######## vtage_provider_sel ########
Fig. 1: vtage_provider_sel, wire density map
21 x 21 tiles, from black (low) to pale yellow (high), scaled to the fullest tile. Values are wire area over tile area, all layers added.
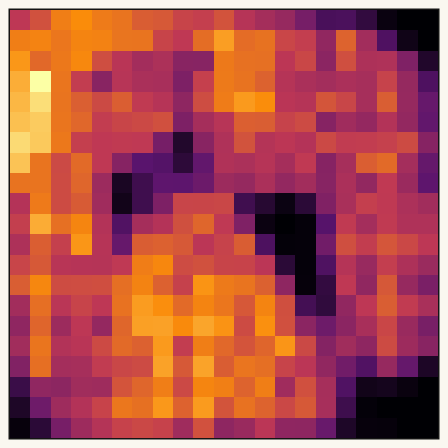
Fig. 2: vtage_provider_sel, placed standard cells
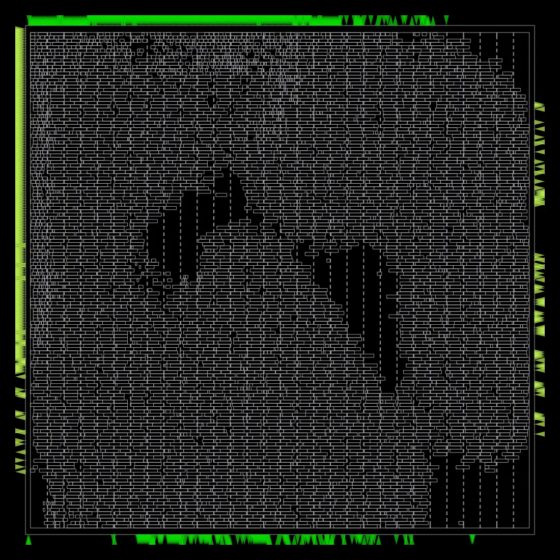
Fig. 3: vtage_provider_sel, metal 3
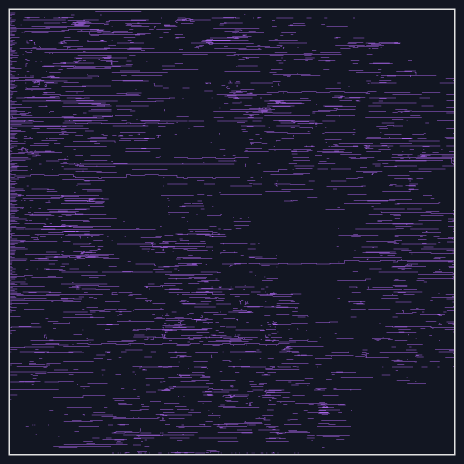
File: src/rtl/vtage_provider_sel.sv
// VTAGE provider selection: picks the highest hitting bank per lane, registers
// the prediction and use decision, and queues lookup metadata for update.
module vtage_provider_sel #(
  parameter int P_NUM_PRED    = 2,
  parameter int P_NUM_BANKS   = 4,
  parameter int P_NUM_ENTRIES = 256,
  parameter int P_VALUE_WIDTH = 32,
  parameter int P_CONF_WIDTH  = 8,
  parameter int P_CONF_THRESH = 2**(P_CONF_WIDTH+1)-1,
  parameter int P_TAG_WIDTH   = 8,
  parameter int P_U_WIDTH     = 2,
  parameter int P_Q_DEPTH     = 16,
  localparam int LP_INDEX_WIDTH = $clog2(P_NUM_ENTRIES),
  localparam int LP_QW          = $clog2(P_Q_DEPTH),
  localparam int LP_BW          = $clog2(P_NUM_BANKS)
) (
  input  logic                                                          clk_i,
  input  logic                                                          rst_i,
  input  logic [P_NUM_PRED-1:0]                                         lk_valid_i,
  input  logic [P_NUM_BANKS-1:0][P_NUM_PRED-1:0]                        bank_hit_i,
  input  logic [P_NUM_BANKS-1:0][P_NUM_PRED-1:0][P_VALUE_WIDTH-1:0]     bank_value_i,
  input  logic [P_NUM_BANKS-1:0][P_NUM_PRED-1:0][P_CONF_WIDTH:0]        bank_conf_i,
  input  logic [P_NUM_BANKS-1:0][P_NUM_PRED-1:0][P_U_WIDTH-1:0]         bank_useful_i,
  input  logic [P_NUM_BANKS-1:0][P_NUM_PRED-1:0][LP_INDEX_WIDTH-1:0]    bank_index_i,
  input  logic [P_NUM_BANKS-1:0][P_NUM_PRED-1:0][P_TAG_WIDTH-1:0]       bank_tag_i,
  output logic [P_NUM_PRED-1:0]                                         pred_valid_o,
  output logic [P_NUM_PRED-1:0][P_VALUE_WIDTH-1:0]                      pred_value_o,
  output logic [P_NUM_PRED-1:0][P_CONF_WIDTH:0]                         pred_conf_o,
  output logic [P_NUM_PRED-1:0]                                         pred_use_o,
  output logic [P_NUM_PRED-1:0][LP_BW-1:0]                              pred_provider_o,
  output logic                                                          meta_valid_o,
  output logic [P_NUM_PRED-1:0]                                         meta_lane_o,
  output logic [P_NUM_PRED-1:0][LP_BW-1:0]                              meta_provider_o,
  output logic [P_NUM_PRED-1:0][P_CONF_WIDTH:0]                         meta_conf_o,
  output logic [P_NUM_PRED-1:0][P_U_WIDTH-1:0]                          meta_useful_o,
  output logic [P_NUM_BANKS-1:0][P_NUM_PRED-1:0][LP_INDEX_WIDTH-1:0]    meta_index_o,
  output logic [P_NUM_BANKS-1:0][P_NUM_PRED-1:0][P_TAG_WIDTH-1:0]       meta_tag_o,
  input  logic                                                          meta_pop_i,
  input  logic                                                          flush_i,
  output logic                                                          drop_o,
  output logic [LP_QW:0]                                                q_count_o
);

  localparam logic [P_CONF_WIDTH:0] LP_THRESH = (P_CONF_WIDTH+1)'(P_CONF_THRESH);
  localparam logic [LP_QW:0]        LP_FULL   = (LP_QW+1)'(P_Q_DEPTH);

  // Bank 0 is the base predictor and always hits, so its hit bits carry no information.
  logic unused_bank0_hit;
  assign unused_bank0_hit = ^bank_hit_i[0];

  logic [P_NUM_PRED-1:0][LP_BW-1:0]          sel_prov;
  logic [P_NUM_PRED-1:0][P_VALUE_WIDTH-1:0]  sel_value;
  logic [P_NUM_PRED-1:0][P_CONF_WIDTH:0]     sel_conf;
  logic [P_NUM_PRED-1:0][P_U_WIDTH-1:0]      sel_useful;
  logic [P_NUM_PRED-1:0]                     use_d;

  logic [LP_QW-1:0] wr_ptr_q;
  logic [LP_QW-1:0] rd_ptr_q;
  logic [LP_QW:0]   count_q;

  logic push;
  logic full;
  logic empty;
  logic accept;
  logic pop_eff;
  logic drop_d;

  logic [P_NUM_PRED-1:0]                                      q_lane   [P_Q_DEPTH];
  logic [P_NUM_PRED-1:0][LP_BW-1:0]                           q_prov   [P_Q_DEPTH];
  logic [P_NUM_PRED-1:0][P_CONF_WIDTH:0]                      q_conf   [P_Q_DEPTH];
  logic [P_NUM_PRED-1:0][P_U_WIDTH-1:0]                       q_useful [P_Q_DEPTH];
  logic [P_NUM_BANKS-1:0][P_NUM_PRED-1:0][LP_INDEX_WIDTH-1:0] q_index  [P_Q_DEPTH];
  logic [P_NUM_BANKS-1:0][P_NUM_PRED-1:0][P_TAG_WIDTH-1:0]    q_tag    [P_Q_DEPTH];

  // Queue handshake: flush overrides everything, a pop frees a slot for a same-cycle push when full.
  assign push    = |lk_valid_i;
  assign full    = (count_q == LP_FULL);
  assign empty   = (count_q == '0);
  assign accept  = push & (~full | meta_pop_i) & ~flush_i;
  assign pop_eff = meta_pop_i & ~empty & ~flush_i;
  assign drop_d  = push & full & ~meta_pop_i & ~flush_i;

  // Per lane, the last (highest) hitting bank above the base wins; then mux its fields.
  always_comb begin
    sel_prov   = '0;
    sel_value  = '0;
    sel_conf   = '0;
    sel_useful = '0;
    use_d      = '0;
    for (int l = 0; l < P_NUM_PRED; l++) begin
      for (int b = 1; b < P_NUM_BANKS; b++) begin
        if (bank_hit_i[b][l]) sel_prov[l] = LP_BW'(b);
      end
      sel_value[l]  = bank_value_i[sel_prov[l]][l];
      sel_conf[l]   = bank_conf_i[sel_prov[l]][l];
      sel_useful[l] = bank_useful_i[sel_prov[l]][l];
      use_d[l]      = lk_valid_i[l] & accept & (sel_conf[l] >= LP_THRESH);
    end
  end

  // Prediction output stage, pointers, occupancy and the drop pulse.
  always_ff @(posedge clk_i) begin
    if (rst_i) begin
      pred_valid_o    <= '0;
      pred_value_o    <= '0;
      pred_conf_o     <= '0;
      pred_use_o      <= '0;
      pred_provider_o <= '0;
      drop_o          <= 1'b0;
      wr_ptr_q        <= '0;
      rd_ptr_q        <= '0;
      count_q         <= '0;
    end else begin
      pred_valid_o    <= lk_valid_i & {P_NUM_PRED{accept}};
      pred_value_o    <= sel_value;
      pred_conf_o     <= sel_conf;
      pred_use_o      <= use_d;
      pred_provider_o <= sel_prov;
      drop_o          <= drop_d;
      if (flush_i) begin
        wr_ptr_q <= '0;
        rd_ptr_q <= '0;
        count_q  <= '0;
      end else begin
        if (accept)  wr_ptr_q <= wr_ptr_q + 1'b1;
        if (pop_eff) rd_ptr_q <= rd_ptr_q + 1'b1;
        count_q <= count_q + (LP_QW+1)'(accept) - (LP_QW+1)'(pop_eff);
      end
    end
  end

  // Metadata storage has no reset; only slots below the occupancy count are ever read.
  always_ff @(posedge clk_i) begin
    if (!rst_i && accept) begin
      q_lane[wr_ptr_q]   <= lk_valid_i;
      q_prov[wr_ptr_q]   <= sel_prov;
      q_conf[wr_ptr_q]   <= sel_conf;
      q_useful[wr_ptr_q] <= sel_useful;
      q_index[wr_ptr_q]  <= bank_index_i;
      q_tag[wr_ptr_q]    <= bank_tag_i;
    end
  end

  assign meta_valid_o    = ~empty;
  assign meta_lane_o     = q_lane[rd_ptr_q];
  assign meta_provider_o = q_prov[rd_ptr_q];
  assign meta_conf_o     = q_conf[rd_ptr_q];
  assign meta_useful_o   = q_useful[rd_ptr_q];
  assign meta_index_o    = q_index[rd_ptr_q];
  assign meta_tag_o      = q_tag[rd_ptr_q];
  assign q_count_o       = count_q;

endmodule
File: config.mk
export PLATFORM = sky130hd
export DESIGN_NAME = vtage_provider_sel
export DESIGN_NICKNAME = d
export VERILOG_FILES = /design/src/rtl/vtage_provider_sel.sv
export SDC_FILE = /design/constraint.sdc
export NUM_CORES = 2
export LEC_CHECK = 0
export CAP_MARGIN = 40
export CORE_MARGIN = 4
export CORE_UTILIZATION = 58
export CTS_BUF_LIST = sky130_fd_sc_hd__clkbuf_16
export CTS_CLUSTER_DIAMETER = 30
export DETAILED_ROUTE_END_ITERATION = 10
export PLACE_DENSITY = 0.82
export SYNTH_ARGS = -nofsm -noshare
export SYNTH_HDL_FRONTEND = slang
export SYNTH_SLANG_ARGS = --single-unit
export TNS_END_PERCENT = 10
File: constraint.sdc
create_clock -name clk_i -period 19.33 [get_ports clk_i]
set_clock_uncertainty 0.05 [all_clocks]
set_input_delay 2.8995 -clock clk_i [delete_from_list [all_inputs] [get_ports clk_i]]
set_output_delay 2.8995 -clock clk_i [all_outputs]
set_load 0.02 [all_outputs]
==> results.sh <==
# source this file to load flow results
export IMPL_r2r_start="q_count_o[3]"
export IMPL_area_dominant_class="sequential cells"
export IMPL_clock_sinks=2604
export IMPL_dpl_cell_area_sq_um=110400
export IMPL_hp_start="rd_ptr_q[1]"
export IMPL_clk_latency_ns=0.94
export IMPL_slew_violations=0
export IMPL_tns_ns=0
export IMPL_rr_endpoint="q_conf[15][17]"
export IMPL_regArea_sq_um=77130
export IMPL_ant_nets=0
export IMPL_path_clk_slew_ns=0.05
export IMPL_fp_nets=4818
export IMPL_routed_wl_um=292300
export IMPL_drt_iter0_drc=7520
export IMPL_p_sw_share_pct=21.49
export IMPL_synthCells=4320
export IMPL_ys_cells=4320
export IMPL_fin_area_sq_um=126200
export IMPL_ys_sh_aoi_pct=1.975
export IMPL_layout_min_cycle_time_ns=8.581
export IMPL_comb_power_share_pct=5.1
export IMPL_cts_hold_buffers=0
export IMPL_grt_max_degree=153
export IMPL_top_cells_by_area="edfxtp_1 (75%), mux4_2 (16%), dfxtp_1 (2.2%), mux2i_1 (1.3%), nor2b_1 (0.47%)"
export IMPL_final_clk_cell_share_pct=12.51
export IMPL_power_switching_mw=3.292
export IMPL_yosys_warnings=0
export IMPL_path_delay_family="buffers and inverters"
export IMPL_nMultiInputCombCells=1451
export IMPL_synth_xor_xnor_area_share_pct=0.08809
export IMPL_post_dp_hpwl_um=146200
export IMPL_antenna_found_initial=37
export IMPL_num_nonclk_inverters=18
export IMPL_comb_share_pct=16.79
export IMPL_ff_count=2604
export IMPL_synthAdderAreaFrac_pct=0.1586
export IMPL_clock_root_buffer="clkbuf_16"
export IMPL_min_period_over_period_pct=44.39
export IMPL_syn_avg_cell_area_sq_um=23.01
export IMPL_finalSetupViolations=0
export IMPL_drc=0
export IMPL_dpl_cell_count=7172
export IMPL_area_delta_synth_final_pct=26.96
export IMPL_synth_edff_count=2496
export IMPL_n_tap_cell=2218
export IMPL_p_leak_nw=40.16
export IMPL_run_status="finished, final reports clean"
export IMPL_numCtsBuffers=446
export IMPL_hold_slack_ns=0.4572
export IMPL_cts_tree="yes"
export IMPL_gp_congestion=0.9295
export IMPL_power_leader="the clock network"
export IMPL_netlist_top_cells_count="edfxtp_1 (2,496), mux4_2 (724), mux2i_1 (126), clkbuf_1 (122), dfxtp_1 (108)"
Notes on Fig. 1 above:
The mean over all tiles is 0.28. The emptiest ninth of the die: south-east. The fullest tile reaches 0.58. 4.3% of the tiles are nearly empty. 51% of the tiles are over half the peak.

Notes on Fig. 2 above:
sequential cell area share: 61.10%
Fill cells: 8,673

Notes on Fig. 3 above:
The longest straight run is 182 um. The layer holds 8.3% of the routed length.

-- state kept, by name (all words and copies together), names as in the netlist, named ones only --
signal           flops
q_conf             288
q_lane              32
pred_conf_o         18
q_index           1024
q_prov              64
q_count_o            5
pred_use_o           2
pred_provider_o      4
pred_value_o        64
wr_ptr_q             4
pred_valid_o         2
rd_ptr_q             4
q_useful            64
q_tag             1024
drop_o               1
-- layout by cell type (no fill, tap or decap), types with 25 or more instances in the layout --
master / count
edfxtp_1: 2496
clkdlybuf4s50_1: 729
mux4_2: 724
clkbuf_16: 453
mux2i_1: 126
dfxtp_1: 104
buf_4: 94
bufinv_16: 86
a21oi_1: 82
nor2_1: 77
nor2b_1: 74
o21ai_0: 67
nand2_1: 64
a211oi_1: 57
clkinvlp_4: 55
inv_6: 49
clkinv_4: 46
clkinv_2: 46
inv_1: 45
clkinv_1: 42
a22oi_1: 38
o221ai_1: 38
diode_2: 27
buf_16: 25
-- per-layer routing --
layer	GRT usage, %	share of wire, %	wire length, um
met1	40.41	34	99210
met3	6.728	8.3	24230
met2	54.52	50	147500
met5	0	0.040	116
met4	20.76	7.3	21280

######## spi_cfg_slave ########
[config.mk]
export PLATFORM = sky130hd
export DESIGN_NAME = spi_cfg_slave
export DESIGN_NICKNAME = d
export VERILOG_FILES = /design/src/rtl/hft_cfg_pkg.sv /design/src/rtl/spi_sync_edge.sv /design/src/rtl/spi_cfg_slave.sv
export SDC_FILE = /design/constraint.sdc
export NUM_CORES = 1
export LEC_CHECK = 0
export CORE_MARGIN = 8
export CORE_UTILIZATION = 45
export DETAILED_ROUTE_END_ITERATION = 10
export GPL_TIMING_DRIVEN = 0
export PLACE_DENSITY = 0.71
export RECOVER_POWER = 25
export SYNTH_ARGS = -nofsm -noshare
export SYNTH_HDL_FRONTEND = slang
export SYNTH_SLANG_ARGS = --single-unit
[constraint.sdc]
create_clock -name clk -period 6.3 [get_ports clk]
set_input_delay 0.945 -clock clk [delete_from_list [all_inputs] [get_ports clk]]
set_output_delay 0.945 -clock clk [all_outputs]
set_load 0.01 [all_outputs]
[src/rtl/hft_cfg_pkg.sv]
// Shared definitions for the SPI configuration slave.
// Holds the register index map, the exec_mode encodings, the arb_mult reset
// value and the frame FSM state type.
package hft_cfg_pkg;

    // Register index map. The index is carried in command bits [6:0].
    localparam logic [6:0] REG_BUY_LIMIT  = 7'h00;
    localparam logic [6:0] REG_SELL_LIMIT = 7'h01;
    localparam logic [6:0] REG_BUY_QTY    = 7'h02;
    localparam logic [6:0] REG_SELL_QTY   = 7'h03;
    localparam logic [6:0] REG_EXEC_MODE  = 7'h04;
    localparam logic [6:0] REG_ARB_MULT   = 7'h05;

    // Execution modes. Any exec_mode write above MODE_HOST_SELL is rejected.
    typedef enum logic [7:0] {
        MODE_BUILTIN   = 8'h00,
        MODE_HOST_BUY  = 8'h01,
        MODE_HOST_SELL = 8'h02
    } exec_mode_t;

    localparam logic [15:0] ARB_MULT_RST = 16'd16;

    // Frame FSM: 8 command bits (CMD), 32 data bits (DATA), then DONE until
    // chip select goes high.
    typedef enum logic [1:0] {
        IDLE = 2'd0,
        CMD  = 2'd1,
        DATA = 2'd2,
        DONE = 2'd3
    } spi_state_t;

endpackage

[src/rtl/spi_sync_edge.sv]
// Multi-flop synchronizer with edge detect for one asynchronous SPI pin.
// Ports:
//   clk, rst_n : core clock, asynchronous active-low reset
//   async_in   : raw pin from the SPI host
//   rise, fall : one-clk pulses on a synchronized rising / falling edge
// RST_VAL is the pin's idle level so that leaving reset produces no edge
// when the pin is idle. STAGES must be at least 2.
module spi_sync_edge #(
    parameter int   STAGES  = 2,
    parameter logic RST_VAL = 1'b0
) (
    input  logic clk,
    input  logic rst_n,
    input  logic async_in,
    output logic rise,
    output logic fall
);

    logic [STAGES-1:0] sync_q;
    logic              prev_q;
    logic              level;

    always_ff @(posedge clk or negedge rst_n) begin
        if (!rst_n) begin
            sync_q <= {STAGES{RST_VAL}};
            prev_q <= RST_VAL;
        end else begin
            sync_q <= {sync_q[STAGES-2:0], async_in};
            prev_q <= sync_q[STAGES-1];
        end
    end

    assign level = sync_q[STAGES-1];
    assign rise  = level & ~prev_q;
    assign fall  = ~level & prev_q;

endmodule

[src/rtl/spi_cfg_slave.sv]
// SPI (mode 0) configuration slave for the trading core's host registers.
// A frame is an 8-bit command (bit7 = read, bits[6:0] = index) followed by
// 32 data bits, MSB first. Writes commit one clk after the 40th bit; reads
// return the indexed register on spi_miso during the data phase.
// Ports:
//   clk, rst_n                    : core clock, async active-low reset
//   spi_sclk, spi_cs_n, spi_mosi  : SPI host pins (asynchronous)
//   spi_miso                      : read data, 0 outside a read data phase
//   buy_limit .. arb_mult         : configuration registers
//   cfg_wr_strobe, cfg_wr_addr    : one-clk pulse + index per committed write
//   frame_err                     : sticky error for aborted/invalid frames
module spi_cfg_slave
    import hft_cfg_pkg::*;
#(
    parameter int SYNC_STAGES = 2
) (
    input  logic        clk,
    input  logic        rst_n,
    input  logic        spi_sclk,
    input  logic        spi_cs_n,
    input  logic        spi_mosi,
    output logic        spi_miso,
    output logic [31:0] buy_limit,
    output logic [31:0] sell_limit,
    output logic [31:0] buy_qty,
    output logic [31:0] sell_qty,
    output logic [7:0]  exec_mode,
    output logic [15:0] arb_mult,
    output logic        cfg_wr_strobe,
    output logic [7:0]  cfg_wr_addr,
    output logic        frame_err
);

    logic                   sclk_rise, sclk_fall;
    logic                   cs_rise, cs_fall;
    logic [SYNC_STAGES-1:0] mosi_sync_q;
    logic                   mosi_s;

    spi_state_t  state_q, state_d;
    logic [4:0]  bit_cnt_q;
    logic [7:0]  cmd_q;
    logic [31:0] data_q;
    logic        commit_q;
    logic        rd_loaded_q;
    logic [31:0] miso_sr_q;
    logic [31:0] rd_word;
    logic [6:0]  cmd_idx;
    logic        cmd_rd;
    logic        wr_ok;

    spi_sync_edge #(.STAGES(SYNC_STAGES), .RST_VAL(1'b0)) u_sclk_sync (
        .clk      (clk),
        .rst_n    (rst_n),
        .async_in (spi_sclk),
        .rise     (sclk_rise),
        .fall     (sclk_fall)
    );

    spi_sync_edge #(.STAGES(SYNC_STAGES), .RST_VAL(1'b1)) u_cs_sync (
        .clk      (clk),
        .rst_n    (rst_n),
        .async_in (spi_cs_n),
        .rise     (cs_rise),
        .fall     (cs_fall)
    );

    // MOSI uses the same depth as SCLK so the synchronized data bit lines up
    // with the synchronized rising edge.
    always_ff @(posedge clk or negedge rst_n) begin
        if (!rst_n) begin
            mosi_sync_q <= '0;
        end else begin
            mosi_sync_q <= {mosi_sync_q[SYNC_STAGES-2:0], spi_mosi};
        end
    end

    assign mosi_s  = mosi_sync_q[SYNC_STAGES-1];
    assign cmd_idx = cmd_q[6:0];
    assign cmd_rd  = cmd_q[7];

    // Read shadow: the live register, zero-extended; unknown indices read 0.
    always_comb begin
        rd_word = '0;
        case (cmd_idx)
            REG_BUY_LIMIT:  rd_word = buy_limit;
            REG_SELL_LIMIT: rd_word = sell_limit;
            REG_BUY_QTY:    rd_word = buy_qty;
            REG_SELL_QTY:   rd_word = sell_qty;
            REG_EXEC_MODE:  rd_word = {24'd0, exec_mode};
            REG_ARB_MULT:   rd_word = {16'd0, arb_mult};
            default:        rd_word = '0;
        endcase
    end

    always_comb begin
        wr_ok = 1'b0;
        case (cmd_idx)
            REG_BUY_LIMIT, REG_SELL_LIMIT,
            REG_BUY_QTY, REG_SELL_QTY,
            REG_ARB_MULT:  wr_ok = 1'b1;
            REG_EXEC_MODE: wr_ok = (data_q[7:0] <= MODE_HOST_SELL);
            default:       wr_ok = 1'b0;
        endcase
    end

    always_ff @(posedge clk or negedge rst_n) begin
        if (!rst_n) begin
            state_q <= IDLE;
        end else begin
            state_q <= state_d;
        end
    end

    // Chip-select edges take priority: a rise always ends the frame and a
    // fall always starts a fresh one, whatever state the FSM is in.
    always_comb begin
        state_d = state_q;
        if (cs_rise) begin
            state_d = IDLE;
        end else if (cs_fall) begin
            state_d = CMD;
        end else if (sclk_rise) begin
            if (state_q == CMD && bit_cnt_q == 5'd7) begin
                state_d = DATA;
            end else if (state_q == DATA && bit_cnt_q == 5'd31) begin
                state_d = DONE;
            end
        end
    end

    always_ff @(posedge clk or negedge rst_n) begin
        if (!rst_n) begin
            bit_cnt_q     <= '0;
            cmd_q         <= '0;
            data_q        <= '0;
            commit_q      <= 1'b0;
            rd_loaded_q   <= 1'b0;
            miso_sr_q     <= '0;
            buy_limit     <= '0;
            sell_limit    <= '0;
            buy_qty       <= '0;
            sell_qty      <= '0;
            exec_mode     <= MODE_BUILTIN;
            arb_mult      <= ARB_MULT_RST;
            cfg_wr_strobe <= 1'b0;
            cfg_wr_addr   <= '0;
            frame_err     <= 1'b0;
        end else begin
            cfg_wr_strobe <= 1'b0;

            // Commit cycle: the clk after the 40th bit was sampled.
            if (commit_q) begin
                commit_q <= 1'b0;
                if (!cmd_rd) begin
                    if (wr_ok) begin
                        case (cmd_idx)
                            REG_BUY_LIMIT:  buy_limit  <= data_q;
                            REG_SELL_LIMIT: sell_limit <= data_q;
                            REG_BUY_QTY:    buy_qty    <= data_q;
                            REG_SELL_QTY:   sell_qty   <= data_q;
                            REG_EXEC_MODE:  exec_mode  <= data_q[7:0];
                            REG_ARB_MULT:   arb_mult   <= data_q[15:0];
                            default:        ;
                        endcase
                        cfg_wr_strobe <= 1'b1;
                        cfg_wr_addr   <= {1'b0, cmd_idx};
                    end else begin
                        frame_err <= 1'b1;
                    end
                end
            end

            if (cs_rise) begin
                bit_cnt_q   <= '0;
                rd_loaded_q <= 1'b0;
                if (state_q == CMD || state_q == DATA) begin
                    frame_err <= 1'b1;
                end
            end else if (cs_fall) begin
                bit_cnt_q   <= '0;
                rd_loaded_q <= 1'b0;
            end else begin
                if (sclk_rise) begin
                    case (state_q)
                        CMD: begin
                            cmd_q     <= {cmd_q[6:0], mosi_s};
                            bit_cnt_q <= (bit_cnt_q == 5'd7) ? 5'd0 : bit_cnt_q + 5'd1;
                        end
                        DATA: begin
                            data_q    <= {data_q[30:0], mosi_s};
                            bit_cnt_q <= bit_cnt_q + 5'd1;
                            if (bit_cnt_q == 5'd31) begin
                                commit_q <= 1'b1;
                            end
                        end
                        default: ;
                    endcase
                end
                // First falling edge of a read data phase loads the shadow
                // word; later falling edges shift it out MSB first.
                if (sclk_fall && state_q == DATA && cmd_rd) begin
                    if (!rd_loaded_q) begin
                        miso_sr_q   <= rd_word;
                        rd_loaded_q <= 1'b1;
                    end else begin
                        miso_sr_q <= {miso_sr_q[30:0], 1'b0};
                    end
                end
            end
        end
    end

    assign spi_miso = (state_q == DATA) && cmd_rd && rd_loaded_q && miso_sr_q[31];

endmodule

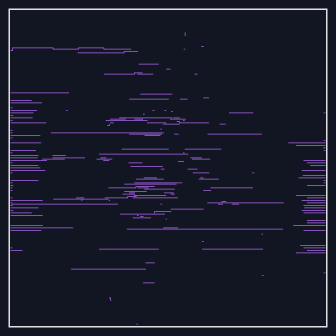
Fig. 4. Metal 3 (spi_cfg_slave).
The longest straight run is 84.6 um. The layer carries 2,060 um of wire. 134 nets have wire on it.
met3 global-route usage: 4.429%
vias: 7,471

==> results.sh <==
# source this file to load flow results
export IMPL_run_status="complete, but fails checks"
export IMPL_violations="capacitance limit, slew limit"
export IMPL_syn_avg_cell_area_sq_um=13.61
export IMPL_ff_type="dfrtp_1"
export IMPL_crit_buf_inv=1
export IMPL_top_layer="met4"
export IMPL_lay_top_cells="dfrtp_1 (246), mux2_2 (163), clkdlybuf4s50_1 (162)"
export IMPL_post_cts_resized=0
export IMPL_hold_slack_ns=0.3563
export IMPL_grt_util_met2_pct=33.72
export IMPL_netlist_top_cells_count="dfrtp_1 (246), mux2_2 (163), nor2_1 (34), mux2_1 (31), nand2_1 (29)"
export IMPL_drv_cap=1
export IMPL_fp_util_pct=45.40
export IMPL_cp_end_kind="async pin"
export IMPL_cts_tree="yes"
export IMPL_wl_met1_um=12880
export IMPL_slew_violations=66
==> path summary, 6_finish.rpt <==
check / startpoint / to / slack (ns) / depth (start not counted)
max reg2reg: cmd_q[1] / miso_sr_q[27] / 3.18 / 6
min in group asynchronous: rst_n / sell_qty[18] / 1.69 / 1
max in group clk: rd_loaded_q / spi_miso / 2.66 / 4
min reg2reg: u_sclk_sync.sync_q[0] / u_sclk_sync.sync_q[1] / 0.36 / 0
min: u_sclk_sync.sync_q[0] / u_sclk_sync.sync_q[1] / 0.36 / 0
max: rst_n / sell_limit[8] / 2.50 / 1
==> logic make-up (layout without fill, tap and decap cells) <==
family                     count (synthesis)  count (layout)  synth area share (%)
adders and majority gates                  6               6                0.6860
muxes                                    231             231                 25.29
buffers and inverters                     62             278                 2.939
and+or+nand+nor                          138             138                 6.620
DFF                                      250             250                 57.21
other                                      1               1               0.03427
AOI/OAI and AO/OA                        116             116                 7.215
==> area by class of cell <==
type / instances / area [sq um]
clock inverter: 6 / 61.31
tap: 324 / 405.4
sequential: 250 / 6261
multi-input combinational: 492 / 4360
timing repair buffer: 168 / 1710
fill: 2031 / 10200
inverter: 12 / 45.04
buffer: 50 / 276.5
clock buffer: 42 / 782.0

######## rs_slot_tracker ########
Fig. 5: rs_slot_tracker, placed standard cells
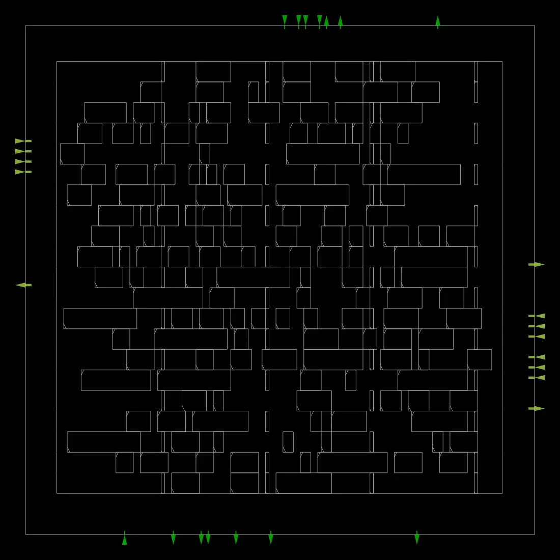
Fig. 6: rs_slot_tracker, sequential cells coloured by netlist name
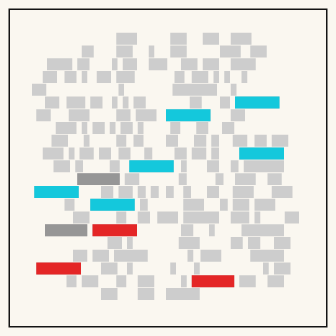
File: src/rtl/rs_slot_tracker_pkg.sv
// Shared reservation-station constants and tag type.
// Also used by the free-tag lookup.
package rs_slot_tracker_pkg;

  localparam int RS_SIZE_ALU = 6;
  localparam int RS_SIZE_LS  = 6;
  localparam int TAG_W       = 3;

  typedef logic [TAG_W-1:0] tag_t;

  localparam tag_t NO_FREE_TAG = 3'b111;

endpackage

File: src/rtl/rs_slot_tracker_tag_onehot.sv
// Decodes a slot tag into a one-hot slot mask.
// Out-of-range tags decode to an empty mask.
module tag_onehot
  import rs_slot_tracker_pkg::*;
#(
  parameter int RS_SIZE = RS_SIZE_ALU
) (
  input  logic               valid_i,
  input  tag_t               tag_i,
  output logic [RS_SIZE-1:0] onehot_o,
  output logic               in_range_o
);

  assign in_range_o = {{(32-TAG_W){1'b0}}, tag_i} < RS_SIZE;

  always_comb begin
    onehot_o = '0;
    for (int i = 0; i < RS_SIZE; i++) begin
      onehot_o[i] = valid_i && (tag_i == TAG_W'(i));
    end
  end

endmodule

File: src/rtl/rs_slot_tracker.sv
// Reservation-station occupancy bitmap with one alloc
// port, two release ports, flush and a sticky error flag.
module rs_slot_tracker
  import rs_slot_tracker_pkg::*;
#(
  parameter int RS_SIZE = RS_SIZE_ALU
) (
  input  logic               clk,
  input  logic               rst,
  input  logic               flush,
  input  logic               alloc_valid,
  input  tag_t               alloc_tag,
  output logic               alloc_grant,
  input  logic               rel0_valid,
  input  tag_t               rel0_tag,
  input  logic               rel1_valid,
  input  tag_t               rel1_tag,
  output logic [RS_SIZE-1:0] free_status,
  output logic [TAG_W-1:0]   free_count,
  output logic               full,
  output logic               err
);

  localparam logic [RS_SIZE-1:0] ALL_FREE = {RS_SIZE{1'b1}};

  logic [RS_SIZE-1:0] free_q, free_d;
  logic [TAG_W-1:0]   count_q, count_d;
  logic               full_q, full_d;
  logic               err_q, err_d;

  logic [RS_SIZE-1:0] alloc_oh, rel0_oh, rel1_oh;
  logic               alloc_rng, rel0_rng, rel1_rng;
  logic               rel0_ok, rel1_ok, dup;
  logic               rel_err;

  tag_onehot #(.RS_SIZE(RS_SIZE)) u_alloc_dec (
    .valid_i    (alloc_valid),
    .tag_i      (alloc_tag),
    .onehot_o   (alloc_oh),
    .in_range_o (alloc_rng)
  );

  tag_onehot #(.RS_SIZE(RS_SIZE)) u_rel0_dec (
    .valid_i    (rel0_valid),
    .tag_i      (rel0_tag),
    .onehot_o   (rel0_oh),
    .in_range_o (rel0_rng)
  );

  tag_onehot #(.RS_SIZE(RS_SIZE)) u_rel1_dec (
    .valid_i    (rel1_valid),
    .tag_i      (rel1_tag),
    .onehot_o   (rel1_oh),
    .in_range_o (rel1_rng)
  );

  assign alloc_grant = !rst && alloc_valid && !flush
                    && alloc_rng
                    && (alloc_tag != NO_FREE_TAG)
                    && |(alloc_oh & free_q);

  // A duplicate tag on port 1 is the error; port 0 frees it.
  assign dup = rel0_valid && rel1_valid
            && (rel0_tag == rel1_tag);

  assign rel0_ok = rel0_rng && |(rel0_oh & ~free_q);
  assign rel1_ok = rel1_rng && |(rel1_oh & ~free_q) && !dup;

  assign rel_err = (rel0_valid && !rel0_ok)
                || (rel1_valid && !rel1_ok);

  always_comb begin
    free_d  = free_q;
    count_d = count_q;
    err_d   = err_q;
    if (flush) begin
      free_d  = ALL_FREE;
      count_d = TAG_W'(RS_SIZE);
    end else begin
      free_d = free_q
             & ~(alloc_grant ? alloc_oh : '0)
             | (rel0_ok ? rel0_oh : '0)
             | (rel1_ok ? rel1_oh : '0);
      count_d = count_q
              - TAG_W'(alloc_grant)
              + TAG_W'(rel0_ok)
              + TAG_W'(rel1_ok);
      err_d = err_q || rel_err;
    end
    full_d = (count_d == '0);
  end

  always_ff @(posedge clk or posedge rst) begin
    if (rst) begin
      free_q  <= ALL_FREE;
      count_q <= TAG_W'(RS_SIZE);
      full_q  <= 1'b0;
      err_q   <= 1'b0;
    end else begin
      free_q  <= free_d;
      count_q <= count_d;
      full_q  <= full_d;
      err_q   <= err_d;
    end
  end

  assign free_status = free_q;
  assign free_count  = count_q;
  assign full        = full_q;
  assign err         = err_q;

endmodule

File: config.mk
export PLATFORM = sky130hd
export DESIGN_NAME = rs_slot_tracker
export DESIGN_NICKNAME = d
export VERILOG_FILES = /design/src/rtl/rs_slot_tracker_pkg.sv /design/src/rtl/rs_slot_tracker_tag_onehot.sv /design/src/rtl/rs_slot_tracker.sv
export SDC_FILE = /design/constraint.sdc
export NUM_CORES = 1
export LEC_CHECK = 0
export ABC_CLOCK_PERIOD_IN_PS = 3400
export CELL_PAD_IN_SITES_DETAIL_PLACEMENT = 1
export CELL_PAD_IN_SITES_GLOBAL_PLACEMENT = 2
export CORE_MARGIN = 4
export CORE_UTILIZATION = 28
export CTS_CLUSTER_DIAMETER = 200
export DETAILED_ROUTE_END_ITERATION = 10
export PLACE_DENSITY_LB_ADDON = 0.1
export SYNTH_ARGS = -nofsm -noshare
export SYNTH_HDL_FRONTEND = slang
export SYNTH_HIERARCHICAL = 1
export SYNTH_SLANG_ARGS = --single-unit
export TNS_END_PERCENT = 20
File: constraint.sdc
create_clock -name clk -period 3.4 [get_ports clk]
set_input_delay 0.68 -clock clk [delete_from_list [all_inputs] [get_ports clk]]
set_output_delay 0.68 -clock clk [all_outputs]
set_load 0.05 [all_outputs]
==> results.sh <==
# source this file to load flow results
export IMPL_hold_path_class="reg2reg"
export IMPL_critical_path_class="in2reg"
export IMPL_run_status="finished, final reports clean"
export IMPL_dpl_cell_area_sq_um=1470
export IMPL_final_util_pct=45.65
export IMPL_start_kind="primary input"
export IMPL_drv_cap=0
export IMPL_cts_hold_buffers=0
export IMPL_synth_edff_count=0
export IMPL_die_area_sq_um=4529
export IMPL_grt_use_met3_pct=3.161
export IMPL_r2r_slack_ns=0.61
export IMPL_worstPathRequired_ns=3.58
export IMPL_clk_latency_ns=0.27
export IMPL_synthCells=102
export IMPL_grt_pass1_vias=1014
export IMPL_use_met1_pct=20.28
export IMPL_ff_count=11
export IMPL_post_dp_hpwl_um=2563
export IMPL_gr_max_usage_layer="met2"
export IMPL_drc=0
export IMPL_comb_power_share_pct=28.3
export IMPL_regArea_sq_um=285.3
export IMPL_top_cells_by_area="dfstp_2 (21%), and4bb_2 (11%), dfrtp_1 (7.6%), inv_1 (6.9%), o221ai_1 (5.3%)"
export IMPL_dp_slack_ns=-0.4482
export IMPL_yosys_area_top_type="dfstp_2"
export IMPL_layout_min_cycle_time_ns=3.305
export IMPL_comb_area_sq_um=683.2
export IMPL_ys_sh_aoi_pct=20.08
export IMPL_synthAdderAreaFrac_pct=5.337
export IMPL_routed_via_density=5.097
export IMPL_htreeDepth=1
About Fig. 5:
CORE AREA: 3363 sq um
final non-filler cell total: 196
# rows: 21
sequential cell area share: 18.58%

About Fig. 6:
Key: free_count = red [sequential cells 3]; free_status = cyan [sequential cells 6]

## critical path, cell delays in order
cell	delay, ns
clkdlybuf4s50_1	0.56
and4bb_2	0.36
inv_1	0.05
o22ai_1	0.29
o311ai_4	0.16
fa_1	0.42
inv_1	0.08
fa_1	0.40
or2_2	0.31
nor3_2	0.17
## layout by cell type (no fill, tap or decap), types with 6 or more instances in the layout
cell,netlist,routed
clkdlybuf4s50_1,0,18
o22ai_1,6,6
and4bb_2,9,9
nand3_1,7,7
inv_1,18,18
dfstp_2,8,8
a21oi_1,6,6
dlygate4sd2_1,0,6
o221ai_1,6,6
buf_4,0,20
## repair_timing
action / in CTS / in global routing
endpoints found under the setup margin: 1 / 1
cloned: 0 / 0
pin swaps: 1 / 1
resized: 12 / 2
## how the worst min path moves through the flow
stage          end  cells past startpoint
6_report       err                      1
5_1_grt        err                      1
3_5_place_dp   err                      1
3_3_place_gp   err                      1
4_1_cts        err                      1
2_1_floorplan  err                      1
## sequential cells by signal, summed over array words and instances, names as in the netlist
name / flops
err: 1
free_count: 3
free_status: 6
full: 1

######## ddr_burst_ctrl ########
Fig. 7: ddr_burst_ctrl, wire density map
23 x 23 tiles, from black (low) to pale yellow (high), scaled to the fullest tile. Values are wire area over tile area, all layers added.
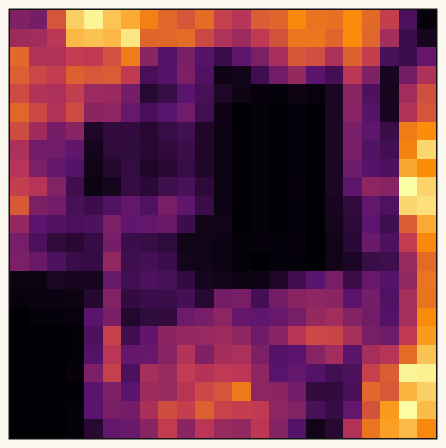
Fig. 8: ddr_burst_ctrl, nets reached from selected ports
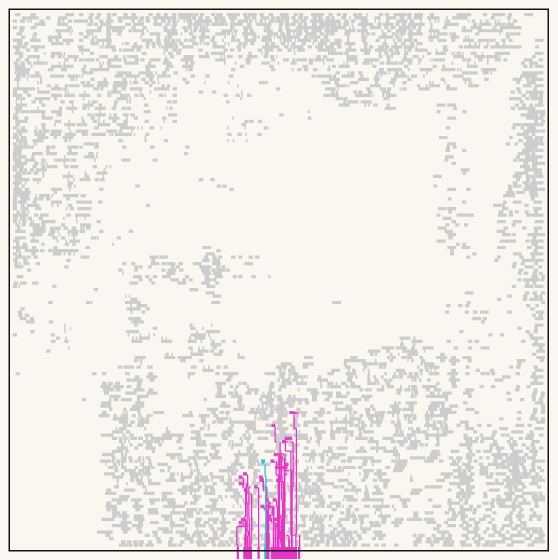
==> config.mk <==
export PLATFORM = sky130hd
export DESIGN_NAME = ddr_burst_ctrl
export DESIGN_NICKNAME = d
export VERILOG_FILES = /design/src/rtl/ddr_burst_pkg.sv /design/src/rtl/ddr_burst_addr_gen.sv /design/src/rtl/ddr_burst_ctrl.sv
export SDC_FILE = /design/constraint.sdc
export NUM_CORES = 1
export LEC_CHECK = 0
export ABC_AREA = 0
export CORE_AREA = 2 2 450 452
export CTS_BUF_LIST = sky130_fd_sc_hd__clkbuf_2
export CTS_CLUSTER_DIAMETER = 80
export CTS_CLUSTER_SIZE = 16
export DETAILED_ROUTE_END_ITERATION = 8
export DIE_AREA = 0 0 452 454
export MAX_ROUTING_LAYER = met4
export PLACE_DENSITY = 0.39
export SYNTH_ARGS = -nofsm -noshare
export SYNTH_HDL_FRONTEND = slang
export SYNTH_HIERARCHICAL = 1
export SYNTH_SLANG_ARGS = --single-unit
==> constraint.sdc <==
create_clock -name clk -period 3.8 [get_ports clk]
set_input_delay 0.76 -clock clk [delete_from_list [all_inputs] [get_ports clk]]
set_output_delay 0.76 -clock clk [all_outputs]
set_load 0.05 [all_outputs]
==> src/rtl/ddr_burst_pkg.sv <==
// ============================================================================
// ddr_burst_pkg : shared encodings and types for the DDR burst command engine
// Revision      : 1.0
// ============================================================================
`default_nettype none

package ddr_burst_pkg;

   localparam int ADDR_W        = 29;
   localparam int DATA_W        = 256;
   localparam int DEF_ADDR_STEP = 8;

   localparam logic [2:0] ST_INIT     = 3'd0;
   localparam logic [2:0] ST_IDLE     = 3'd1;
   localparam logic [2:0] ST_WR       = 3'd2;
   localparam logic [2:0] ST_RD       = 3'd3;
   localparam logic [2:0] ST_RD_DRAIN = 3'd4;

   localparam logic [2:0] CMD_WR = 3'b000;
   localparam logic [2:0] CMD_RD = 3'b001;

   typedef logic [ADDR_W-1:0] addr_t;
   typedef logic [DATA_W-1:0] data_t;

endpackage

`default_nettype wire

==> src/rtl/ddr_burst_addr_gen.sv <==
// ============================================================================
// ddr_burst_addr_gen : loadable beat address/count generator with last flags
// Revision           : 1.0
// ============================================================================
`default_nettype none

module ddr_burst_addr_gen
   import ddr_burst_pkg::*;
#(
   parameter int ADDR_STEP = DEF_ADDR_STEP,
   parameter int LEN_W     = 16
) (
   input  logic              clk,
   input  logic              rst_n,
   input  logic              i_load,
   input  logic [ADDR_W-1:0] i_base,
   input  logic [LEN_W-1:0]  i_beats,
   input  logic              i_adv,
   output logic [ADDR_W-1:0] o_addr,
   output logic [LEN_W-1:0]  o_beats,
   output logic              o_last,
   output logic              o_all
);

   logic [ADDR_W-1:0] r_addr;
   logic [LEN_W-1:0]  r_cnt;
   logic [LEN_W-1:0]  r_beats;

   always_ff @(posedge clk or negedge rst_n) begin
      if (!rst_n) begin
         r_addr  <= '0;
         r_cnt   <= '0;
         r_beats <= '0;
      end else if (i_load) begin
         r_addr  <= i_base;
         r_cnt   <= '0;
         r_beats <= i_beats;
      end else if (i_adv) begin
         r_addr <= r_addr + ADDR_W'(ADDR_STEP);
         r_cnt  <= r_cnt + 1'b1;
      end
   end

   // Extra bit keeps the compare correct when the burst is the maximum length.
   assign o_last  = ({1'b0, r_cnt} + {{LEN_W{1'b0}}, 1'b1}) == {1'b0, r_beats};
   assign o_all   = (r_cnt == r_beats);
   assign o_addr  = r_addr;
   assign o_beats = r_beats;

endmodule

`default_nettype wire

==> src/rtl/ddr_burst_ctrl.sv <==
// ============================================================================
// ddr_burst_ctrl : one-at-a-time write/read burst engine in front of a DDR UI
// Revision       : 1.0
// ============================================================================
`default_nettype none

module ddr_burst_ctrl
   import ddr_burst_pkg::*;
#(
   parameter int ADDR_STEP       = DEF_ADDR_STEP,
   parameter int LEN_W           = 16,
   parameter int MAX_OUTSTANDING = 16
) (
   input  logic              clk,
   input  logic              rst_n,
   input  logic              i_wr_start,
   input  logic [ADDR_W-1:0] i_wr_base_addr,
   input  logic [LEN_W-1:0]  i_wr_beats,
   input  logic [DATA_W-1:0] i_wr_data,
   input  logic              i_wr_data_valid,
   output logic              o_wr_data_rdy,
   output logic              o_wr_done,
   input  logic              i_rd_start,
   input  logic [ADDR_W-1:0] i_rd_base_addr,
   input  logic [LEN_W-1:0]  i_rd_beats,
   output logic [DATA_W-1:0] o_rd_data,
   output logic              o_rd_data_valid,
   output logic              o_rd_done,
   output logic              o_busy,
   output logic [2:0]        o_app_cmd,
   output logic              o_app_en,
   output logic [ADDR_W-1:0] o_app_addr,
   output logic [DATA_W-1:0] o_app_wdf_data,
   input  logic [DATA_W-1:0] i_app_rd_data,
   input  logic              i_app_rd_data_valid,
   input  logic              i_app_rdy,
   input  logic              i_app_wdf_rdy,
   input  logic              i_phy_init_done
);

   localparam int               OUT_W     = $clog2(MAX_OUTSTANDING) + 1;
   localparam logic [OUT_W-1:0] c_MAX_OUT = OUT_W'(MAX_OUTSTANDING);

   logic [2:0]        r_state;
   logic [2:0]        w_state_nxt;
   logic              r_wr_pend;
   logic [ADDR_W-1:0] r_wr_pend_addr;
   logic [LEN_W-1:0]  r_wr_pend_beats;
   logic              r_rd_pend;
   logic [ADDR_W-1:0] r_rd_pend_addr;
   logic [LEN_W-1:0]  r_rd_pend_beats;
   logic [OUT_W-1:0]  r_outst;
   logic [LEN_W-1:0]  r_ret;
   logic              r_wr_done;
   logic              r_rd_done;
   logic              r_rd_valid;
   logic [DATA_W-1:0] r_rd_data;

   logic              w_idle, w_in_wr, w_in_rd, w_rd_active;
   logic              w_wr_go, w_rd_go, w_wr_cap, w_rd_cap;
   logic [ADDR_W-1:0] w_wr_base, w_rd_base;
   logic [LEN_W-1:0]  w_wr_len, w_rd_len;
   logic [ADDR_W-1:0] w_wg_addr, w_rg_addr;
   logic [LEN_W-1:0]  w_wg_beats, w_rg_beats;
   logic              w_wg_last, w_wg_all, w_rg_last, w_rg_all;
   logic              w_wr_rdy, w_wr_fire, w_wr_end;
   logic              w_rd_issue, w_rd_ret, w_ret_last;

   assign w_idle      = (r_state == ST_IDLE);
   assign w_in_wr     = (r_state == ST_WR);
   assign w_in_rd     = (r_state == ST_RD);
   assign w_rd_active = w_in_rd | (r_state == ST_RD_DRAIN);

   // A pending request takes priority over a same-cycle pulse; writes beat reads.
   assign w_wr_go   = w_idle & (r_wr_pend | i_wr_start);
   assign w_rd_go   = w_idle & ~w_wr_go & (r_rd_pend | i_rd_start);
   assign w_wr_base = r_wr_pend ? r_wr_pend_addr  : i_wr_base_addr;
   assign w_wr_len  = r_wr_pend ? r_wr_pend_beats : i_wr_beats;
   assign w_rd_base = r_rd_pend ? r_rd_pend_addr  : i_rd_base_addr;
   assign w_rd_len  = r_rd_pend ? r_rd_pend_beats : i_rd_beats;
   assign w_wr_cap  = i_wr_start & (w_wr_go ? r_wr_pend : ~r_wr_pend);
   assign w_rd_cap  = i_rd_start & (w_rd_go ? r_rd_pend : ~r_rd_pend);

   assign w_wr_rdy   = w_in_wr & ~w_wg_all & i_app_rdy & i_app_wdf_rdy;
   assign w_wr_fire  = w_wr_rdy & i_wr_data_valid;
   assign w_wr_end   = w_in_wr & (w_wg_all | (w_wr_fire & w_wg_last));
   assign w_rd_issue = w_in_rd & ~w_rg_all & i_app_rdy & (r_outst < c_MAX_OUT);
   assign w_rd_ret   = w_rd_active & i_app_rd_data_valid;
   assign w_ret_last = ({1'b0, r_ret} + {{LEN_W{1'b0}}, 1'b1}) == {1'b0, w_rg_beats};

   ddr_burst_addr_gen #(.ADDR_STEP(ADDR_STEP), .LEN_W(LEN_W)) u_wr_gen (
      .clk     (clk),
      .rst_n   (rst_n),
      .i_load  (w_wr_go),
      .i_base  (w_wr_base),
      .i_beats (w_wr_len),
      .i_adv   (w_wr_fire),
      .o_addr  (w_wg_addr),
      .o_beats (w_wg_beats),
      .o_last  (w_wg_last),
      .o_all   (w_wg_all)
   );

   ddr_burst_addr_gen #(.ADDR_STEP(ADDR_STEP), .LEN_W(LEN_W)) u_rd_gen (
      .clk     (clk),
      .rst_n   (rst_n),
      .i_load  (w_rd_go),
      .i_base  (w_rd_base),
      .i_beats (w_rd_len),
      .i_adv   (w_rd_issue),
      .o_addr  (w_rg_addr),
      .o_beats (w_rg_beats),
      .o_last  (w_rg_last),
      .o_all   (w_rg_all)
   );

   always_comb begin
      w_state_nxt = r_state;
      case (r_state)
         ST_INIT:     if (i_phy_init_done) w_state_nxt = ST_IDLE;
         ST_IDLE: begin
            if (w_wr_go)      w_state_nxt = ST_WR;
            else if (w_rd_go) w_state_nxt = ST_RD;
         end
         ST_WR:       if (w_wr_end) w_state_nxt = ST_IDLE;
         // An empty read burst skips the drain phase entirely.
         ST_RD: begin
            if (w_rg_all)                     w_state_nxt = ST_IDLE;
            else if (w_rd_issue && w_rg_last) w_state_nxt = ST_RD_DRAIN;
         end
         ST_RD_DRAIN: if (r_ret == w_rg_beats) w_state_nxt = ST_IDLE;
         default:     w_state_nxt = ST_INIT;
      endcase
   end

   always_ff @(posedge clk or negedge rst_n) begin
      if (!rst_n) begin
         r_state         <= ST_INIT;
         r_wr_pend       <= 1'b0;
         r_wr_pend_addr  <= '0;
         r_wr_pend_beats <= '0;
         r_rd_pend       <= 1'b0;
         r_rd_pend_addr  <= '0;
         r_rd_pend_beats <= '0;
      end else begin
         r_state   <= w_state_nxt;
         r_wr_pend <= w_wr_cap | (r_wr_pend & ~w_wr_go);
         r_rd_pend <= w_rd_cap | (r_rd_pend & ~w_rd_go);
         if (w_wr_cap) begin
            r_wr_pend_addr  <= i_wr_base_addr;
            r_wr_pend_beats <= i_wr_beats;
         end
         if (w_rd_cap) begin
            r_rd_pend_addr  <= i_rd_base_addr;
            r_rd_pend_beats <= i_rd_beats;
         end
      end
   end

   always_ff @(posedge clk or negedge rst_n) begin
      if (!rst_n) begin
         r_outst    <= '0;
         r_ret      <= '0;
         r_wr_done  <= 1'b0;
         r_rd_done  <= 1'b0;
         r_rd_valid <= 1'b0;
         r_rd_data  <= '0;
      end else begin
         if (w_rd_go)
            r_outst <= '0;
         else if (w_rd_issue && !w_rd_ret)
            r_outst <= r_outst + 1'b1;
         else if (!w_rd_issue && w_rd_ret && (r_outst != '0))
            r_outst <= r_outst - 1'b1;

         if (w_rd_go)       r_ret <= '0;
         else if (w_rd_ret) r_ret <= r_ret + 1'b1;

         r_wr_done  <= w_wr_end;
         r_rd_done  <= (w_rd_ret & w_ret_last) | (w_in_rd & w_rg_all);
         r_rd_valid <= w_rd_ret;
         if (w_rd_ret) r_rd_data <= i_app_rd_data;
      end
   end

   assign o_wr_data_rdy   = w_wr_rdy;
   assign o_wr_done       = r_wr_done;
   assign o_rd_data       = r_rd_data;
   assign o_rd_data_valid = r_rd_valid;
   assign o_rd_done       = r_rd_done;
   assign o_busy          = w_in_wr | w_rd_active | r_wr_pend | r_rd_pend;
   assign o_app_en        = w_wr_fire | w_rd_issue;
   assign o_app_cmd       = w_in_wr ? CMD_WR : CMD_RD;
   assign o_app_addr      = w_in_wr ? w_wg_addr : (w_in_rd ? w_rg_addr : '0);
   assign o_app_wdf_data  = w_in_wr ? i_wr_data : '0;

endmodule

`default_nettype wire
==> results.sh <==
# source this file to load flow results
export IMPL_numCtsBuffers=54
export IMPL_largest_register_ffs=256
export IMPL_cp_end_kind="output port"
export IMPL_critical_path_class="reg2out"
export IMPL_die_x_um=452
export IMPL_clockPowerShare_pct=8.7
export IMPL_grt_max_degree=161
export IMPL_p_sw_share_pct=50.31
export IMPL_cellPowerDensity_nw_per_um2=756.8
export IMPL_min_period_over_period_pct=110.6
export IMPL_r2r_start="u_rd_gen/r_cnt[1]"
export IMPL_area_delta_synth_final_pct=98.57
export IMPL_nMultiInputCombCells=1983
export IMPL_ys_ff=497
export IMPL_die_area_sq_um=205200
export IMPL_cts_buffer_depth=3
export IMPL_seq_cell_share_pct=25.30
export IMPL_overflow=0
export IMPL_cp_max_fo=2
export IMPL_finalNonFillerCells=6988
export IMPL_synthCells=2651
export IMPL_die_h_um=454
export IMPL_skew_ns=0.1537
export IMPL_power_total_mw=37.28
export IMPL_grt_use_met3_pct=4.851
export IMPL_run_status="complete, but fails checks"
export IMPL_whs_endpoint="o_rd_data[116]"
export IMPL_pg_comb_mw=24.5
export IMPL_ys_types=63
export IMPL_hold_depth=4
export IMPL_diodes=38
export IMPL_setup_slack_ns=-0.4036
export IMPL_num_nonclk_inverters=13
export IMPL_slew_limit_headroom_pct=29.04
export IMPL_ys_sh_aoi_pct=3.990
export IMPL_nClkBuffers=57
export IMPL_gr_max_usage_layer="met2"
export IMPL_grt_util_met2_pct=31.13
export IMPL_core_area_sq_um=200900
export IMPL_rsz0062_at_grt="yes"
export IMPL_comb_area_sq_um=12560
export IMPL_violations="setup timing"
export IMPL_hold_path_class="in2reg"
export IMPL_comb_share_pct=25.50
export IMPL_cts_hold_buffers=354
export IMPL_intPower_mw=18.52
export IMPL_finalSetupViolations=222
export IMPL_fin_area_sq_um=49260
export IMPL_ff_type="dfrtp_1"
export IMPL_use_met1_pct=19.08
Notes on Fig. 7 above:
21% of the tiles are over half the peak. 15% of the tiles are nearly empty. The mean over all tiles is 0.15. The emptiest ninth of the die: centre. The fullest tile reaches 0.48.
vias: 25,813
drt total wl: 185,500 um
DR WL/cell: 26.54 um

Notes on Fig. 8 above:
Key: o_app_addr = magenta [bits 29, direction output, end cells 29, buffers 29, wire 1,770 um]; o_app_en = cyan [bits 1, direction output, end cells 1, buffers 1, wire 74.2 um]
Top Ports: 1,161
number of I/O port buffers: 1,158

==> layout by cell type, fill, tap and decap left out, types with 9 or more instances in the layout <==
| master | n |
|---|---|
| a21oi_1 | 17 |
| a22o_1 | 28 |
| and2_4 | 255 |
| buf_12 | 222 |
| buf_16 | 19 |
| buf_4 | 67 |
| buf_6 | 53 |
| buf_8 | 91 |
| clkbuf_16 | 11 |
| clkbuf_2 | 57 |
| clkdlybuf4s50_1 | 841 |
| dfrtp_1 | 478 |
| dfrtp_2 | 19 |
| diode_2 | 38 |
| dlygate4sd3_1 | 353 |
| dlymetal6s2s_1 | 27 |
| ha_1 | 11 |
| inv_1 | 10 |
| mux2_2 | 219 |
| mux2i_1 | 9 |
| nand2_1 | 891 |
| nand3_1 | 43 |
| nand4_1 | 26 |
| nor2_1 | 80 |
| nor3_1 | 29 |
| nor4_1 | 14 |
| o21ai_0 | 72 |
| xnor2_1 | 66 |
| xor2_1 | 81 |
==> critical path, stage by stage (launching register included) <==
cell and delay, ns:
dfrtp_2 0.52, xnor2_4 0.24, o2111ai_4 0.17, nor4_4 0.21
and3_4 0.27, and4b_4 0.22, or2_4 0.26, buf_12 0.15

######## dac_route_mux ########
Fig. 9: dac_route_mux, nets reached from selected ports
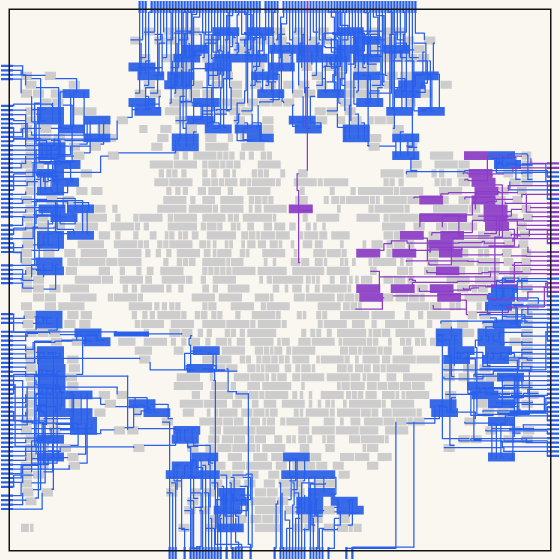
Fig. 10: dac_route_mux, placed standard cells
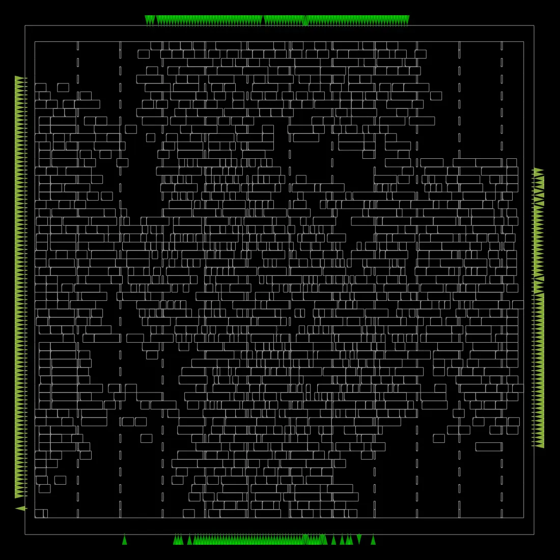
### config.mk
export PLATFORM = sky130hd
export DESIGN_NAME = dac_route_mux
export DESIGN_NICKNAME = d
export VERILOG_FILES = /design/src/rtl/dac_route_pkg.sv /design/src/rtl/dac_route_mux_conv.sv /design/src/rtl/dac_route_mux.sv
export SDC_FILE = /design/constraint.sdc
export NUM_CORES = 1
export LEC_CHECK = 0
export CAP_MARGIN = 20
export CORE_MARGIN = 3
export CORE_UTILIZATION = 35
export CTS_CLUSTER_DIAMETER = 80
export DETAILED_ROUTE_END_ITERATION = 8
export GPL_TIMING_DRIVEN = 0
export PLACE_DENSITY = 0.74
export SETUP_SLACK_MARGIN = 0.2
export SLEW_MARGIN = 20
export SYNTH_ARGS = -nofsm -noshare
export SYNTH_HDL_FRONTEND = slang
export SYNTH_SLANG_ARGS = --single-unit
### constraint.sdc
create_clock -name clk -period 2.1 [get_ports clk]
set_input_delay 0.63 -clock clk [delete_from_list [all_inputs] [get_ports clk]]
set_output_delay 0.63 -clock clk [all_outputs]
set_load 0.02 [all_outputs]
### src/rtl/dac_route_pkg.sv
// Shared encodings and conversion helpers for the DAC routing multiplexer.
package dac_route_pkg;

   localparam logic [1:0] MODE_BIPOLAR  = 2'd0;
   localparam logic [1:0] MODE_UNSIGNED = 2'd1;
   localparam logic [1:0] MODE_SYMBOL   = 2'd2;

   typedef enum logic {
      ST_RUN,
      ST_MUTE
   } ch_state_t;

   function automatic logic [63:0] midscale(input int dac_w);
      return 64'd1 << (dac_w - 1);
   endfunction

   // Clamp to [-MID, MID-1] then offset by MID, giving an offset-binary code.
   function automatic logic [63:0] sat_signed(input logic signed [63:0] v, input int dac_w);
      logic signed [63:0] mid;
      mid = signed'(midscale(dac_w));
      if (v > mid - 64'sd1) return mid + mid - 64'sd1;
      if (v < -mid) return 64'd0;
      return v + mid;
   endfunction

   function automatic logic [63:0] sat_unsigned(input logic [63:0] v, input int dac_w);
      logic [63:0] full;
      full = (64'd1 << dac_w) - 64'd1;
      return (v > full) ? full : v;
   endfunction

endpackage

### src/rtl/dac_route_mux_conv.sv
// Single-channel registered converter: source word plus mode -> DAC code.
module dac_sample_conv
   import dac_route_pkg::*;
#(
   parameter int IN_W  = 32,
   parameter int DAC_W = 12
) (
   input  logic             clk,
   input  logic             rst_n,
   input  logic             en,
   input  logic             mute,
   input  logic [1:0]       mode,
   input  logic             m4,
   input  logic [IN_W-1:0]  word,
   output logic [DAC_W-1:0] code
);

   localparam logic [DAC_W-1:0] MID  = DAC_W'(midscale(DAC_W));
   localparam logic [DAC_W-1:0] FULL = '1;
   localparam logic [DAC_W-1:0] STEP = FULL / DAC_W'(3);

   logic [DAC_W-1:0] conv;

   // Reserved mode 3 falls through to the bipolar default.
   always_comb begin
      conv = DAC_W'(sat_signed(64'(signed'(word)), DAC_W));
      case (mode)
         MODE_UNSIGNED: conv = DAC_W'(sat_unsigned(64'(word), DAC_W));
         MODE_SYMBOL: begin
            if (m4) conv = STEP * DAC_W'(word[1:0]);
            else    conv = word[0] ? FULL : '0;
         end
         default: ;
      endcase
   end

   always_ff @(posedge clk) begin
      if (!rst_n)   code <= MID;
      else if (en)  code <= mute ? MID : conv;
   end

endmodule

### src/rtl/dac_route_mux.sv
// Routes NUM_IN sources to NUM_OUT DAC channels with glitch-free muted switching.
//   state   | meaning
//   ST_RUN  | active source routed to the channel
//   ST_MUTE | channel held at midscale, pending source waits for the countdown
module dac_route_mux
   import dac_route_pkg::*;
#(
   parameter int NUM_IN     = 8,
   parameter int NUM_OUT    = 2,
   parameter int IN_W       = 32,
   parameter int DAC_W      = 12,
   parameter int MUTE_TICKS = 16,
   localparam int SEL_W     = $clog2(NUM_IN)
) (
   input  logic                     clk,
   input  logic                     rst_n,
   input  logic                     sample_en,
   input  logic [NUM_IN*IN_W-1:0]   data_in,
   input  logic [2*NUM_IN-1:0]      in_mode,
   input  logic [NUM_IN-1:0]        sym_m4,
   input  logic [NUM_OUT*SEL_W-1:0] sel,
   output logic [NUM_OUT*DAC_W-1:0] data_out,
   output logic                     out_valid,
   output logic [NUM_OUT-1:0]       muting,
   output logic [NUM_OUT-1:0]       sel_err
);

   localparam int CNT_W = $clog2(MUTE_TICKS + 2);
   // The tick that detects the change is itself the first midscale tick.
   localparam logic [CNT_W-1:0] CNT_RELOAD = CNT_W'((MUTE_TICKS > 0) ? MUTE_TICKS - 1 : 0);

   logic v1_q;

   always_ff @(posedge clk) begin
      if (!rst_n) begin
         v1_q      <= 1'b0;
         out_valid <= 1'b0;
      end else begin
         v1_q      <= sample_en;
         out_valid <= v1_q;
      end
   end

   for (genvar k = 0; k < NUM_OUT; k++) begin : g_ch
      localparam logic [SEL_W-1:0] RST_SEL = SEL_W'(k % NUM_IN);

      logic [SEL_W-1:0] req;
      logic             req_ok;
      ch_state_t        state_q, state_d;
      logic [SEL_W-1:0] active_q, active_d;
      logic [SEL_W-1:0] pending_q, pending_d;
      logic [CNT_W-1:0] cnt_q, cnt_d;
      logic [SEL_W-1:0] src;
      logic             mid;
      logic [IN_W-1:0]  word_q;
      logic [1:0]       mode_q;
      logic             m4_q;
      logic             mid_q;
      logic             mute_out_q;

      assign req        = sel[k*SEL_W +: SEL_W];
      assign req_ok     = 32'(req) < NUM_IN;
      assign sel_err[k] = !req_ok;
      assign muting[k]  = mute_out_q;

      always_comb begin
         state_d   = state_q;
         active_d  = active_q;
         pending_d = pending_q;
         cnt_d     = cnt_q;
         src       = active_q;
         mid       = 1'b0;
         case (state_q)
            ST_RUN: begin
               if (req_ok && req != active_q) begin
                  if (MUTE_TICKS == 0) begin
                     active_d = req;
                     src      = req;
                  end else begin
                     mid = 1'b1;
                     if (CNT_RELOAD == '0) begin
                        active_d = req;
                     end else begin
                        pending_d = req;
                        cnt_d     = CNT_RELOAD;
                        state_d   = ST_MUTE;
                     end
                  end
               end
            end
            ST_MUTE: begin
               mid = 1'b1;
               if (req_ok && req != pending_q) begin
                  pending_d = req;
                  cnt_d     = CNT_RELOAD;
               end else if (cnt_q == CNT_W'(1)) begin
                  active_d = pending_q;
                  cnt_d    = '0;
                  state_d  = ST_RUN;
               end else begin
                  cnt_d = cnt_q - CNT_W'(1);
               end
            end
            default: state_d = ST_RUN;
         endcase
      end

      always_ff @(posedge clk) begin
         if (!rst_n) begin
            state_q    <= ST_RUN;
            active_q   <= RST_SEL;
            pending_q  <= RST_SEL;
            cnt_q      <= '0;
            word_q     <= '0;
            mode_q     <= MODE_BIPOLAR;
            m4_q       <= 1'b0;
            mid_q      <= 1'b0;
            mute_out_q <= 1'b0;
         end else begin
            if (sample_en) begin
               state_q   <= state_d;
               active_q  <= active_d;
               pending_q <= pending_d;
               cnt_q     <= cnt_d;
               word_q    <= data_in[src*IN_W +: IN_W];
               mode_q    <= in_mode[src*2 +: 2];
               m4_q      <= sym_m4[src];
               mid_q     <= mid;
            end
            if (v1_q) mute_out_q <= mid_q;
         end
      end

      dac_sample_conv #(
         .IN_W  (IN_W),
         .DAC_W (DAC_W)
      ) u_conv (
         .clk   (clk),
         .rst_n (rst_n),
         .en    (v1_q),
         .mute  (mid_q),
         .mode  (mode_q),
         .m4    (m4_q),
         .word  (word_q),
         .code  (data_out[k*DAC_W +: DAC_W])
      );
   end

endmodule

==> results.sh <==
# source this file to load flow results
export IMPL_ant_nets=0
export IMPL_r2r_start="g_ch[0].active_q[2]"
export IMPL_overflow=0
export IMPL_start_kind="register"
export IMPL_drt_iter0_drc=747
export IMPL_ys_area_sq_um=8931
export IMPL_crit_cells=5
export IMPL_synth_edff_count=0
export IMPL_drc=0
export IMPL_path_clk_slew_ns=0.06
export IMPL_ys_types=50
export IMPL_clock_root_buffer="clkbuf_16"
export IMPL_ys_sh_simple_pct=5.884
export IMPL_die_area_sq_um=27470
export IMPL_cp_end_kind="register"
export IMPL_antenna_found_initial=3
export IMPL_syn_area_sq_um=8931
export IMPL_yosys_warnings=0
export IMPL_ff_type="dfxtp_1"
export IMPL_regArea_sq_um=2484
export IMPL_layout_top_cell="clkdlybuf4s50_1"
export IMPL_routed_via_count=8582
export IMPL_diodes=2
export IMPL_die_x_um=165.7
export IMPL_drive_gt1_share_pct=23.54
export IMPL_area_delta_synth_final_pct=51.09
export IMPL_routedWlPerCell_um=23.18
export IMPL_power_switching_mw=1.915
export IMPL_synthAdderAreaFrac_pct=1.121
export IMPL_tns_ns=0
export IMPL_layout_min_cycle_time_ns=1.859
export IMPL_hold_path_class="reg2reg"
export IMPL_final_nonclk_buf_share_pct=27.42
export IMPL_cts_setup_buffers=4
export IMPL_whs_endpoint="g_ch[1].u_conv.code[4]"
export IMPL_wl_met2_um=17450
export IMPL_rsz0062_at_grt="yes"
export IMPL_crit_end="g_ch[0].mode_q[0]"
export IMPL_mux_area_share_pct=45.07
export IMPL_clk_power_mw=2.92
export IMPL_path_delay_family="multiplexers"
export IMPL_clockPowerShare_pct=40.7
export IMPL_grt_pass1_wl_um=50880
export IMPL_gp_congestion=0.8790
export IMPL_slew_limit_headroom_pct=62.35
export IMPL_run_status="finished, final reports clean"
export IMPL_path_cells="clkbuf_2 -> buf_2 -> mux4_2 -> mux2i_1 -> a21oi_1"
export IMPL_comb_area_sq_um=6254
export IMPL_numCtsBuffers=17
export IMPL_fin_area_sq_um=13490
export IMPL_num_nets_final=1418
export IMPL_synth_xor_xnor_area_share_pct=1.177
export IMPL_r2r_slack_ns=0.24
export IMPL_drv_cap=0
export IMPL_cts_tree="yes"
export IMPL_pg_comb_mw=1.57
## Picture notes: Fig. 9
Key: data_in = blue [bits 256, direction input, end cells 128, buffers 256, wire 8,450 um]; data_out = purple [bits 24, direction output, end cells 24, buffers 24, wire 1,030 um]
number of I/O port buffers: 314
Top Ports: 318

## Picture notes: Fig. 10
Fill cells: 2,161
flop count: 124
# rows: 57
CORE AREA: 24,680 sq um

[registers in the layout (all words and copies together), names as in the netlist]
name	cells
g_ch.word_q	64
g_ch.u_conv.code	24
g_ch.cnt_q	10
g_ch.active_q	6
g_ch.pending_q	6
g_ch.mode_q	4
g_ch.m4_q	2
g_ch.mid_q	2
g_ch.mute_out_q	2
g_ch.state_q	2
out_valid	1
v1_q	1
[synthesized netlist by cell type, types with 4 or more instances]
cell type  count  area (sq um)
buf_2         20         100.1
buf_4          6         45.04
or3_1          4         25.02
ha_1           8         100.1
inv_1         16         60.06
nor3_1         5         25.02
a21oi_1       86         430.4
nor4_1        11         68.82
and2_1         5         31.28
buf_1          6         22.52
nand2_1       15         56.30
xnor2_1        6         52.55
nor2_1        29         108.9
clkbuf_1      45         168.9
mux2i_1       86         860.8
xor2_1         6         52.55
a221o_1       17         170.2
mux4_2       140          3153
a211oi_1       5         37.54
dfxtp_1      124          2482
a311o_1        5         50.05
nand3_1        5         25.02
o21ai_0       77         385.4
nand4_1       12         75.07
[layer usage]
layer	global-route usage [%]	vias up
met5	0	-
met4	8.029	2
met3	5.142	55
met2	42.63	392
met1	28.20	4286
li1	-	3847

######## clock_set_controller ########
## config.mk

```make
export PLATFORM = sky130hd
export DESIGN_NAME = clock_set_controller
export DESIGN_NICKNAME = d
export VERILOG_FILES = /design/src/rtl/clock_set_controller.sv
export SDC_FILE = /design/constraint.sdc
export NUM_CORES = 1
export LEC_CHECK = 0
export CORE_MARGIN = 4
export CORE_UTILIZATION = 58
export CTS_CLUSTER_DIAMETER = 50
export DETAILED_ROUTE_END_ITERATION = 10
export DONT_BUFFER_PORTS = 1
export GPL_TIMING_DRIVEN = 0
export PLACE_DENSITY_LB_ADDON = 0.08
export RECOVER_POWER = 100
export SYNTH_ARGS = -nofsm -noshare
export SYNTH_HDL_FRONTEND = slang
export SYNTH_SLANG_ARGS = --single-unit
```

## constraint.sdc

```tcl
create_clock -name clk -period 4.25 [get_ports clk]
set_clock_uncertainty 0.05 [all_clocks]
set_input_delay 0.85 -clock clk [delete_from_list [all_inputs] [get_ports clk]]
set_output_delay 0.85 -clock clk [all_outputs]
set_load 0.005 [all_outputs]
```

## src/rtl/clock_set_controller.sv

```systemverilog
// clock_set_controller: time-set sequencer for the HH:MM:SS BCD counters.
// Debounces mode/inc/dec, walks hours -> minutes -> seconds -> commit,
// freezes the counters while editing and blinks the field being edited.
// Optional build macro: CLOCK_SET_AUTO_REPEAT_EN (auto-repeat of held inc/dec
// in the hour and minute fields).
module clock_set_controller #(
  parameter int unsigned DEBOUNCE_CYCLES = 1000000,
  parameter int unsigned TIMEOUT_S       = 10,
  parameter int unsigned REPEAT_DELAY    = 50000000,
  parameter int unsigned REPEAT_CYCLES   = 12500000
) (
  input  logic       clk,
  input  logic       rst,
  input  logic       btn_mode,
  input  logic       btn_inc,
  input  logic       btn_dec,
  input  logic       tick_1hz,
  input  logic [1:0] cur_hr_tens,
  input  logic [3:0] cur_hr_ones,
  input  logic [2:0] cur_min_tens,
  input  logic [3:0] cur_min_ones,
  input  logic [2:0] cur_sec_tens,
  input  logic [3:0] cur_sec_ones,
  output logic       count_en,
  output logic       load,
  output logic [1:0] ld_hr_tens,
  output logic [3:0] ld_hr_ones,
  output logic [2:0] ld_min_tens,
  output logic [3:0] ld_min_ones,
  output logic [2:0] ld_sec_tens,
  output logic [3:0] ld_sec_ones,
  output logic [5:0] blank_mask,
  output logic [2:0] edit_state
);

  localparam logic [2:0] RUN     = 3'd0;
  localparam logic [2:0] SET_HR  = 3'd1;
  localparam logic [2:0] SET_MIN = 3'd2;
  localparam logic [2:0] SET_SEC = 3'd3;
  localparam logic [2:0] COMMIT  = 3'd4;

  localparam int unsigned DW = $clog2(DEBOUNCE_CYCLES + 1);
  localparam logic [DW-1:0] DB_LAST = DW'(DEBOUNCE_CYCLES - 1);
  localparam int unsigned TW = $clog2(TIMEOUT_S + 1);
  localparam logic [TW-1:0] TO_LAST = TW'(TIMEOUT_S - 1);

  // button index: 0 = mode, 1 = inc, 2 = dec
  logic [2:0]    btn_raw, sync1, sync2, db, db_q, press;
  logic [DW-1:0] db_cnt [3];

  logic [2:0]    state;
  logic [TW-1:0] idle_cnt;
  logic          phase;
  logic          in_set, timeout;
  logic          ev_inc, ev_dec, act_mode, act_inc, act_dec;
  logic          rpt_inc, rpt_dec;

  logic [1:0] e_hr_t;  logic [3:0] e_hr_o;
  logic [2:0] e_min_t; logic [3:0] e_min_o;
  logic [2:0] e_sec_t; logic [3:0] e_sec_o;
  logic [1:0] nh_t;    logic [3:0] nh_o;
  logic [2:0] nm_t;    logic [3:0] nm_o;

  assign btn_raw = {btn_dec, btn_inc, btn_mode};

  // two-flop synchronizer for the raw buttons
  always_ff @(posedge clk or posedge rst) begin
    if (rst) begin
      sync1 <= '0;
      sync2 <= '0;
    end else begin
      sync1 <= btn_raw;
      sync2 <= sync1;
    end
  end

  // debounce: level flips after DEBOUNCE_CYCLES consecutive differing samples
  always_ff @(posedge clk or posedge rst) begin
    if (rst) begin
      db   <= '0;
      db_q <= '0;
      for (int unsigned i = 0; i < 3; i++) db_cnt[i] <= '0;
    end else begin
      db_q <= db;
      for (int unsigned i = 0; i < 3; i++) begin
        if (sync2[i] == db[i]) begin
          db_cnt[i] <= '0;
        end else if (db_cnt[i] == DB_LAST) begin
          db[i]     <= sync2[i];
          db_cnt[i] <= '0;
        end else begin
          db_cnt[i] <= db_cnt[i] + 1'b1;
        end
      end
    end
  end

  assign press = db & ~db_q;

`ifdef CLOCK_SET_AUTO_REPEAT_EN
  localparam int unsigned RMAX = (REPEAT_DELAY > REPEAT_CYCLES) ? REPEAT_DELAY : REPEAT_CYCLES;
  localparam int unsigned RW = $clog2(RMAX + 1);
  localparam logic [RW-1:0] RPT_FIRST = RW'(REPEAT_DELAY - 1);
  localparam logic [RW-1:0] RPT_NEXT  = RW'(REPEAT_CYCLES - 1);

  logic [RW-1:0] rpt_cnt;
  logic          rpt_first, rpt_armed, rpt_hold, rpt_fire;

  // exactly one of inc/dec held, and only in the hour/minute fields
  assign rpt_hold = (db[1] ^ db[2]) && (state == SET_HR || state == SET_MIN);
  assign rpt_fire = rpt_hold && rpt_armed && !press[1] && !press[2] &&
                    (rpt_cnt == (rpt_first ? RPT_FIRST : RPT_NEXT));
  assign rpt_inc  = rpt_fire & db[1];
  assign rpt_dec  = rpt_fire & db[2];

  // repeat timer: armed by a press pulse, dropped as soon as the hold ends
  always_ff @(posedge clk or posedge rst) begin
    if (rst) begin
      rpt_cnt   <= '0;
      rpt_first <= 1'b1;
      rpt_armed <= 1'b0;
    end else if (!rpt_hold) begin
      rpt_cnt   <= '0;
      rpt_first <= 1'b1;
      rpt_armed <= 1'b0;
    end else if (press[1] || press[2]) begin
      rpt_cnt   <= '0;
      rpt_first <= 1'b1;
      rpt_armed <= 1'b1;
    end else if (rpt_fire) begin
      rpt_cnt   <= '0;
      rpt_first <= 1'b0;
    end else begin
      rpt_cnt <= rpt_cnt + 1'b1;
    end
  end
`else
  assign rpt_inc = 1'b0;
  assign rpt_dec = 1'b0;
`endif

  assign in_set   = (state == SET_HR) || (state == SET_MIN) || (state == SET_SEC);
  assign timeout  = in_set && tick_1hz && (idle_cnt == TO_LAST);
  assign ev_inc   = press[1] | rpt_inc;
  assign ev_dec   = press[2] | rpt_dec;
  // timeout beats everything; mode beats inc/dec; inc+dec cancel
  assign act_mode = press[0] & ~timeout;
  assign act_inc  = ev_inc & ~ev_dec & ~press[0] & ~timeout;
  assign act_dec  = ev_dec & ~ev_inc & ~press[0] & ~timeout;

  // next BCD values for the hour and minute fields
  always_comb begin
    nh_t = e_hr_t;
    nh_o = e_hr_o;
    nm_t = e_min_t;
    nm_o = e_min_o;
    if (act_inc) begin
      if (e_hr_t == 2'd2 && e_hr_o == 4'd3) begin nh_t = '0; nh_o = '0; end
      else if (e_hr_o == 4'd9) begin nh_t = e_hr_t + 2'd1; nh_o = '0; end
      else nh_o = e_hr_o + 4'd1;
      if (e_min_t == 3'd5 && e_min_o == 4'd9) begin nm_t = '0; nm_o = '0; end
      else if (e_min_o == 4'd9) begin nm_t = e_min_t + 3'd1; nm_o = '0; end
      else nm_o = e_min_o + 4'd1;
    end else if (act_dec) begin
      if (e_hr_t == 2'd0 && e_hr_o == 4'd0) begin nh_t = 2'd2; nh_o = 4'd3; end
      else if (e_hr_o == 4'd0) begin nh_t = e_hr_t - 2'd1; nh_o = 4'd9; end
      else nh_o = e_hr_o - 4'd1;
      if (e_min_t == 3'd0 && e_min_o == 4'd0) begin nm_t = 3'd5; nm_o = 4'd9; end
      else if (e_min_o == 4'd0) begin nm_t = e_min_t - 3'd1; nm_o = 4'd9; end
      else nm_o = e_min_o - 4'd1;
    end
  end

  // edit FSM, edit registers, count enable and parallel-load outputs
  always_ff @(posedge clk or posedge rst) begin
    if (rst) begin
      state    <= RUN;
      count_en <= 1'b1;
      load     <= 1'b0;
      {ld_hr_tens, ld_hr_ones, ld_min_tens, ld_min_ones, ld_sec_tens, ld_sec_ones} <= '0;
      {e_hr_t, e_hr_o, e_min_t, e_min_o, e_sec_t, e_sec_o} <= '0;
    end else begin
      load <= 1'b0;
      case (state)
        RUN: begin
          count_en <= 1'b1;
          if (act_mode) begin
            {e_hr_t, e_hr_o}   <= {cur_hr_tens, cur_hr_ones};
            {e_min_t, e_min_o} <= {cur_min_tens, cur_min_ones};
            {e_sec_t, e_sec_o} <= {cur_sec_tens, cur_sec_ones};
            state    <= SET_HR;
            count_en <= 1'b0;
          end
        end
        SET_HR, SET_MIN, SET_SEC: begin
          if (timeout) begin
            state    <= RUN;
            count_en <= 1'b1;
          end else if (act_mode) begin
            if (state == SET_HR) state <= SET_MIN;
            else if (state == SET_MIN) state <= SET_SEC;
            else begin
              state <= COMMIT;
              load  <= 1'b1;
              {ld_hr_tens, ld_hr_ones}   <= {e_hr_t, e_hr_o};
              {ld_min_tens, ld_min_ones} <= {e_min_t, e_min_o};
              {ld_sec_tens, ld_sec_ones} <= {e_sec_t, e_sec_o};
            end
          end else if (state == SET_HR) begin
            {e_hr_t, e_hr_o} <= {nh_t, nh_o};
          end else if (state == SET_MIN) begin
            {e_min_t, e_min_o} <= {nm_t, nm_o};
          end else if (act_inc || act_dec) begin
            {e_sec_t, e_sec_o} <= '0;
          end
        end
        default: begin
          state    <= RUN;
          count_en <= 1'b1;
        end
      endcase
    end
  end

  // idle-second counter and blink phase while editing
  always_ff @(posedge clk or posedge rst) begin
    if (rst) begin
      idle_cnt <= '0;
      phase    <= 1'b0;
    end else if (!in_set) begin
      idle_cnt <= '0;
      phase    <= 1'b0;
    end else begin
      if (timeout || act_mode || act_inc || act_dec) idle_cnt <= '0;
      else if (tick_1hz) idle_cnt <= idle_cnt + 1'b1;
      if (act_inc || act_dec) phase <= 1'b0;
      else if (tick_1hz) phase <= ~phase;
    end
  end

  // blank the digits of the field being edited during the blink-off phase
  always_comb begin
    blank_mask = '0;
    if (phase) begin
      case (state)
        SET_HR:  blank_mask = 6'b110000;
        SET_MIN: blank_mask = 6'b001100;
        SET_SEC: blank_mask = 6'b000011;
        default: blank_mask = '0;
      endcase
    end
  end

  assign edit_state = state;

endmodule

```

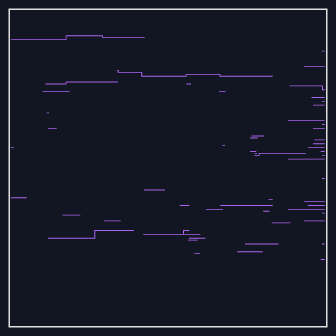
Fig. 11. Metal 3 (clock_set_controller).
The layer carries 434 um of wire. The wires run mostly horizontal. The longest straight run is 19.8 um. 43 nets have wire on it. The layer holds 3.6% of the routed length.

==> results.sh <==
# source this file to load flow results
export IMPL_rr_endpoint="e_hr_o[2]"
export IMPL_post_dp_hpwl_um=8290
export IMPL_use_met1_pct=26.49
export IMPL_drt_iter0_drc=208
export IMPL_p_leak_nw=3.031
export IMPL_power_leader="the clock network"
export IMPL_path_cells="ha_1 -> and4b_1 -> clkbuf_1 -> a2111oi_0 -> mux2_2 -> a2111oi_0 -> a21oi_1"
export IMPL_violations="capacitance limit, slew limit"
export IMPL_dr_pass1_iters=4
export IMPL_pg_comb_mw=0.0590
export IMPL_slew_violations=61
export IMPL_grt_use_met3_pct=5.598
export IMPL_drv_cap=1
export IMPL_run_status="complete, but fails checks"
export IMPL_path_clk_slew_ns=0.06
export IMPL_synth_async_sr_flop_share_pct=100.0
export IMPL_rsz0062_at_grt="no"
export IMPL_mux_area_share_pct=6.918
export IMPL_cp_max_fo=9
export IMPL_slew_limit_headroom_pct=-79.40
export IMPL_worstMarginPinSlew_ns=2.676
export IMPL_ys_cells=613
export IMPL_clock_root_buffer="clkbuf_8"
export IMPL_hold_path_class="reg2reg"
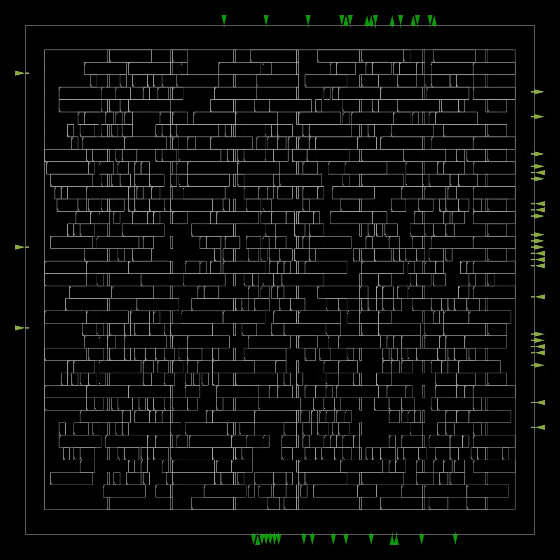
Fig. 12. Placed standard cells (clock_set_controller).
final non-filler cell total: 782
sequential cell area share: 44.40%

layout by cell type (no fill, tap or decap), drive strengths merged, types with 6 or more instances in the layout:
master  count
a21oi      10
a31oi       9
and3        7
and4        6
buf         7
clkbuf     49
dfrtp     121
ha         15
inv        21
mux2       28
mux2i      11
nand2      43
nand2b      7
nand3      32
nand3b      6
nand4      15
nor2       96
nor3       11
nor4        9
o21ai      13
or2         6
or3         6
xnor2      29
xor2       34
cell type report:
type / instances / area [sq um]
fill: 841 / 3491
multi-input combinational: 438 / 2861
timing repair buffer: 1 / 27.53
sequential: 122 / 3054
clock inverter: 8 / 70.07
clock buffer: 24 / 460.4
tap: 136 / 170.2
buffer: 31 / 151.4
inverter: 22 / 83.83
state kept, by name, summed over array words and instances, names as in the netlist, 4 cells and up:
register	cells
db_cnt	60
e_hr_o	4
e_min_o	4
e_sec_o	4
idle_cnt	4
ld_hr_ones	4
ld_min_ones	4
ld_sec_ones	4
layer usage:
layer,routed length [um],vias to the layer above
met4,158,0
met2,5994,79
met5,0,-
li1,-,2148
met1,5495,2122
met3,434,16

######## usr_serial_deserializer_flat ########
===== config.mk =====
export PLATFORM = sky130hd
export DESIGN_NAME = usr_serial_deserializer_flat
export DESIGN_NICKNAME = d
export VERILOG_FILES = /design/src/rtl/usr_serial_deserializer_if.sv /design/src/rtl/usr_serial_deserializer.sv /design/src/flat_wrapper.sv
export SDC_FILE = /design/constraint.sdc
export NUM_CORES = 1
export LEC_CHECK = 0
export CAP_MARGIN = 20
export CORE_MARGIN = 8
export CORE_UTILIZATION = 43
export CTS_CLUSTER_DIAMETER = 80
export DETAILED_ROUTE_END_ITERATION = 6
export GPL_TIMING_DRIVEN = 0
export PLACE_DENSITY = 0.73
export SYNTH_ARGS = -nofsm -noshare
export SYNTH_HDL_FRONTEND = slang
export SYNTH_SLANG_ARGS = --single-unit

===== constraint.sdc =====
create_clock -name clk -period 1.5 [get_ports clk]
set_input_delay 0.375 -clock clk [delete_from_list [all_inputs] [get_ports clk]]
set_output_delay 0.375 -clock clk [all_outputs]
set_load 0.005 [all_outputs]

===== src/rtl/usr_serial_deserializer_if.sv =====
// Bus bundle between the serial deserializer and its producer/consumer.
// The DUT takes the slave modport; the driving side takes the master modport.
interface usr_serial_deserializer_if #(
    parameter int WIDTH = 8
);
    logic [1:0]       s;
    logic             sin;
    logic             sin_valid;
    logic [WIDTH-1:0] a;
    logic [WIDTH-1:0] p;
    logic             p_valid;
    logic             p_ready;
    logic             overrun;
    logic             perr;

    modport slave (
        input  s, sin, sin_valid, a, p_ready,
        output p, p_valid, overrun, perr
    );

    modport master (
        output s, sin, sin_valid, a, p_ready,
        input  p, p_valid, overrun, perr
    );
endinterface


===== src/rtl/usr_serial_deserializer.sv =====
// Rebuilds parallel words from an MSB- or LSB-first serial stream into a one-entry valid/ready buffer.
// Define USR_DESER_PARITY_EN to expect a trailing even-parity bit per frame and report it on perr.
module usr_serial_deserializer #(
    parameter int WIDTH = 8
) (
    input logic                   clk,
    input logic                   rst_n,
    usr_serial_deserializer_if.slave bus
);
    localparam int CW = $clog2(WIDTH) + 1;
`ifdef USR_DESER_PARITY_EN
    localparam int LAST = WIDTH;
`else
    localparam int LAST = WIDTH - 1;
`endif

    typedef enum logic {IDLE, RECV} state_t;

    state_t           state, state_next;
    logic [CW-1:0]    count, count_next;
    logic [WIDTH-1:0] sr, sr_next;
    logic             dir, dir_next;
    logic [WIDTH-1:0] p_q, p_next;
    logic             p_valid_q, p_valid_next;
    logic             overrun_q, overrun_next;
    logic             perr_q, perr_next;

    logic             accept;
    logic             load;
    logic             dir_eff;
    logic             last_bit;
    logic             complete;
    logic [WIDTH-1:0] shifted;
    logic [WIDTH-1:0] word;
    logic             word_perr;

    always_ff @(posedge clk) begin
        if (!rst_n) begin
            state     <= IDLE;
            count     <= '0;
            sr        <= '0;
            dir       <= 1'b0;
            p_q       <= '0;
            p_valid_q <= 1'b0;
            overrun_q <= 1'b0;
            perr_q    <= 1'b0;
        end else begin
            state     <= state_next;
            count     <= count_next;
            sr        <= sr_next;
            dir       <= dir_next;
            p_q       <= p_next;
            p_valid_q <= p_valid_next;
            overrun_q <= overrun_next;
            perr_q    <= perr_next;
        end
    end

    always_comb begin
        accept   = bus.sin_valid && !bus.s[0];
        load     = (bus.s == 2'b11);
        // Direction comes from the live mode only for the first bit of a frame.
        dir_eff  = (state == IDLE) ? bus.s[1] : dir;
        shifted  = dir_eff ? {bus.sin, sr[WIDTH-1:1]} : {sr[WIDTH-2:0], bus.sin};
        last_bit = (count == CW'(LAST));
        complete = load || (accept && last_bit);
`ifdef USR_DESER_PARITY_EN
        word      = load ? bus.a : sr;
        word_perr = load ? 1'b0 : ((^sr) ^ bus.sin);
`else
        word      = load ? bus.a : shifted;
        word_perr = 1'b0;
`endif

        count_next   = count;
        sr_next      = sr;
        dir_next     = dir;
        p_next       = p_q;
        p_valid_next = p_valid_q;
        overrun_next = overrun_q;
        perr_next    = perr_q;

        if (load) begin
            count_next = '0;
            sr_next    = '0;
        end else if (accept) begin
            if (state == IDLE)
                dir_next = bus.s[1];
            if (last_bit) begin
                count_next = '0;
                sr_next    = '0;
            end else begin
                count_next = count + CW'(1);
                sr_next    = shifted;
            end
        end

        if (p_valid_q && bus.p_ready)
            p_valid_next = 1'b0;

        // A word lands only if the buffer is empty or draining this very cycle.
        if (complete) begin
            if (!p_valid_q || bus.p_ready) begin
                p_next       = word;
                p_valid_next = 1'b1;
                perr_next    = word_perr;
            end else begin
                overrun_next = 1'b1;
            end
        end

        state_next = (count_next == '0) ? IDLE : RECV;
    end

    always_comb begin
        bus.p       = p_q;
        bus.p_valid = p_valid_q;
        bus.overrun = overrun_q;
        bus.perr    = perr_q;
    end
endmodule


===== src/flat_wrapper.sv =====
// flat-port wrapper written by rule: the top's interface ports become plain ports
module usr_serial_deserializer_flat 
#(
    parameter int WIDTH = 8
)
  (clk, rst_n, bus_s, bus_sin, bus_sin_valid, bus_a, bus_p_ready, bus_p, bus_p_valid, bus_overrun, bus_perr);
  usr_serial_deserializer_if #(.WIDTH(WIDTH)) bus_i ();
  input logic clk;
  input logic rst_n;
  input wire logic [$bits(bus_i.s)-1:0] bus_s;
  input wire logic [$bits(bus_i.sin)-1:0] bus_sin;
  input wire logic [$bits(bus_i.sin_valid)-1:0] bus_sin_valid;
  input wire logic [$bits(bus_i.a)-1:0] bus_a;
  input wire logic [$bits(bus_i.p_ready)-1:0] bus_p_ready;
  output wire logic [$bits(bus_i.p)-1:0] bus_p;
  output wire logic [$bits(bus_i.p_valid)-1:0] bus_p_valid;
  output wire logic [$bits(bus_i.overrun)-1:0] bus_overrun;
  output wire logic [$bits(bus_i.perr)-1:0] bus_perr;
  assign bus_i.s = bus_s;
  assign bus_i.sin = bus_sin;
  assign bus_i.sin_valid = bus_sin_valid;
  assign bus_i.a = bus_a;
  assign bus_i.p_ready = bus_p_ready;
  assign bus_p = bus_i.p;
  assign bus_p_valid = bus_i.p_valid;
  assign bus_overrun = bus_i.overrun;
  assign bus_perr = bus_i.perr;
  usr_serial_deserializer #(.WIDTH(WIDTH)) u_core (.clk(clk), .rst_n(rst_n), .bus(bus_i));
endmodule

==> results.sh <==
# source this file to load flow results
export IMPL_run_status="finished, final reports clean"
export IMPL_power_total_mw=1.218
export IMPL_worstPathRequired_ns=1.71
export IMPL_hold_viol_final=0
export IMPL_skew_ns=0.001616
export IMPL_crit_cells=5
export IMPL_core_area_sq_um=2455
export IMPL_hold_depth=1
export IMPL_whs_endpoint="u_core.bus.p[0]"
export IMPL_io_buffers=24
export IMPL_num_nets_final=170
export IMPL_r2r_start="u_core.count[0]"
export IMPL_path_cells="ha_4 -> nand3b_1 -> o21ai_2 -> and3b_2 -> a22o_2"
export IMPL_clk_latency_ns=0.30
export IMPL_warning_count=28
export IMPL_die_x_um=66.43
export IMPL_rr_endpoint="u_core.bus.p[6]"
export IMPL_post_dp_hpwl_um=1928
export IMPL_yosysSeqAreaShare_pct=43.94
export IMPL_fin_area_sq_um=1570
export IMPL_syn_area_sq_um=1094
export IMPL_clock_sinks=24
export IMPL_r2r_cells=5
export IMPL_grt_max_degree=14
export IMPL_slew_violations=0
export IMPL_pg_comb_mw=0.216
export IMPL_routedWlPerCell_um=14.27
export IMPL_critical_path_class="reg2reg"
export IMPL_clk_power_mw=0.333
export IMPL_layout_top_cell="nor2_1"
export IMPL_rsz0062_at_grt="yes"
export IMPL_cts_tree="yes"
export IMPL_num_rows=18
export IMPL_cellPowerDensity_nw_per_um2=775.4
export IMPL_path_clk_slew_ns=0.13
export IMPL_area_delta_synth_final_pct=43.59
export IMPL_path_delay_family="simple AND/OR/NAND/NOR gates"
export IMPL_vdd_drop_max_mv=0.6186
export IMPL_ioPinCount=26
export IMPL_cts_hold_buffers=0
export IMPL_final_util_pct=63.97
-- layout make-up --
type | instances | area, sq um
inverter | 1 | 3.754
clock buffer | 4 | 36.28
multi-input combinational | 88 | 673.1
sequential | 24 | 500.5
timing repair buffer | 32 | 297.8
tap | 30 | 37.54
fill | 216 | 884.6
buffer | 4 | 21.27
-- timing repair --
item                       in CTS  in global routing
setup endpoints to repair      26                 17
setup buffers                   3                  5
gates cloned                    0                  0
gates resized                  33                 15
pin swaps                       1                  5
-- worst reg2reg max path, cell delays in order (launching register included) --
cell and delay (ns):
dfxtp_4 0.39, ha_4 0.17, nand3b_1 0.17, o21ai_2 0.09, and3b_2 0.28, a22o_2 0.28
-- logic make-up (layout without fill, tap and decap cells) --
logic type	count (synthesis)	in the layout	share of synthesized area, %
AND/OR/NAND/NOR	39	39	15.91
AND-OR/OR-AND	34	34	23.11
flip-flops	24	24	43.94
multiplexers	9	9	9.382
buffers and inverters	7	41	2.975
XOR/XNOR	4	4	3.204
adder cells (fa/ha/maj)	1	1	1.144
other	1	1	0.3429
-- routing by layer --
layer / wire length [um] / share of wire, %
met5: 0 / 0
met3: 177 / 6.8
met4: 20 / 0.77
met1: 1151 / 44
met2: 1261 / 48
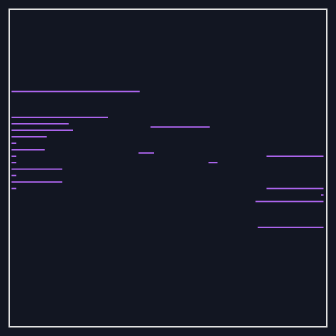
Fig. 13. Metal 3 (usr_serial_deserializer_flat).
19 nets have wire on it. The longest straight run is 26.7 um.


######## mux4_rr_arbiter ########
## src/rtl/mux4_rr_arbiter.sv

```systemverilog
// Round-robin arbiter driving the select of a shared 4:1 data mux. The selected word is
// forwarded on a valid/ready port, and MAX_HOLD bounds the number of beats per grant.
module mux4_rr_arbiter #(
  parameter int unsigned DW       = 8,
  parameter int unsigned MAX_HOLD = 4
) (
  input  logic            clk,
  input  logic            rst_n,
  input  logic [3:0]      req,
  input  logic [4*DW-1:0] din,
  input  logic            out_ready,
  output logic [3:0]      gnt,
  output logic [1:0]      sel,
  output logic            out_valid,
  output logic [DW-1:0]   dout,
  output logic            busy
);

  localparam int unsigned CntW = $clog2(MAX_HOLD + 1);
  localparam logic [CntW-1:0] HoldLast = CntW'(MAX_HOLD - 1);

  typedef enum logic {StIdle, StGrant} state_e;

  state_e          state_q;
  logic [3:0]      gnt_q;
  logic [1:0]      sel_q;
  logic [1:0]      ptr_q;
  logic [CntW-1:0] beat_cnt_q;

  logic [1:0] scan_start;
  logic       win_found;
  logic [1:0] win_idx;
  logic       beat;
  logic       rel_grant;

  // Returns {found, index} of the first requester at or after start, wrapping mod 4.
  function automatic logic [2:0] rr_pick(input logic [3:0] r, input logic [1:0] start);
    logic [2:0] res;
    logic [1:0] idx;
    res = '0;
    for (int k = 3; k >= 0; k--) begin
      idx = start + 2'(k);
      if (r[idx]) res = {1'b1, idx};
    end
    return res;
  endfunction

  always_comb begin
    // On release the scan already starts after the current holder, so no bubble is needed.
    scan_start             = (state_q == StGrant) ? sel_q + 2'd1 : ptr_q;
    {win_found, win_idx}   = rr_pick(req, scan_start);
    busy                   = (state_q == StGrant);
    out_valid              = busy & req[sel_q];
    dout                   = busy ? din[sel_q*DW +: DW] : '0;
    beat                   = out_valid & out_ready;
    rel_grant              = busy & (~req[sel_q] | (beat & (beat_cnt_q == HoldLast)));
  end

  always_ff @(posedge clk) begin
    if (!rst_n) begin
      state_q    <= StIdle;
      gnt_q      <= '0;
      sel_q      <= '0;
      ptr_q      <= '0;
      beat_cnt_q <= '0;
    end else begin
      unique case (state_q)
        StIdle: begin
          if (win_found) begin
            state_q    <= StGrant;
            gnt_q      <= 4'b0001 << win_idx;
            sel_q      <= win_idx;
            beat_cnt_q <= '0;
          end
        end
        StGrant: begin
          if (rel_grant) begin
            ptr_q <= sel_q + 2'd1;
            if (win_found) begin
              gnt_q      <= 4'b0001 << win_idx;
              sel_q      <= win_idx;
              beat_cnt_q <= '0;
            end else begin
              // sel keeps its last value while idle
              state_q <= StIdle;
              gnt_q   <= '0;
            end
          end else if (beat) begin
            beat_cnt_q <= beat_cnt_q + CntW'(1);
          end
        end
      endcase
    end
  end

  assign gnt = gnt_q;
  assign sel = sel_q;

endmodule
```

## config.mk

```make
export PLATFORM = sky130hd
export DESIGN_NAME = mux4_rr_arbiter
export DESIGN_NICKNAME = d
export VERILOG_FILES = /design/src/rtl/mux4_rr_arbiter.sv
export SDC_FILE = /design/constraint.sdc
export NUM_CORES = 1
export LEC_CHECK = 0
export CAP_MARGIN = 10
export CORE_ASPECT_RATIO = 0.7
export CORE_MARGIN = 2
export CORE_UTILIZATION = 34
export CTS_CLUSTER_SIZE = 25
export DETAILED_ROUTE_END_ITERATION = 8
export GPL_ROUTABILITY_DRIVEN = 0
export PLACE_DENSITY = 0.73
export SYNTH_ARGS = -nofsm -noshare
export SYNTH_HDL_FRONTEND = slang
export SYNTH_SLANG_ARGS = --single-unit
export TNS_END_PERCENT = 10
```

## constraint.sdc

```tcl
create_clock -name clk -period 1.7 [get_ports clk]
set_input_delay 0.255 -clock clk [delete_from_list [all_inputs] [get_ports clk]]
set_output_delay 0.255 -clock clk [all_outputs]
set_load 0.02 [all_outputs]
```

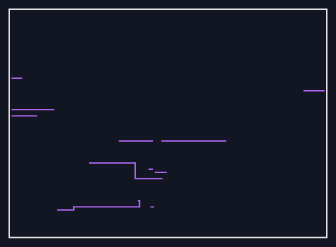
Fig. 14. Metal 3 (mux4_rr_arbiter).
The layer holds 2.7% of the routed length. The layer carries 83.8 um of wire. The wires run mostly horizontal. The longest straight run is 14.3 um. 8 nets have wire on it.
met3 global-route usage: 6.236%
vias: 1,109
drt total wl: 3057 um

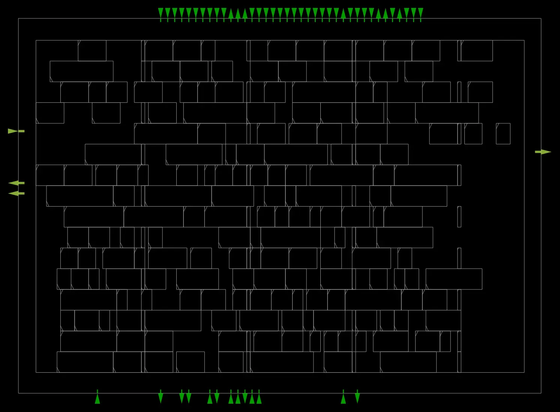
Fig. 15. Placed standard cells (mux4_rr_arbiter).
final core utilization: 66.59%
# rows: 16
TAP cells: 36
flop count: 12
sequential cell area share: 13.44%

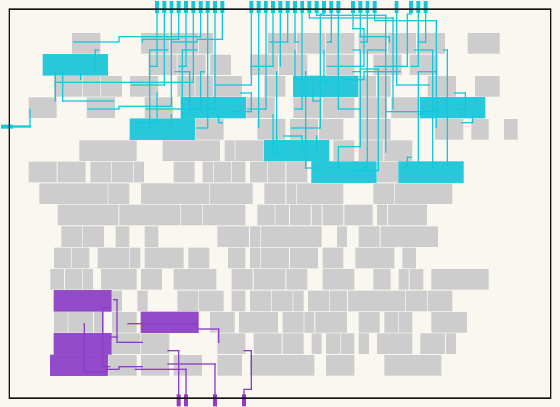
Fig. 16. Nets reached from selected ports (mux4_rr_arbiter).
Key: gnt = purple [bits 4, direction output, end cells 4, buffers 4, wire 81.4 um]; din = cyan [bits 32, direction input, end cells 8, buffers 32, wire 665 um]
Top Ports: 55
number of I/O port buffers: 54

==> results.sh <==
# source this file to load flow results
export IMPL_run_status="complete, but fails checks"
export IMPL_violations="setup timing"
export IMPL_routed_via_density=5.087
export IMPL_top_logic_kind="simple AND/OR/NAND/NOR gates"
export IMPL_hold_viol_final=0
export IMPL_wl_met2_um=1644
export IMPL_cts_setup_buffers=3
export IMPL_crit_end="gnt[2]"
export IMPL_ys_area_sq_um=988.4
export IMPL_drv_cap=0
export IMPL_fp_nets=146
export IMPL_hp_start="gnt[3]"
export IMPL_fp_util_pct=35.52
export IMPL_fmax_mhz=561.9
export IMPL_yosys_area_top_type="dfxtp_1"
export IMPL_num_nonclk_inverters=6
export IMPL_vdd_drop_max_mv=0.4330
export IMPL_netlist_top_cells_count="dfxtp_1 (12), nand2_1 (10), and2_1 (9), mux4_2 (9)"
export IMPL_setup_slack_ns=-0.07977
export IMPL_ys_types=38
export IMPL_finalNonFillerCells=218
export IMPL_htreeDepth=1
export IMPL_post_cts_resized=54
export IMPL_dpl_cell_area_sq_um=1718
export IMPL_ys_sh_simple_pct=24.81
export IMPL_synthMostInstantiatedCell="dfxtp_1"
export IMPL_ys_sh_aoi_pct=18.61
export IMPL_path_cells="buf_12 -> buf_8 -> mux4_2 -> buf_6 -> and3_4 -> o21a_4 -> a22o_1"
export IMPL_die_area_sq_um=3361
export IMPL_grt_max_degree=14
export IMPL_cts_hold_buffers=0
export IMPL_die_h_um=49.11
export IMPL_core_area_sq_um=2783
export IMPL_r2r_cells=7
export IMPL_finalSetupViolations=13
export IMPL_dr_pass1_iters=4
export IMPL_area_dominant_class="multi-input combinational cells"
export IMPL_synth_async_sr_flop_share_pct=0
export IMPL_synthCells=105
export IMPL_hold_slack_ns=0.4617
export IMPL_antenna_found_initial=0
export IMPL_area_delta_synth_final_pct=87.47
export IMPL_clock_sinks=12
export IMPL_synth_edff_count=0
export IMPL_min_period_over_period_pct=104.7
critical path: cells and delay by family (launching register included):
kind / cells / cell delay, ns
simple gates: 1 / 0.21
flops: 1 / 0.35
mux: 1 / 0.30
compound gates: 2 / 0.41
buf+inv: 3 / 0.40
worst min-delay path by stage:
stage	endpoint	slack, ns	cells past startpoint
2_1_floorplan	beat_cnt_q[0]	0.42	2
3_3_place_gp	gnt[3]	0.44	2
3_5_place_dp	gnt[3]	0.46	2
4_1_cts	beat_cnt_q[2]	0.46	2
5_1_grt	gnt[3]	0.50	2
6_report	gnt[3]	0.46	2
stage by stage:
stage / setup TNS (ns) / worst slack (ns) / power [mW]
2_1_floorplan: -0.06646 / -0.03324 / 0.6195
3_3_place_gp: -5.873 / -0.3666 / 0.8789
3_5_place_dp: -6.393 / -0.3948 / 0.8889
4_1_cts: -0.7855 / -0.08242 / 1.231
5_1_grt: -1.752 / -0.1343 / 1.319
6_report: -0.7361 / -0.07977 / 1.254
state kept, by name, summed over array words and instances (netlist names):
signal	flops
beat_cnt_q	3
gnt	4
busy	1
ptr_q	2
sel	2
where the power goes:
part           switching, mW  internal [mW]  total [mW]
combinational          0.243          0.363       0.606
sequential            0.0242          0.308       0.332
clock                  0.111          0.205       0.316

######## addsub_regfile_pipe ########
Fig. 17: addsub_regfile_pipe, nets reached from selected ports
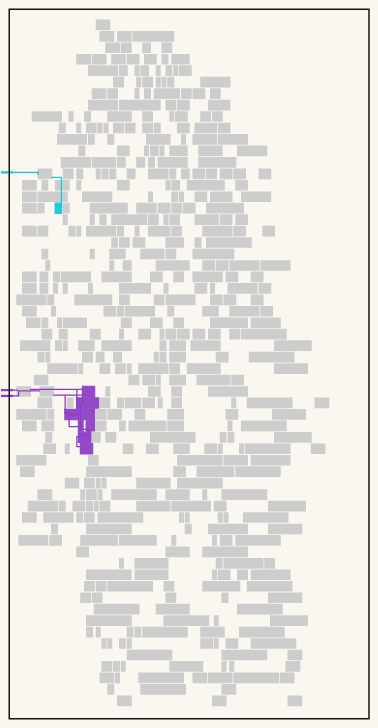
Fig. 18: addsub_regfile_pipe, sequential cells coloured by netlist name
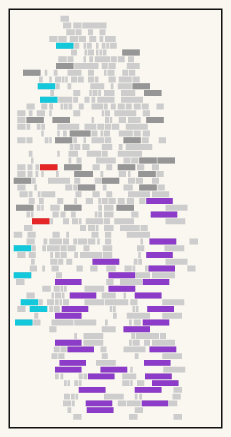
### config.mk
export PLATFORM = sky130hd
export DESIGN_NAME = addsub_regfile_pipe
export DESIGN_NICKNAME = d
export VERILOG_FILES = /design/src/rtl/addsub_regfile_pipe.sv
export SDC_FILE = /design/constraint.sdc
export NUM_CORES = 1
export LEC_CHECK = 0
export CAP_MARGIN = 30
export CORE_ASPECT_RATIO = 2
export CORE_UTILIZATION = 29
export DETAILED_ROUTE_END_ITERATION = 6
export GPL_TIMING_DRIVEN = 1
export PLACE_DENSITY_LB_ADDON = 0.2
export SETUP_SLACK_MARGIN = 0.3
export SLEW_MARGIN = 25
export SYNTH_ARGS = -nofsm -noshare
export SYNTH_HDL_FRONTEND = slang
export SYNTH_SLANG_ARGS = --single-unit
### constraint.sdc
create_clock -name clk -period 3.34 [get_ports clk]
set_clock_uncertainty 0.2 [all_clocks]
set_input_delay 0.668 -clock clk [delete_from_list [all_inputs] [get_ports clk]]
set_output_delay 0.668 -clock clk [all_outputs]
set_load 0.01 [all_outputs]
### src/rtl/addsub_regfile_pipe.sv
// addsub_regfile_pipe
//   Two-stage signed add/subtract unit with an integrated DEPTH-entry operand
//   register file, optional signed saturation and result writeback.
//   S1 holds the latched operands/opcode; S2 holds the registered result.
//
// Ports
//   clk, rst                 clock, synchronous active-high reset
//   wr_en/wr_addr/wr_data    host write into the register file
//   in_valid/in_ready        operation request handshake
//   op_sub, op_sat, op_wb    subtract / saturate / write result to dst
//   src_a, src_b, dst        register addresses
//   out_valid/out_ready      result handshake
//   out_result               final (optionally saturated) result
//   out_overflow, out_carry  raw signed overflow / carry out of MSB
//   out_zero, out_neg        derived from out_result
module addsub_regfile_pipe #(
  parameter  int WIDTH = 8,
  parameter  int DEPTH = 4,
  localparam int AW    = (DEPTH > 1) ? $clog2(DEPTH) : 1
) (
  input  logic             clk,
  input  logic             rst,
  input  logic             wr_en,
  input  logic [AW-1:0]    wr_addr,
  input  logic [WIDTH-1:0] wr_data,
  input  logic             in_valid,
  output logic             in_ready,
  input  logic             op_sub,
  input  logic             op_sat,
  input  logic             op_wb,
  input  logic [AW-1:0]    src_a,
  input  logic [AW-1:0]    src_b,
  input  logic [AW-1:0]    dst,
  output logic             out_valid,
  input  logic             out_ready,
  output logic [WIDTH-1:0] out_result,
  output logic             out_overflow,
  output logic             out_carry,
  output logic             out_zero,
  output logic             out_neg
);

  logic [WIDTH-1:0] rf [DEPTH];

  // S1 operand register
  logic             s1_valid;
  logic [WIDTH-1:0] s1_a;
  logic [WIDTH-1:0] s1_b;
  logic             s1_sub;
  logic             s1_sat;
  logic             s1_wb;
  logic [AW-1:0]    s1_dst;

  // S1 combinational arithmetic
  logic [WIDTH-1:0] b_x;
  logic [WIDTH:0]   raw;
  logic [WIDTH-1:0] low;
  logic             carry_msb_in;
  logic             ovf;
  logic [WIDTH-1:0] result;

  logic             advance;
  logic             accept;
  logic             wb_fire;
  logic             fwd_a;
  logic             fwd_b;
  logic [WIDTH-1:0] opnd_a;
  logic [WIDTH-1:0] opnd_b;

  always_comb begin
    b_x = s1_b ^ {WIDTH{s1_sub}};
    raw = {1'b0, s1_a} + {1'b0, b_x} + (WIDTH+1)'(s1_sub);
    // Sum of the low WIDTH-1 bits; its top bit is the carry into the MSB.
    low = {1'b0, s1_a[WIDTH-2:0]} + {1'b0, b_x[WIDTH-2:0]} + WIDTH'(s1_sub);
    carry_msb_in = low[WIDTH-1];
    ovf = carry_msb_in ^ raw[WIDTH];
    result = raw[WIDTH-1:0];
    if (s1_sat && ovf) begin
      result = s1_a[WIDTH-1] ? {1'b1, {(WIDTH-1){1'b0}}}
                             : {1'b0, {(WIDTH-1){1'b1}}};
    end
  end

  always_comb begin
    advance  = !out_valid || out_ready;
    in_ready = !s1_valid || advance;
    accept   = in_valid && in_ready;
    wb_fire  = s1_valid && s1_wb && advance;
    // The writeback of the op leaving S1 lands on the same edge the new
    // operands are latched, so the register file would still be stale.
    fwd_a    = wb_fire && (src_a == s1_dst);
    fwd_b    = wb_fire && (src_b == s1_dst);
    opnd_a   = fwd_a ? result : rf[src_a];
    opnd_b   = fwd_b ? result : rf[src_b];
  end

  always_ff @(posedge clk) begin
    if (rst) begin
      for (int unsigned i = 0; i < DEPTH; i++) begin
        rf[i] <= '0;
      end
      s1_valid     <= 1'b0;
      s1_a         <= '0;
      s1_b         <= '0;
      s1_sub       <= 1'b0;
      s1_sat       <= 1'b0;
      s1_wb        <= 1'b0;
      s1_dst       <= '0;
      out_valid    <= 1'b0;
      out_result   <= '0;
      out_overflow <= 1'b0;
      out_carry    <= 1'b0;
      out_zero     <= 1'b0;
      out_neg      <= 1'b0;
    end else begin
      if (accept) begin
        s1_valid <= 1'b1;
        s1_a     <= opnd_a;
        s1_b     <= opnd_b;
        s1_sub   <= op_sub;
        s1_sat   <= op_sat;
        s1_wb    <= op_wb;
        s1_dst   <= dst;
      end else if (advance) begin
        s1_valid <= 1'b0;
      end

      if (advance) begin
        out_valid <= s1_valid;
        if (s1_valid) begin
          out_result   <= result;
          out_overflow <= ovf;
          out_carry    <= raw[WIDTH];
          out_zero     <= (result == '0);
          out_neg      <= result[WIDTH-1];
        end
      end

      // Writeback is assigned after the host write so it wins on an
      // address collision.
      if (wr_en) begin
        rf[wr_addr] <= wr_data;
      end
      if (wb_fire) begin
        rf[s1_dst] <= result;
      end
    end
  end

endmodule

==> results.sh <==
# source this file to load flow results
export IMPL_lay_top_cells="nand2_1 (52), buf_4 (40), clkdlybuf4s50_1 (37)"
export IMPL_crit_path_start="s1_sub"
export IMPL_power_switching_mw=0.6785
export IMPL_ioPinCount=38
export IMPL_top_cells_by_area="edfxtp_1 (24%), dfxtp_1 (17%), mux4_2 (6.8%), o311ai_1 (5.9%), nand2_1 (4.9%)"
export IMPL_fp_util_pct=29.77
export IMPL_intPower_mw=1.698
export IMPL_run_status="finished, final reports clean"
export IMPL_tns_ns=0
export IMPL_seq_cell_share_pct=30.56
export IMPL_yosys_warnings=0
export IMPL_routed_via_count=3544
export IMPL_ff_count=66
export IMPL_post_cts_resized=18
export IMPL_comb_power_share_pct=22.8
export IMPL_dr_pass1_iters=4
export IMPL_synthMostInstantiatedCell="nand2_1"
Notes on Fig. 17 above:
Key: wr_addr = purple [bits 2, direction input, end cells 8, buffers 2, wire 66.3 um]; op_sub = cyan [bits 1, direction input, end cells 1, buffers 1, wire 16.2 um]

Notes on Fig. 18 above:
Key: s1_dst = red [sequential cells 2]; out_result = cyan [sequential cells 8]; rf = purple [sequential cells 32]
Another 24 sequential cells are not coloured.

## cells by family after synthesis
| family | synth area share [%] |
|---|---|
| simple gates | 15.86 |
| compound gates | 21.68 |
| flops | 41.04 |
| buf+inv | 4.723 |
| xor+xnor | 4.411 |
| mux | 9.603 |
| fa+ha+maj | 2.690 |
## critical path, stage by stage (launching register included)
cell and delay (ns):
dfxtp_4 0.36, xor2_2 0.18, inv_2 0.06, fa_2 0.40
nand2b_4 0.16, a211oi_4 0.30, o21ai_4 0.13, xor2_4 0.19
buf_4 0.16, or4_4 0.55, o311ai_1 0.14
## worst max path at each step
stage | end | slack [ns] | cells after the start
after floorplan | rf[3][2] | 0.45 | 10
after global placement | rf[0][3] | -0.07 | 8
after detailed placement | s1_b[7] | -0.02 | 9
after CTS | rf[3][4] | 0.29 | 10
after global routing | rf[2][5] | 0.20 | 10
final | rf[2][5] | 0.30 | 10
## routing by layer
metal / global-route usage [%] / wire [um]
met3: 2.304 / 310
met5: 0 / 0
met1: 20.75 / 5113
met2: 41.23 / 8354
met4: 11.27 / 590

######## packetizer_4 ########
Fig. 19: packetizer_4, metal 3
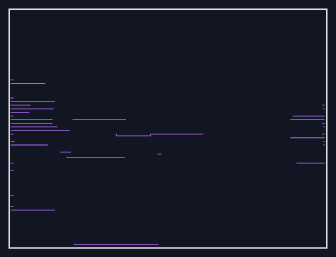
Fig. 20: packetizer_4, sequential cells coloured by netlist name
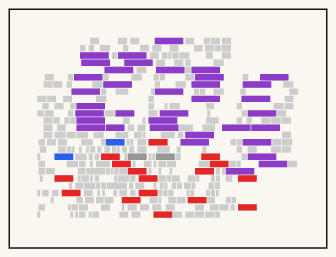
### src/rtl/packetizer_4.sv
// rtl/packetizer_4.sv - 4-flit packetizer with a 2-entry elastic output buffer
module packetizer_4 #(
  parameter int WIDTH_PKT        = 36,
  parameter int WIDTH_DATA       = 12,
  parameter int VC_ADDRESS_WIDTH = 1,
  parameter int ADDRESS_WIDTH    = 4
) (
  input  logic                        clk,
  input  logic                        rst,
  input  logic [WIDTH_DATA-1:0]       data_in,
  input  logic [ADDRESS_WIDTH-1:0]    dst_in,
  input  logic [VC_ADDRESS_WIDTH-1:0] vc_in,
  input  logic                        valid_in,
  output logic                        ready_out,
  output logic [WIDTH_PKT-1:0]        data_out,
  output logic                        valid_out,
  input  logic                        ready_in,
  output logic [15:0]                 pkt_count
);

  localparam int WIDTH_FLIT     = WIDTH_PKT / 4;
  localparam int WIDTH_DATA_IDL = WIDTH_PKT - 12 - 4*VC_ADDRESS_WIDTH - ADDRESS_WIDTH;
  localparam int HEAD_DW        = WIDTH_FLIT - 3 - VC_ADDRESS_WIDTH - ADDRESS_WIDTH;
  localparam int BODY_DW        = WIDTH_FLIT - 3 - VC_ADDRESS_WIDTH;

  localparam logic [2:0] CTRL_HEAD = 3'b110;
  localparam logic [2:0] CTRL_BODY = 3'b100;
  localparam logic [2:0] CTRL_TAIL = 3'b101;

  typedef enum logic [1:0] {
    EMPTY = 2'd0,
    ONE   = 2'd1,
    TWO   = 2'd2
  } state_t;

  state_t                    state;
  state_t                    state_n;
  logic                      head_ptr;
  logic                      wr_ptr;
  logic                      push;
  logic                      pop;
  logic [WIDTH_DATA_IDL-1:0] full_data;
  logic [WIDTH_PKT-1:0]      packed_word;
  logic [WIDTH_PKT-1:0]      mem [2];

  // Data is left-justified; the zero padding lands in the tail flit's LSBs.
  always_comb begin
    full_data = '0;
    full_data[WIDTH_DATA_IDL-1 -: WIDTH_DATA] = data_in;
  end

  assign packed_word = {
    CTRL_HEAD, vc_in, dst_in, full_data[WIDTH_DATA_IDL-1 -: HEAD_DW],
    CTRL_BODY, vc_in, full_data[WIDTH_DATA_IDL-1-HEAD_DW -: BODY_DW],
    CTRL_BODY, vc_in, full_data[WIDTH_DATA_IDL-1-HEAD_DW-BODY_DW -: BODY_DW],
    CTRL_TAIL, vc_in, full_data[BODY_DW-1:0]
  };

  assign push = valid_in & ready_out;
  assign pop  = valid_out & ready_in;

  // Second slot is only written while one entry is already held.
  assign wr_ptr = head_ptr ^ (state == ONE);

  always_comb begin
    state_n   = state;
    ready_out = 1'b1;
    valid_out = 1'b0;
    case (state)
      EMPTY: begin
        if (push) state_n = ONE;
      end
      ONE: begin
        valid_out = 1'b1;
        if (push && !pop)      state_n = TWO;
        else if (!push && pop) state_n = EMPTY;
      end
      TWO: begin
        valid_out = 1'b1;
        ready_out = 1'b0;
        if (pop) state_n = ONE;
      end
      default: begin
        state_n   = EMPTY;
        ready_out = 1'b0;
      end
    endcase
  end

  always_ff @(posedge clk) begin
    if (rst) begin
      state     <= EMPTY;
      head_ptr  <= 1'b0;
      mem[0]    <= '0;
      mem[1]    <= '0;
      pkt_count <= 16'd0;
    end else begin
      state <= state_n;
      if (push) mem[wr_ptr] <= packed_word;
      if (pop) begin
        head_ptr  <= ~head_ptr;
        pkt_count <= pkt_count + 16'd1;
      end
    end
  end

  assign data_out = mem[head_ptr];

endmodule

### config.mk
export PLATFORM = sky130hd
export DESIGN_NAME = packetizer_4
export DESIGN_NICKNAME = d
export VERILOG_FILES = /design/src/rtl/packetizer_4.sv
export SDC_FILE = /design/constraint.sdc
export NUM_CORES = 1
export LEC_CHECK = 0
export CAP_MARGIN = 5
export CORE_ASPECT_RATIO = 0.7
export CORE_MARGIN = 10
export CORE_UTILIZATION = 40
export CTS_CLUSTER_DIAMETER = 50
export DETAILED_ROUTE_END_ITERATION = 7
export GPL_TIMING_DRIVEN = 0
export PLACE_DENSITY = 0.79
export SLEW_MARGIN = 10
export SYNTH_ARGS = -nofsm -noshare
export SYNTH_HDL_FRONTEND = slang
export SYNTH_SLANG_ARGS = --single-unit
### constraint.sdc
create_clock -name clk -period 5.8 [get_ports clk]
set_input_delay 0.87 -clock clk [delete_from_list [all_inputs] [get_ports clk]]
set_output_delay 0.87 -clock clk [all_outputs]
set_load 0.05 [all_outputs]
==> results.sh <==
# source this file to load flow results
export IMPL_clock_sinks=56
export IMPL_cp_data_arrival_time_ns=2.67
export IMPL_skew_ns=0.01150
export IMPL_drv_cap=0
export IMPL_synth_xor_xnor_area_share_pct=3.522
export IMPL_dpl_cell_area_sq_um=3565
export IMPL_min_period_over_period_pct=61.05
export IMPL_core_area_sq_um=6694
export IMPL_htreeDepth=2
export IMPL_vdd_drop_max_mv=0.2819
export IMPL_cts_buffer_depth=2
export IMPL_grt_use_met3_pct=3.470
export IMPL_power_switching_mw=0.6477
export IMPL_use_met1_pct=14.56
export IMPL_comb_power_share_pct=52.3
export IMPL_run_status="finished, final reports clean"
export IMPL_rr_endpoint="mem[1][14]"
export IMPL_gp_congestion=0.7231
export IMPL_ant_nets=0
export IMPL_mux_area_share_pct=8.143
export IMPL_io_buffers=64
export IMPL_fmax_mhz=282.4
export IMPL_yosys_warnings=0
export IMPL_cts_setup_buffers=0
export IMPL_power_total_mw=1.529
export IMPL_clock_root_buffer="clkbuf_8"
export IMPL_cts_hold_buffers=0
About Fig. 19:
The layer holds 5.5% of the routed length. The layer carries 327 um of wire. The longest straight run is 31.5 um.

About Fig. 20:
Key: pkt_count = red [sequential cells 16]; mem = purple [sequential cells 36]; state = blue [sequential cells 2]
Another 2 sequential cells are not coloured.
final core utilization: 54.54%
register area: 1461 sq um
Seq. pwr: 0.520 mW
sequential cell area share: 40.03%

==> synth_stat cells, types with 2 or more instances <==
cell type	n
dfxtp_1	22
inv_1	5
edfxtp_1	34
mux2i_1	2
buf_4	18
nor2b_1	2
buf_1	2
clkbuf_1	3
nor2_1	15
and2_1	35
nand4_1	4
xnor2_1	7
xor2_1	4
or4_1	2
nand2_1	9
nor3_1	5
or3_1	3
o21ai_0	9
a21o_1	2
nand3_1	7
and4_1	2
a21oi_1	8
ha_1	6
mux2_2	18
==> power by group through the flow <==
| stage | clock, mW | combinational [mW] | sequential [mW] |
|---|---|---|---|
| finish | 0.210 | 0.799 | 0.520 |
| global route | 0.233 | 0.850 | 0.528 |
| CTS | 0.217 | 0.811 | 0.521 |
| detailed placement | 0 | 0.808 | 0.530 |
| global placement | 0 | 0.790 | 0.528 |
| floorplan | 0 | 0.561 | 0.535 |
==> area by class of cell <==
type | count | area share, %
Clock buffer | 5 | 1.885
Multi-Input combinational cell | 162 | 30.60
Buffer | 25 | 4.901
Sequential cell | 56 | 40.03
Timing Repair Buffer | 66 | 18.37
Clock inverter | 3 | 0.4798
Tap cell | 94 | 3.221
Inverter | 5 | 0.5141


==> notes/layouts.md <==
Pictures saved along the way, in no particular order.

Wire density map.
(a)
24 x 18 tiles, from black (low) to pale yellow (high), scaled to the fullest tile. Values are wire area over tile area, all layers added.
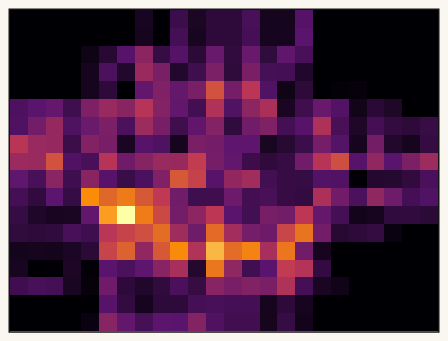
(b)
22 x 22 tiles, from black (low) to pale yellow (high), scaled to the fullest tile. Values are wire area over tile area, all layers added.
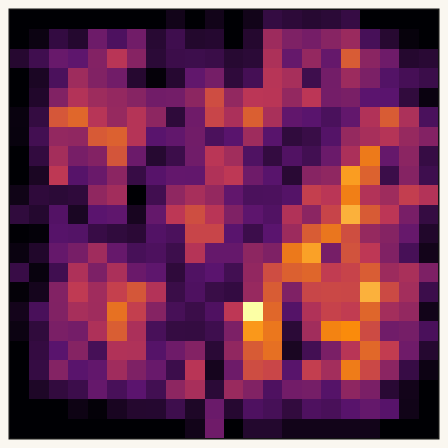
(c)
17 x 34 tiles, from black (low) to pale yellow (high), scaled to the fullest tile. Values are wire area over tile area, all layers added.
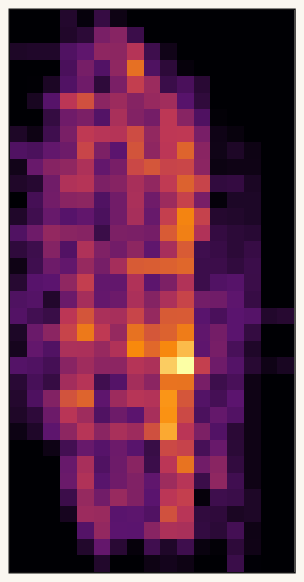
(d)
14 x 10 tiles, from black (low) to pale yellow (high), scaled to the fullest tile. Values are wire area over tile area, all layers added.
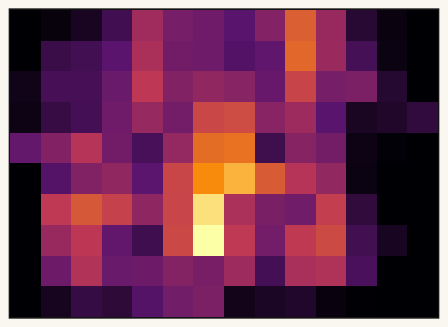
(e)
13 x 13 tiles, from black (low) to pale yellow (high), scaled to the fullest tile. Values are wire area over tile area, all layers added.
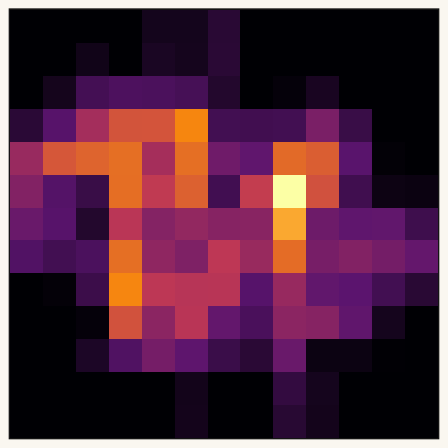
(f)
33 x 33 tiles, from black (low) to pale yellow (high), scaled to the fullest tile. Values are wire area over tile area, all layers added.
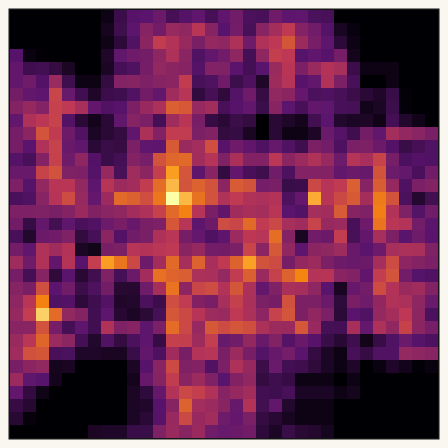
mux4_rr_arbiter -> (d)
clock_set_controller -> (b)
addsub_regfile_pipe -> (c)
usr_serial_deserializer_flat -> (e)
packetizer_4 -> (a)
dac_route_mux -> (f)

Key to (a):
7.2% of the tiles are over half the peak. The emptiest ninth of the die: north-east. The mean over all tiles is 0.088.


==> notes/layouts.md <==
Pictures saved along the way, in no particular order.

Metal 3.
shot_01.png
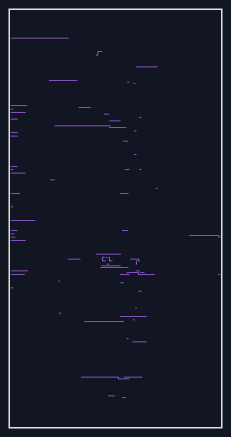
shot_02.png
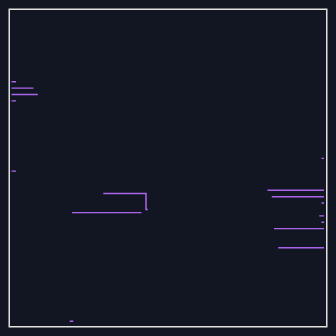
shot_03.png
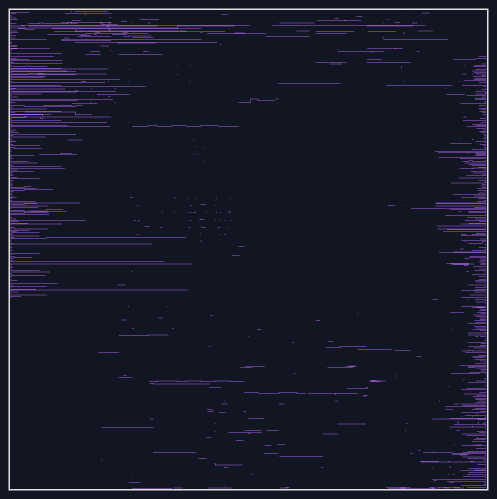
shot_04.png
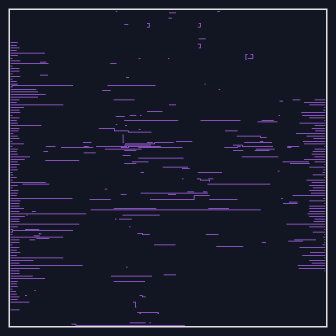
shot_03.png is ddr_burst_ctrl.
shot_01.png is addsub_regfile_pipe.
shot_04.png is dac_route_mux.
shot_02.png is rs_slot_tracker.

Key to shot_02.png:
The layer holds 2.6% of the routed length. The longest straight run is 14.5 um. 15 nets have wire on it. The layer carries 82.8 um of wire. The wires run mostly horizontal.

Power and IR drop assume default switching activity.
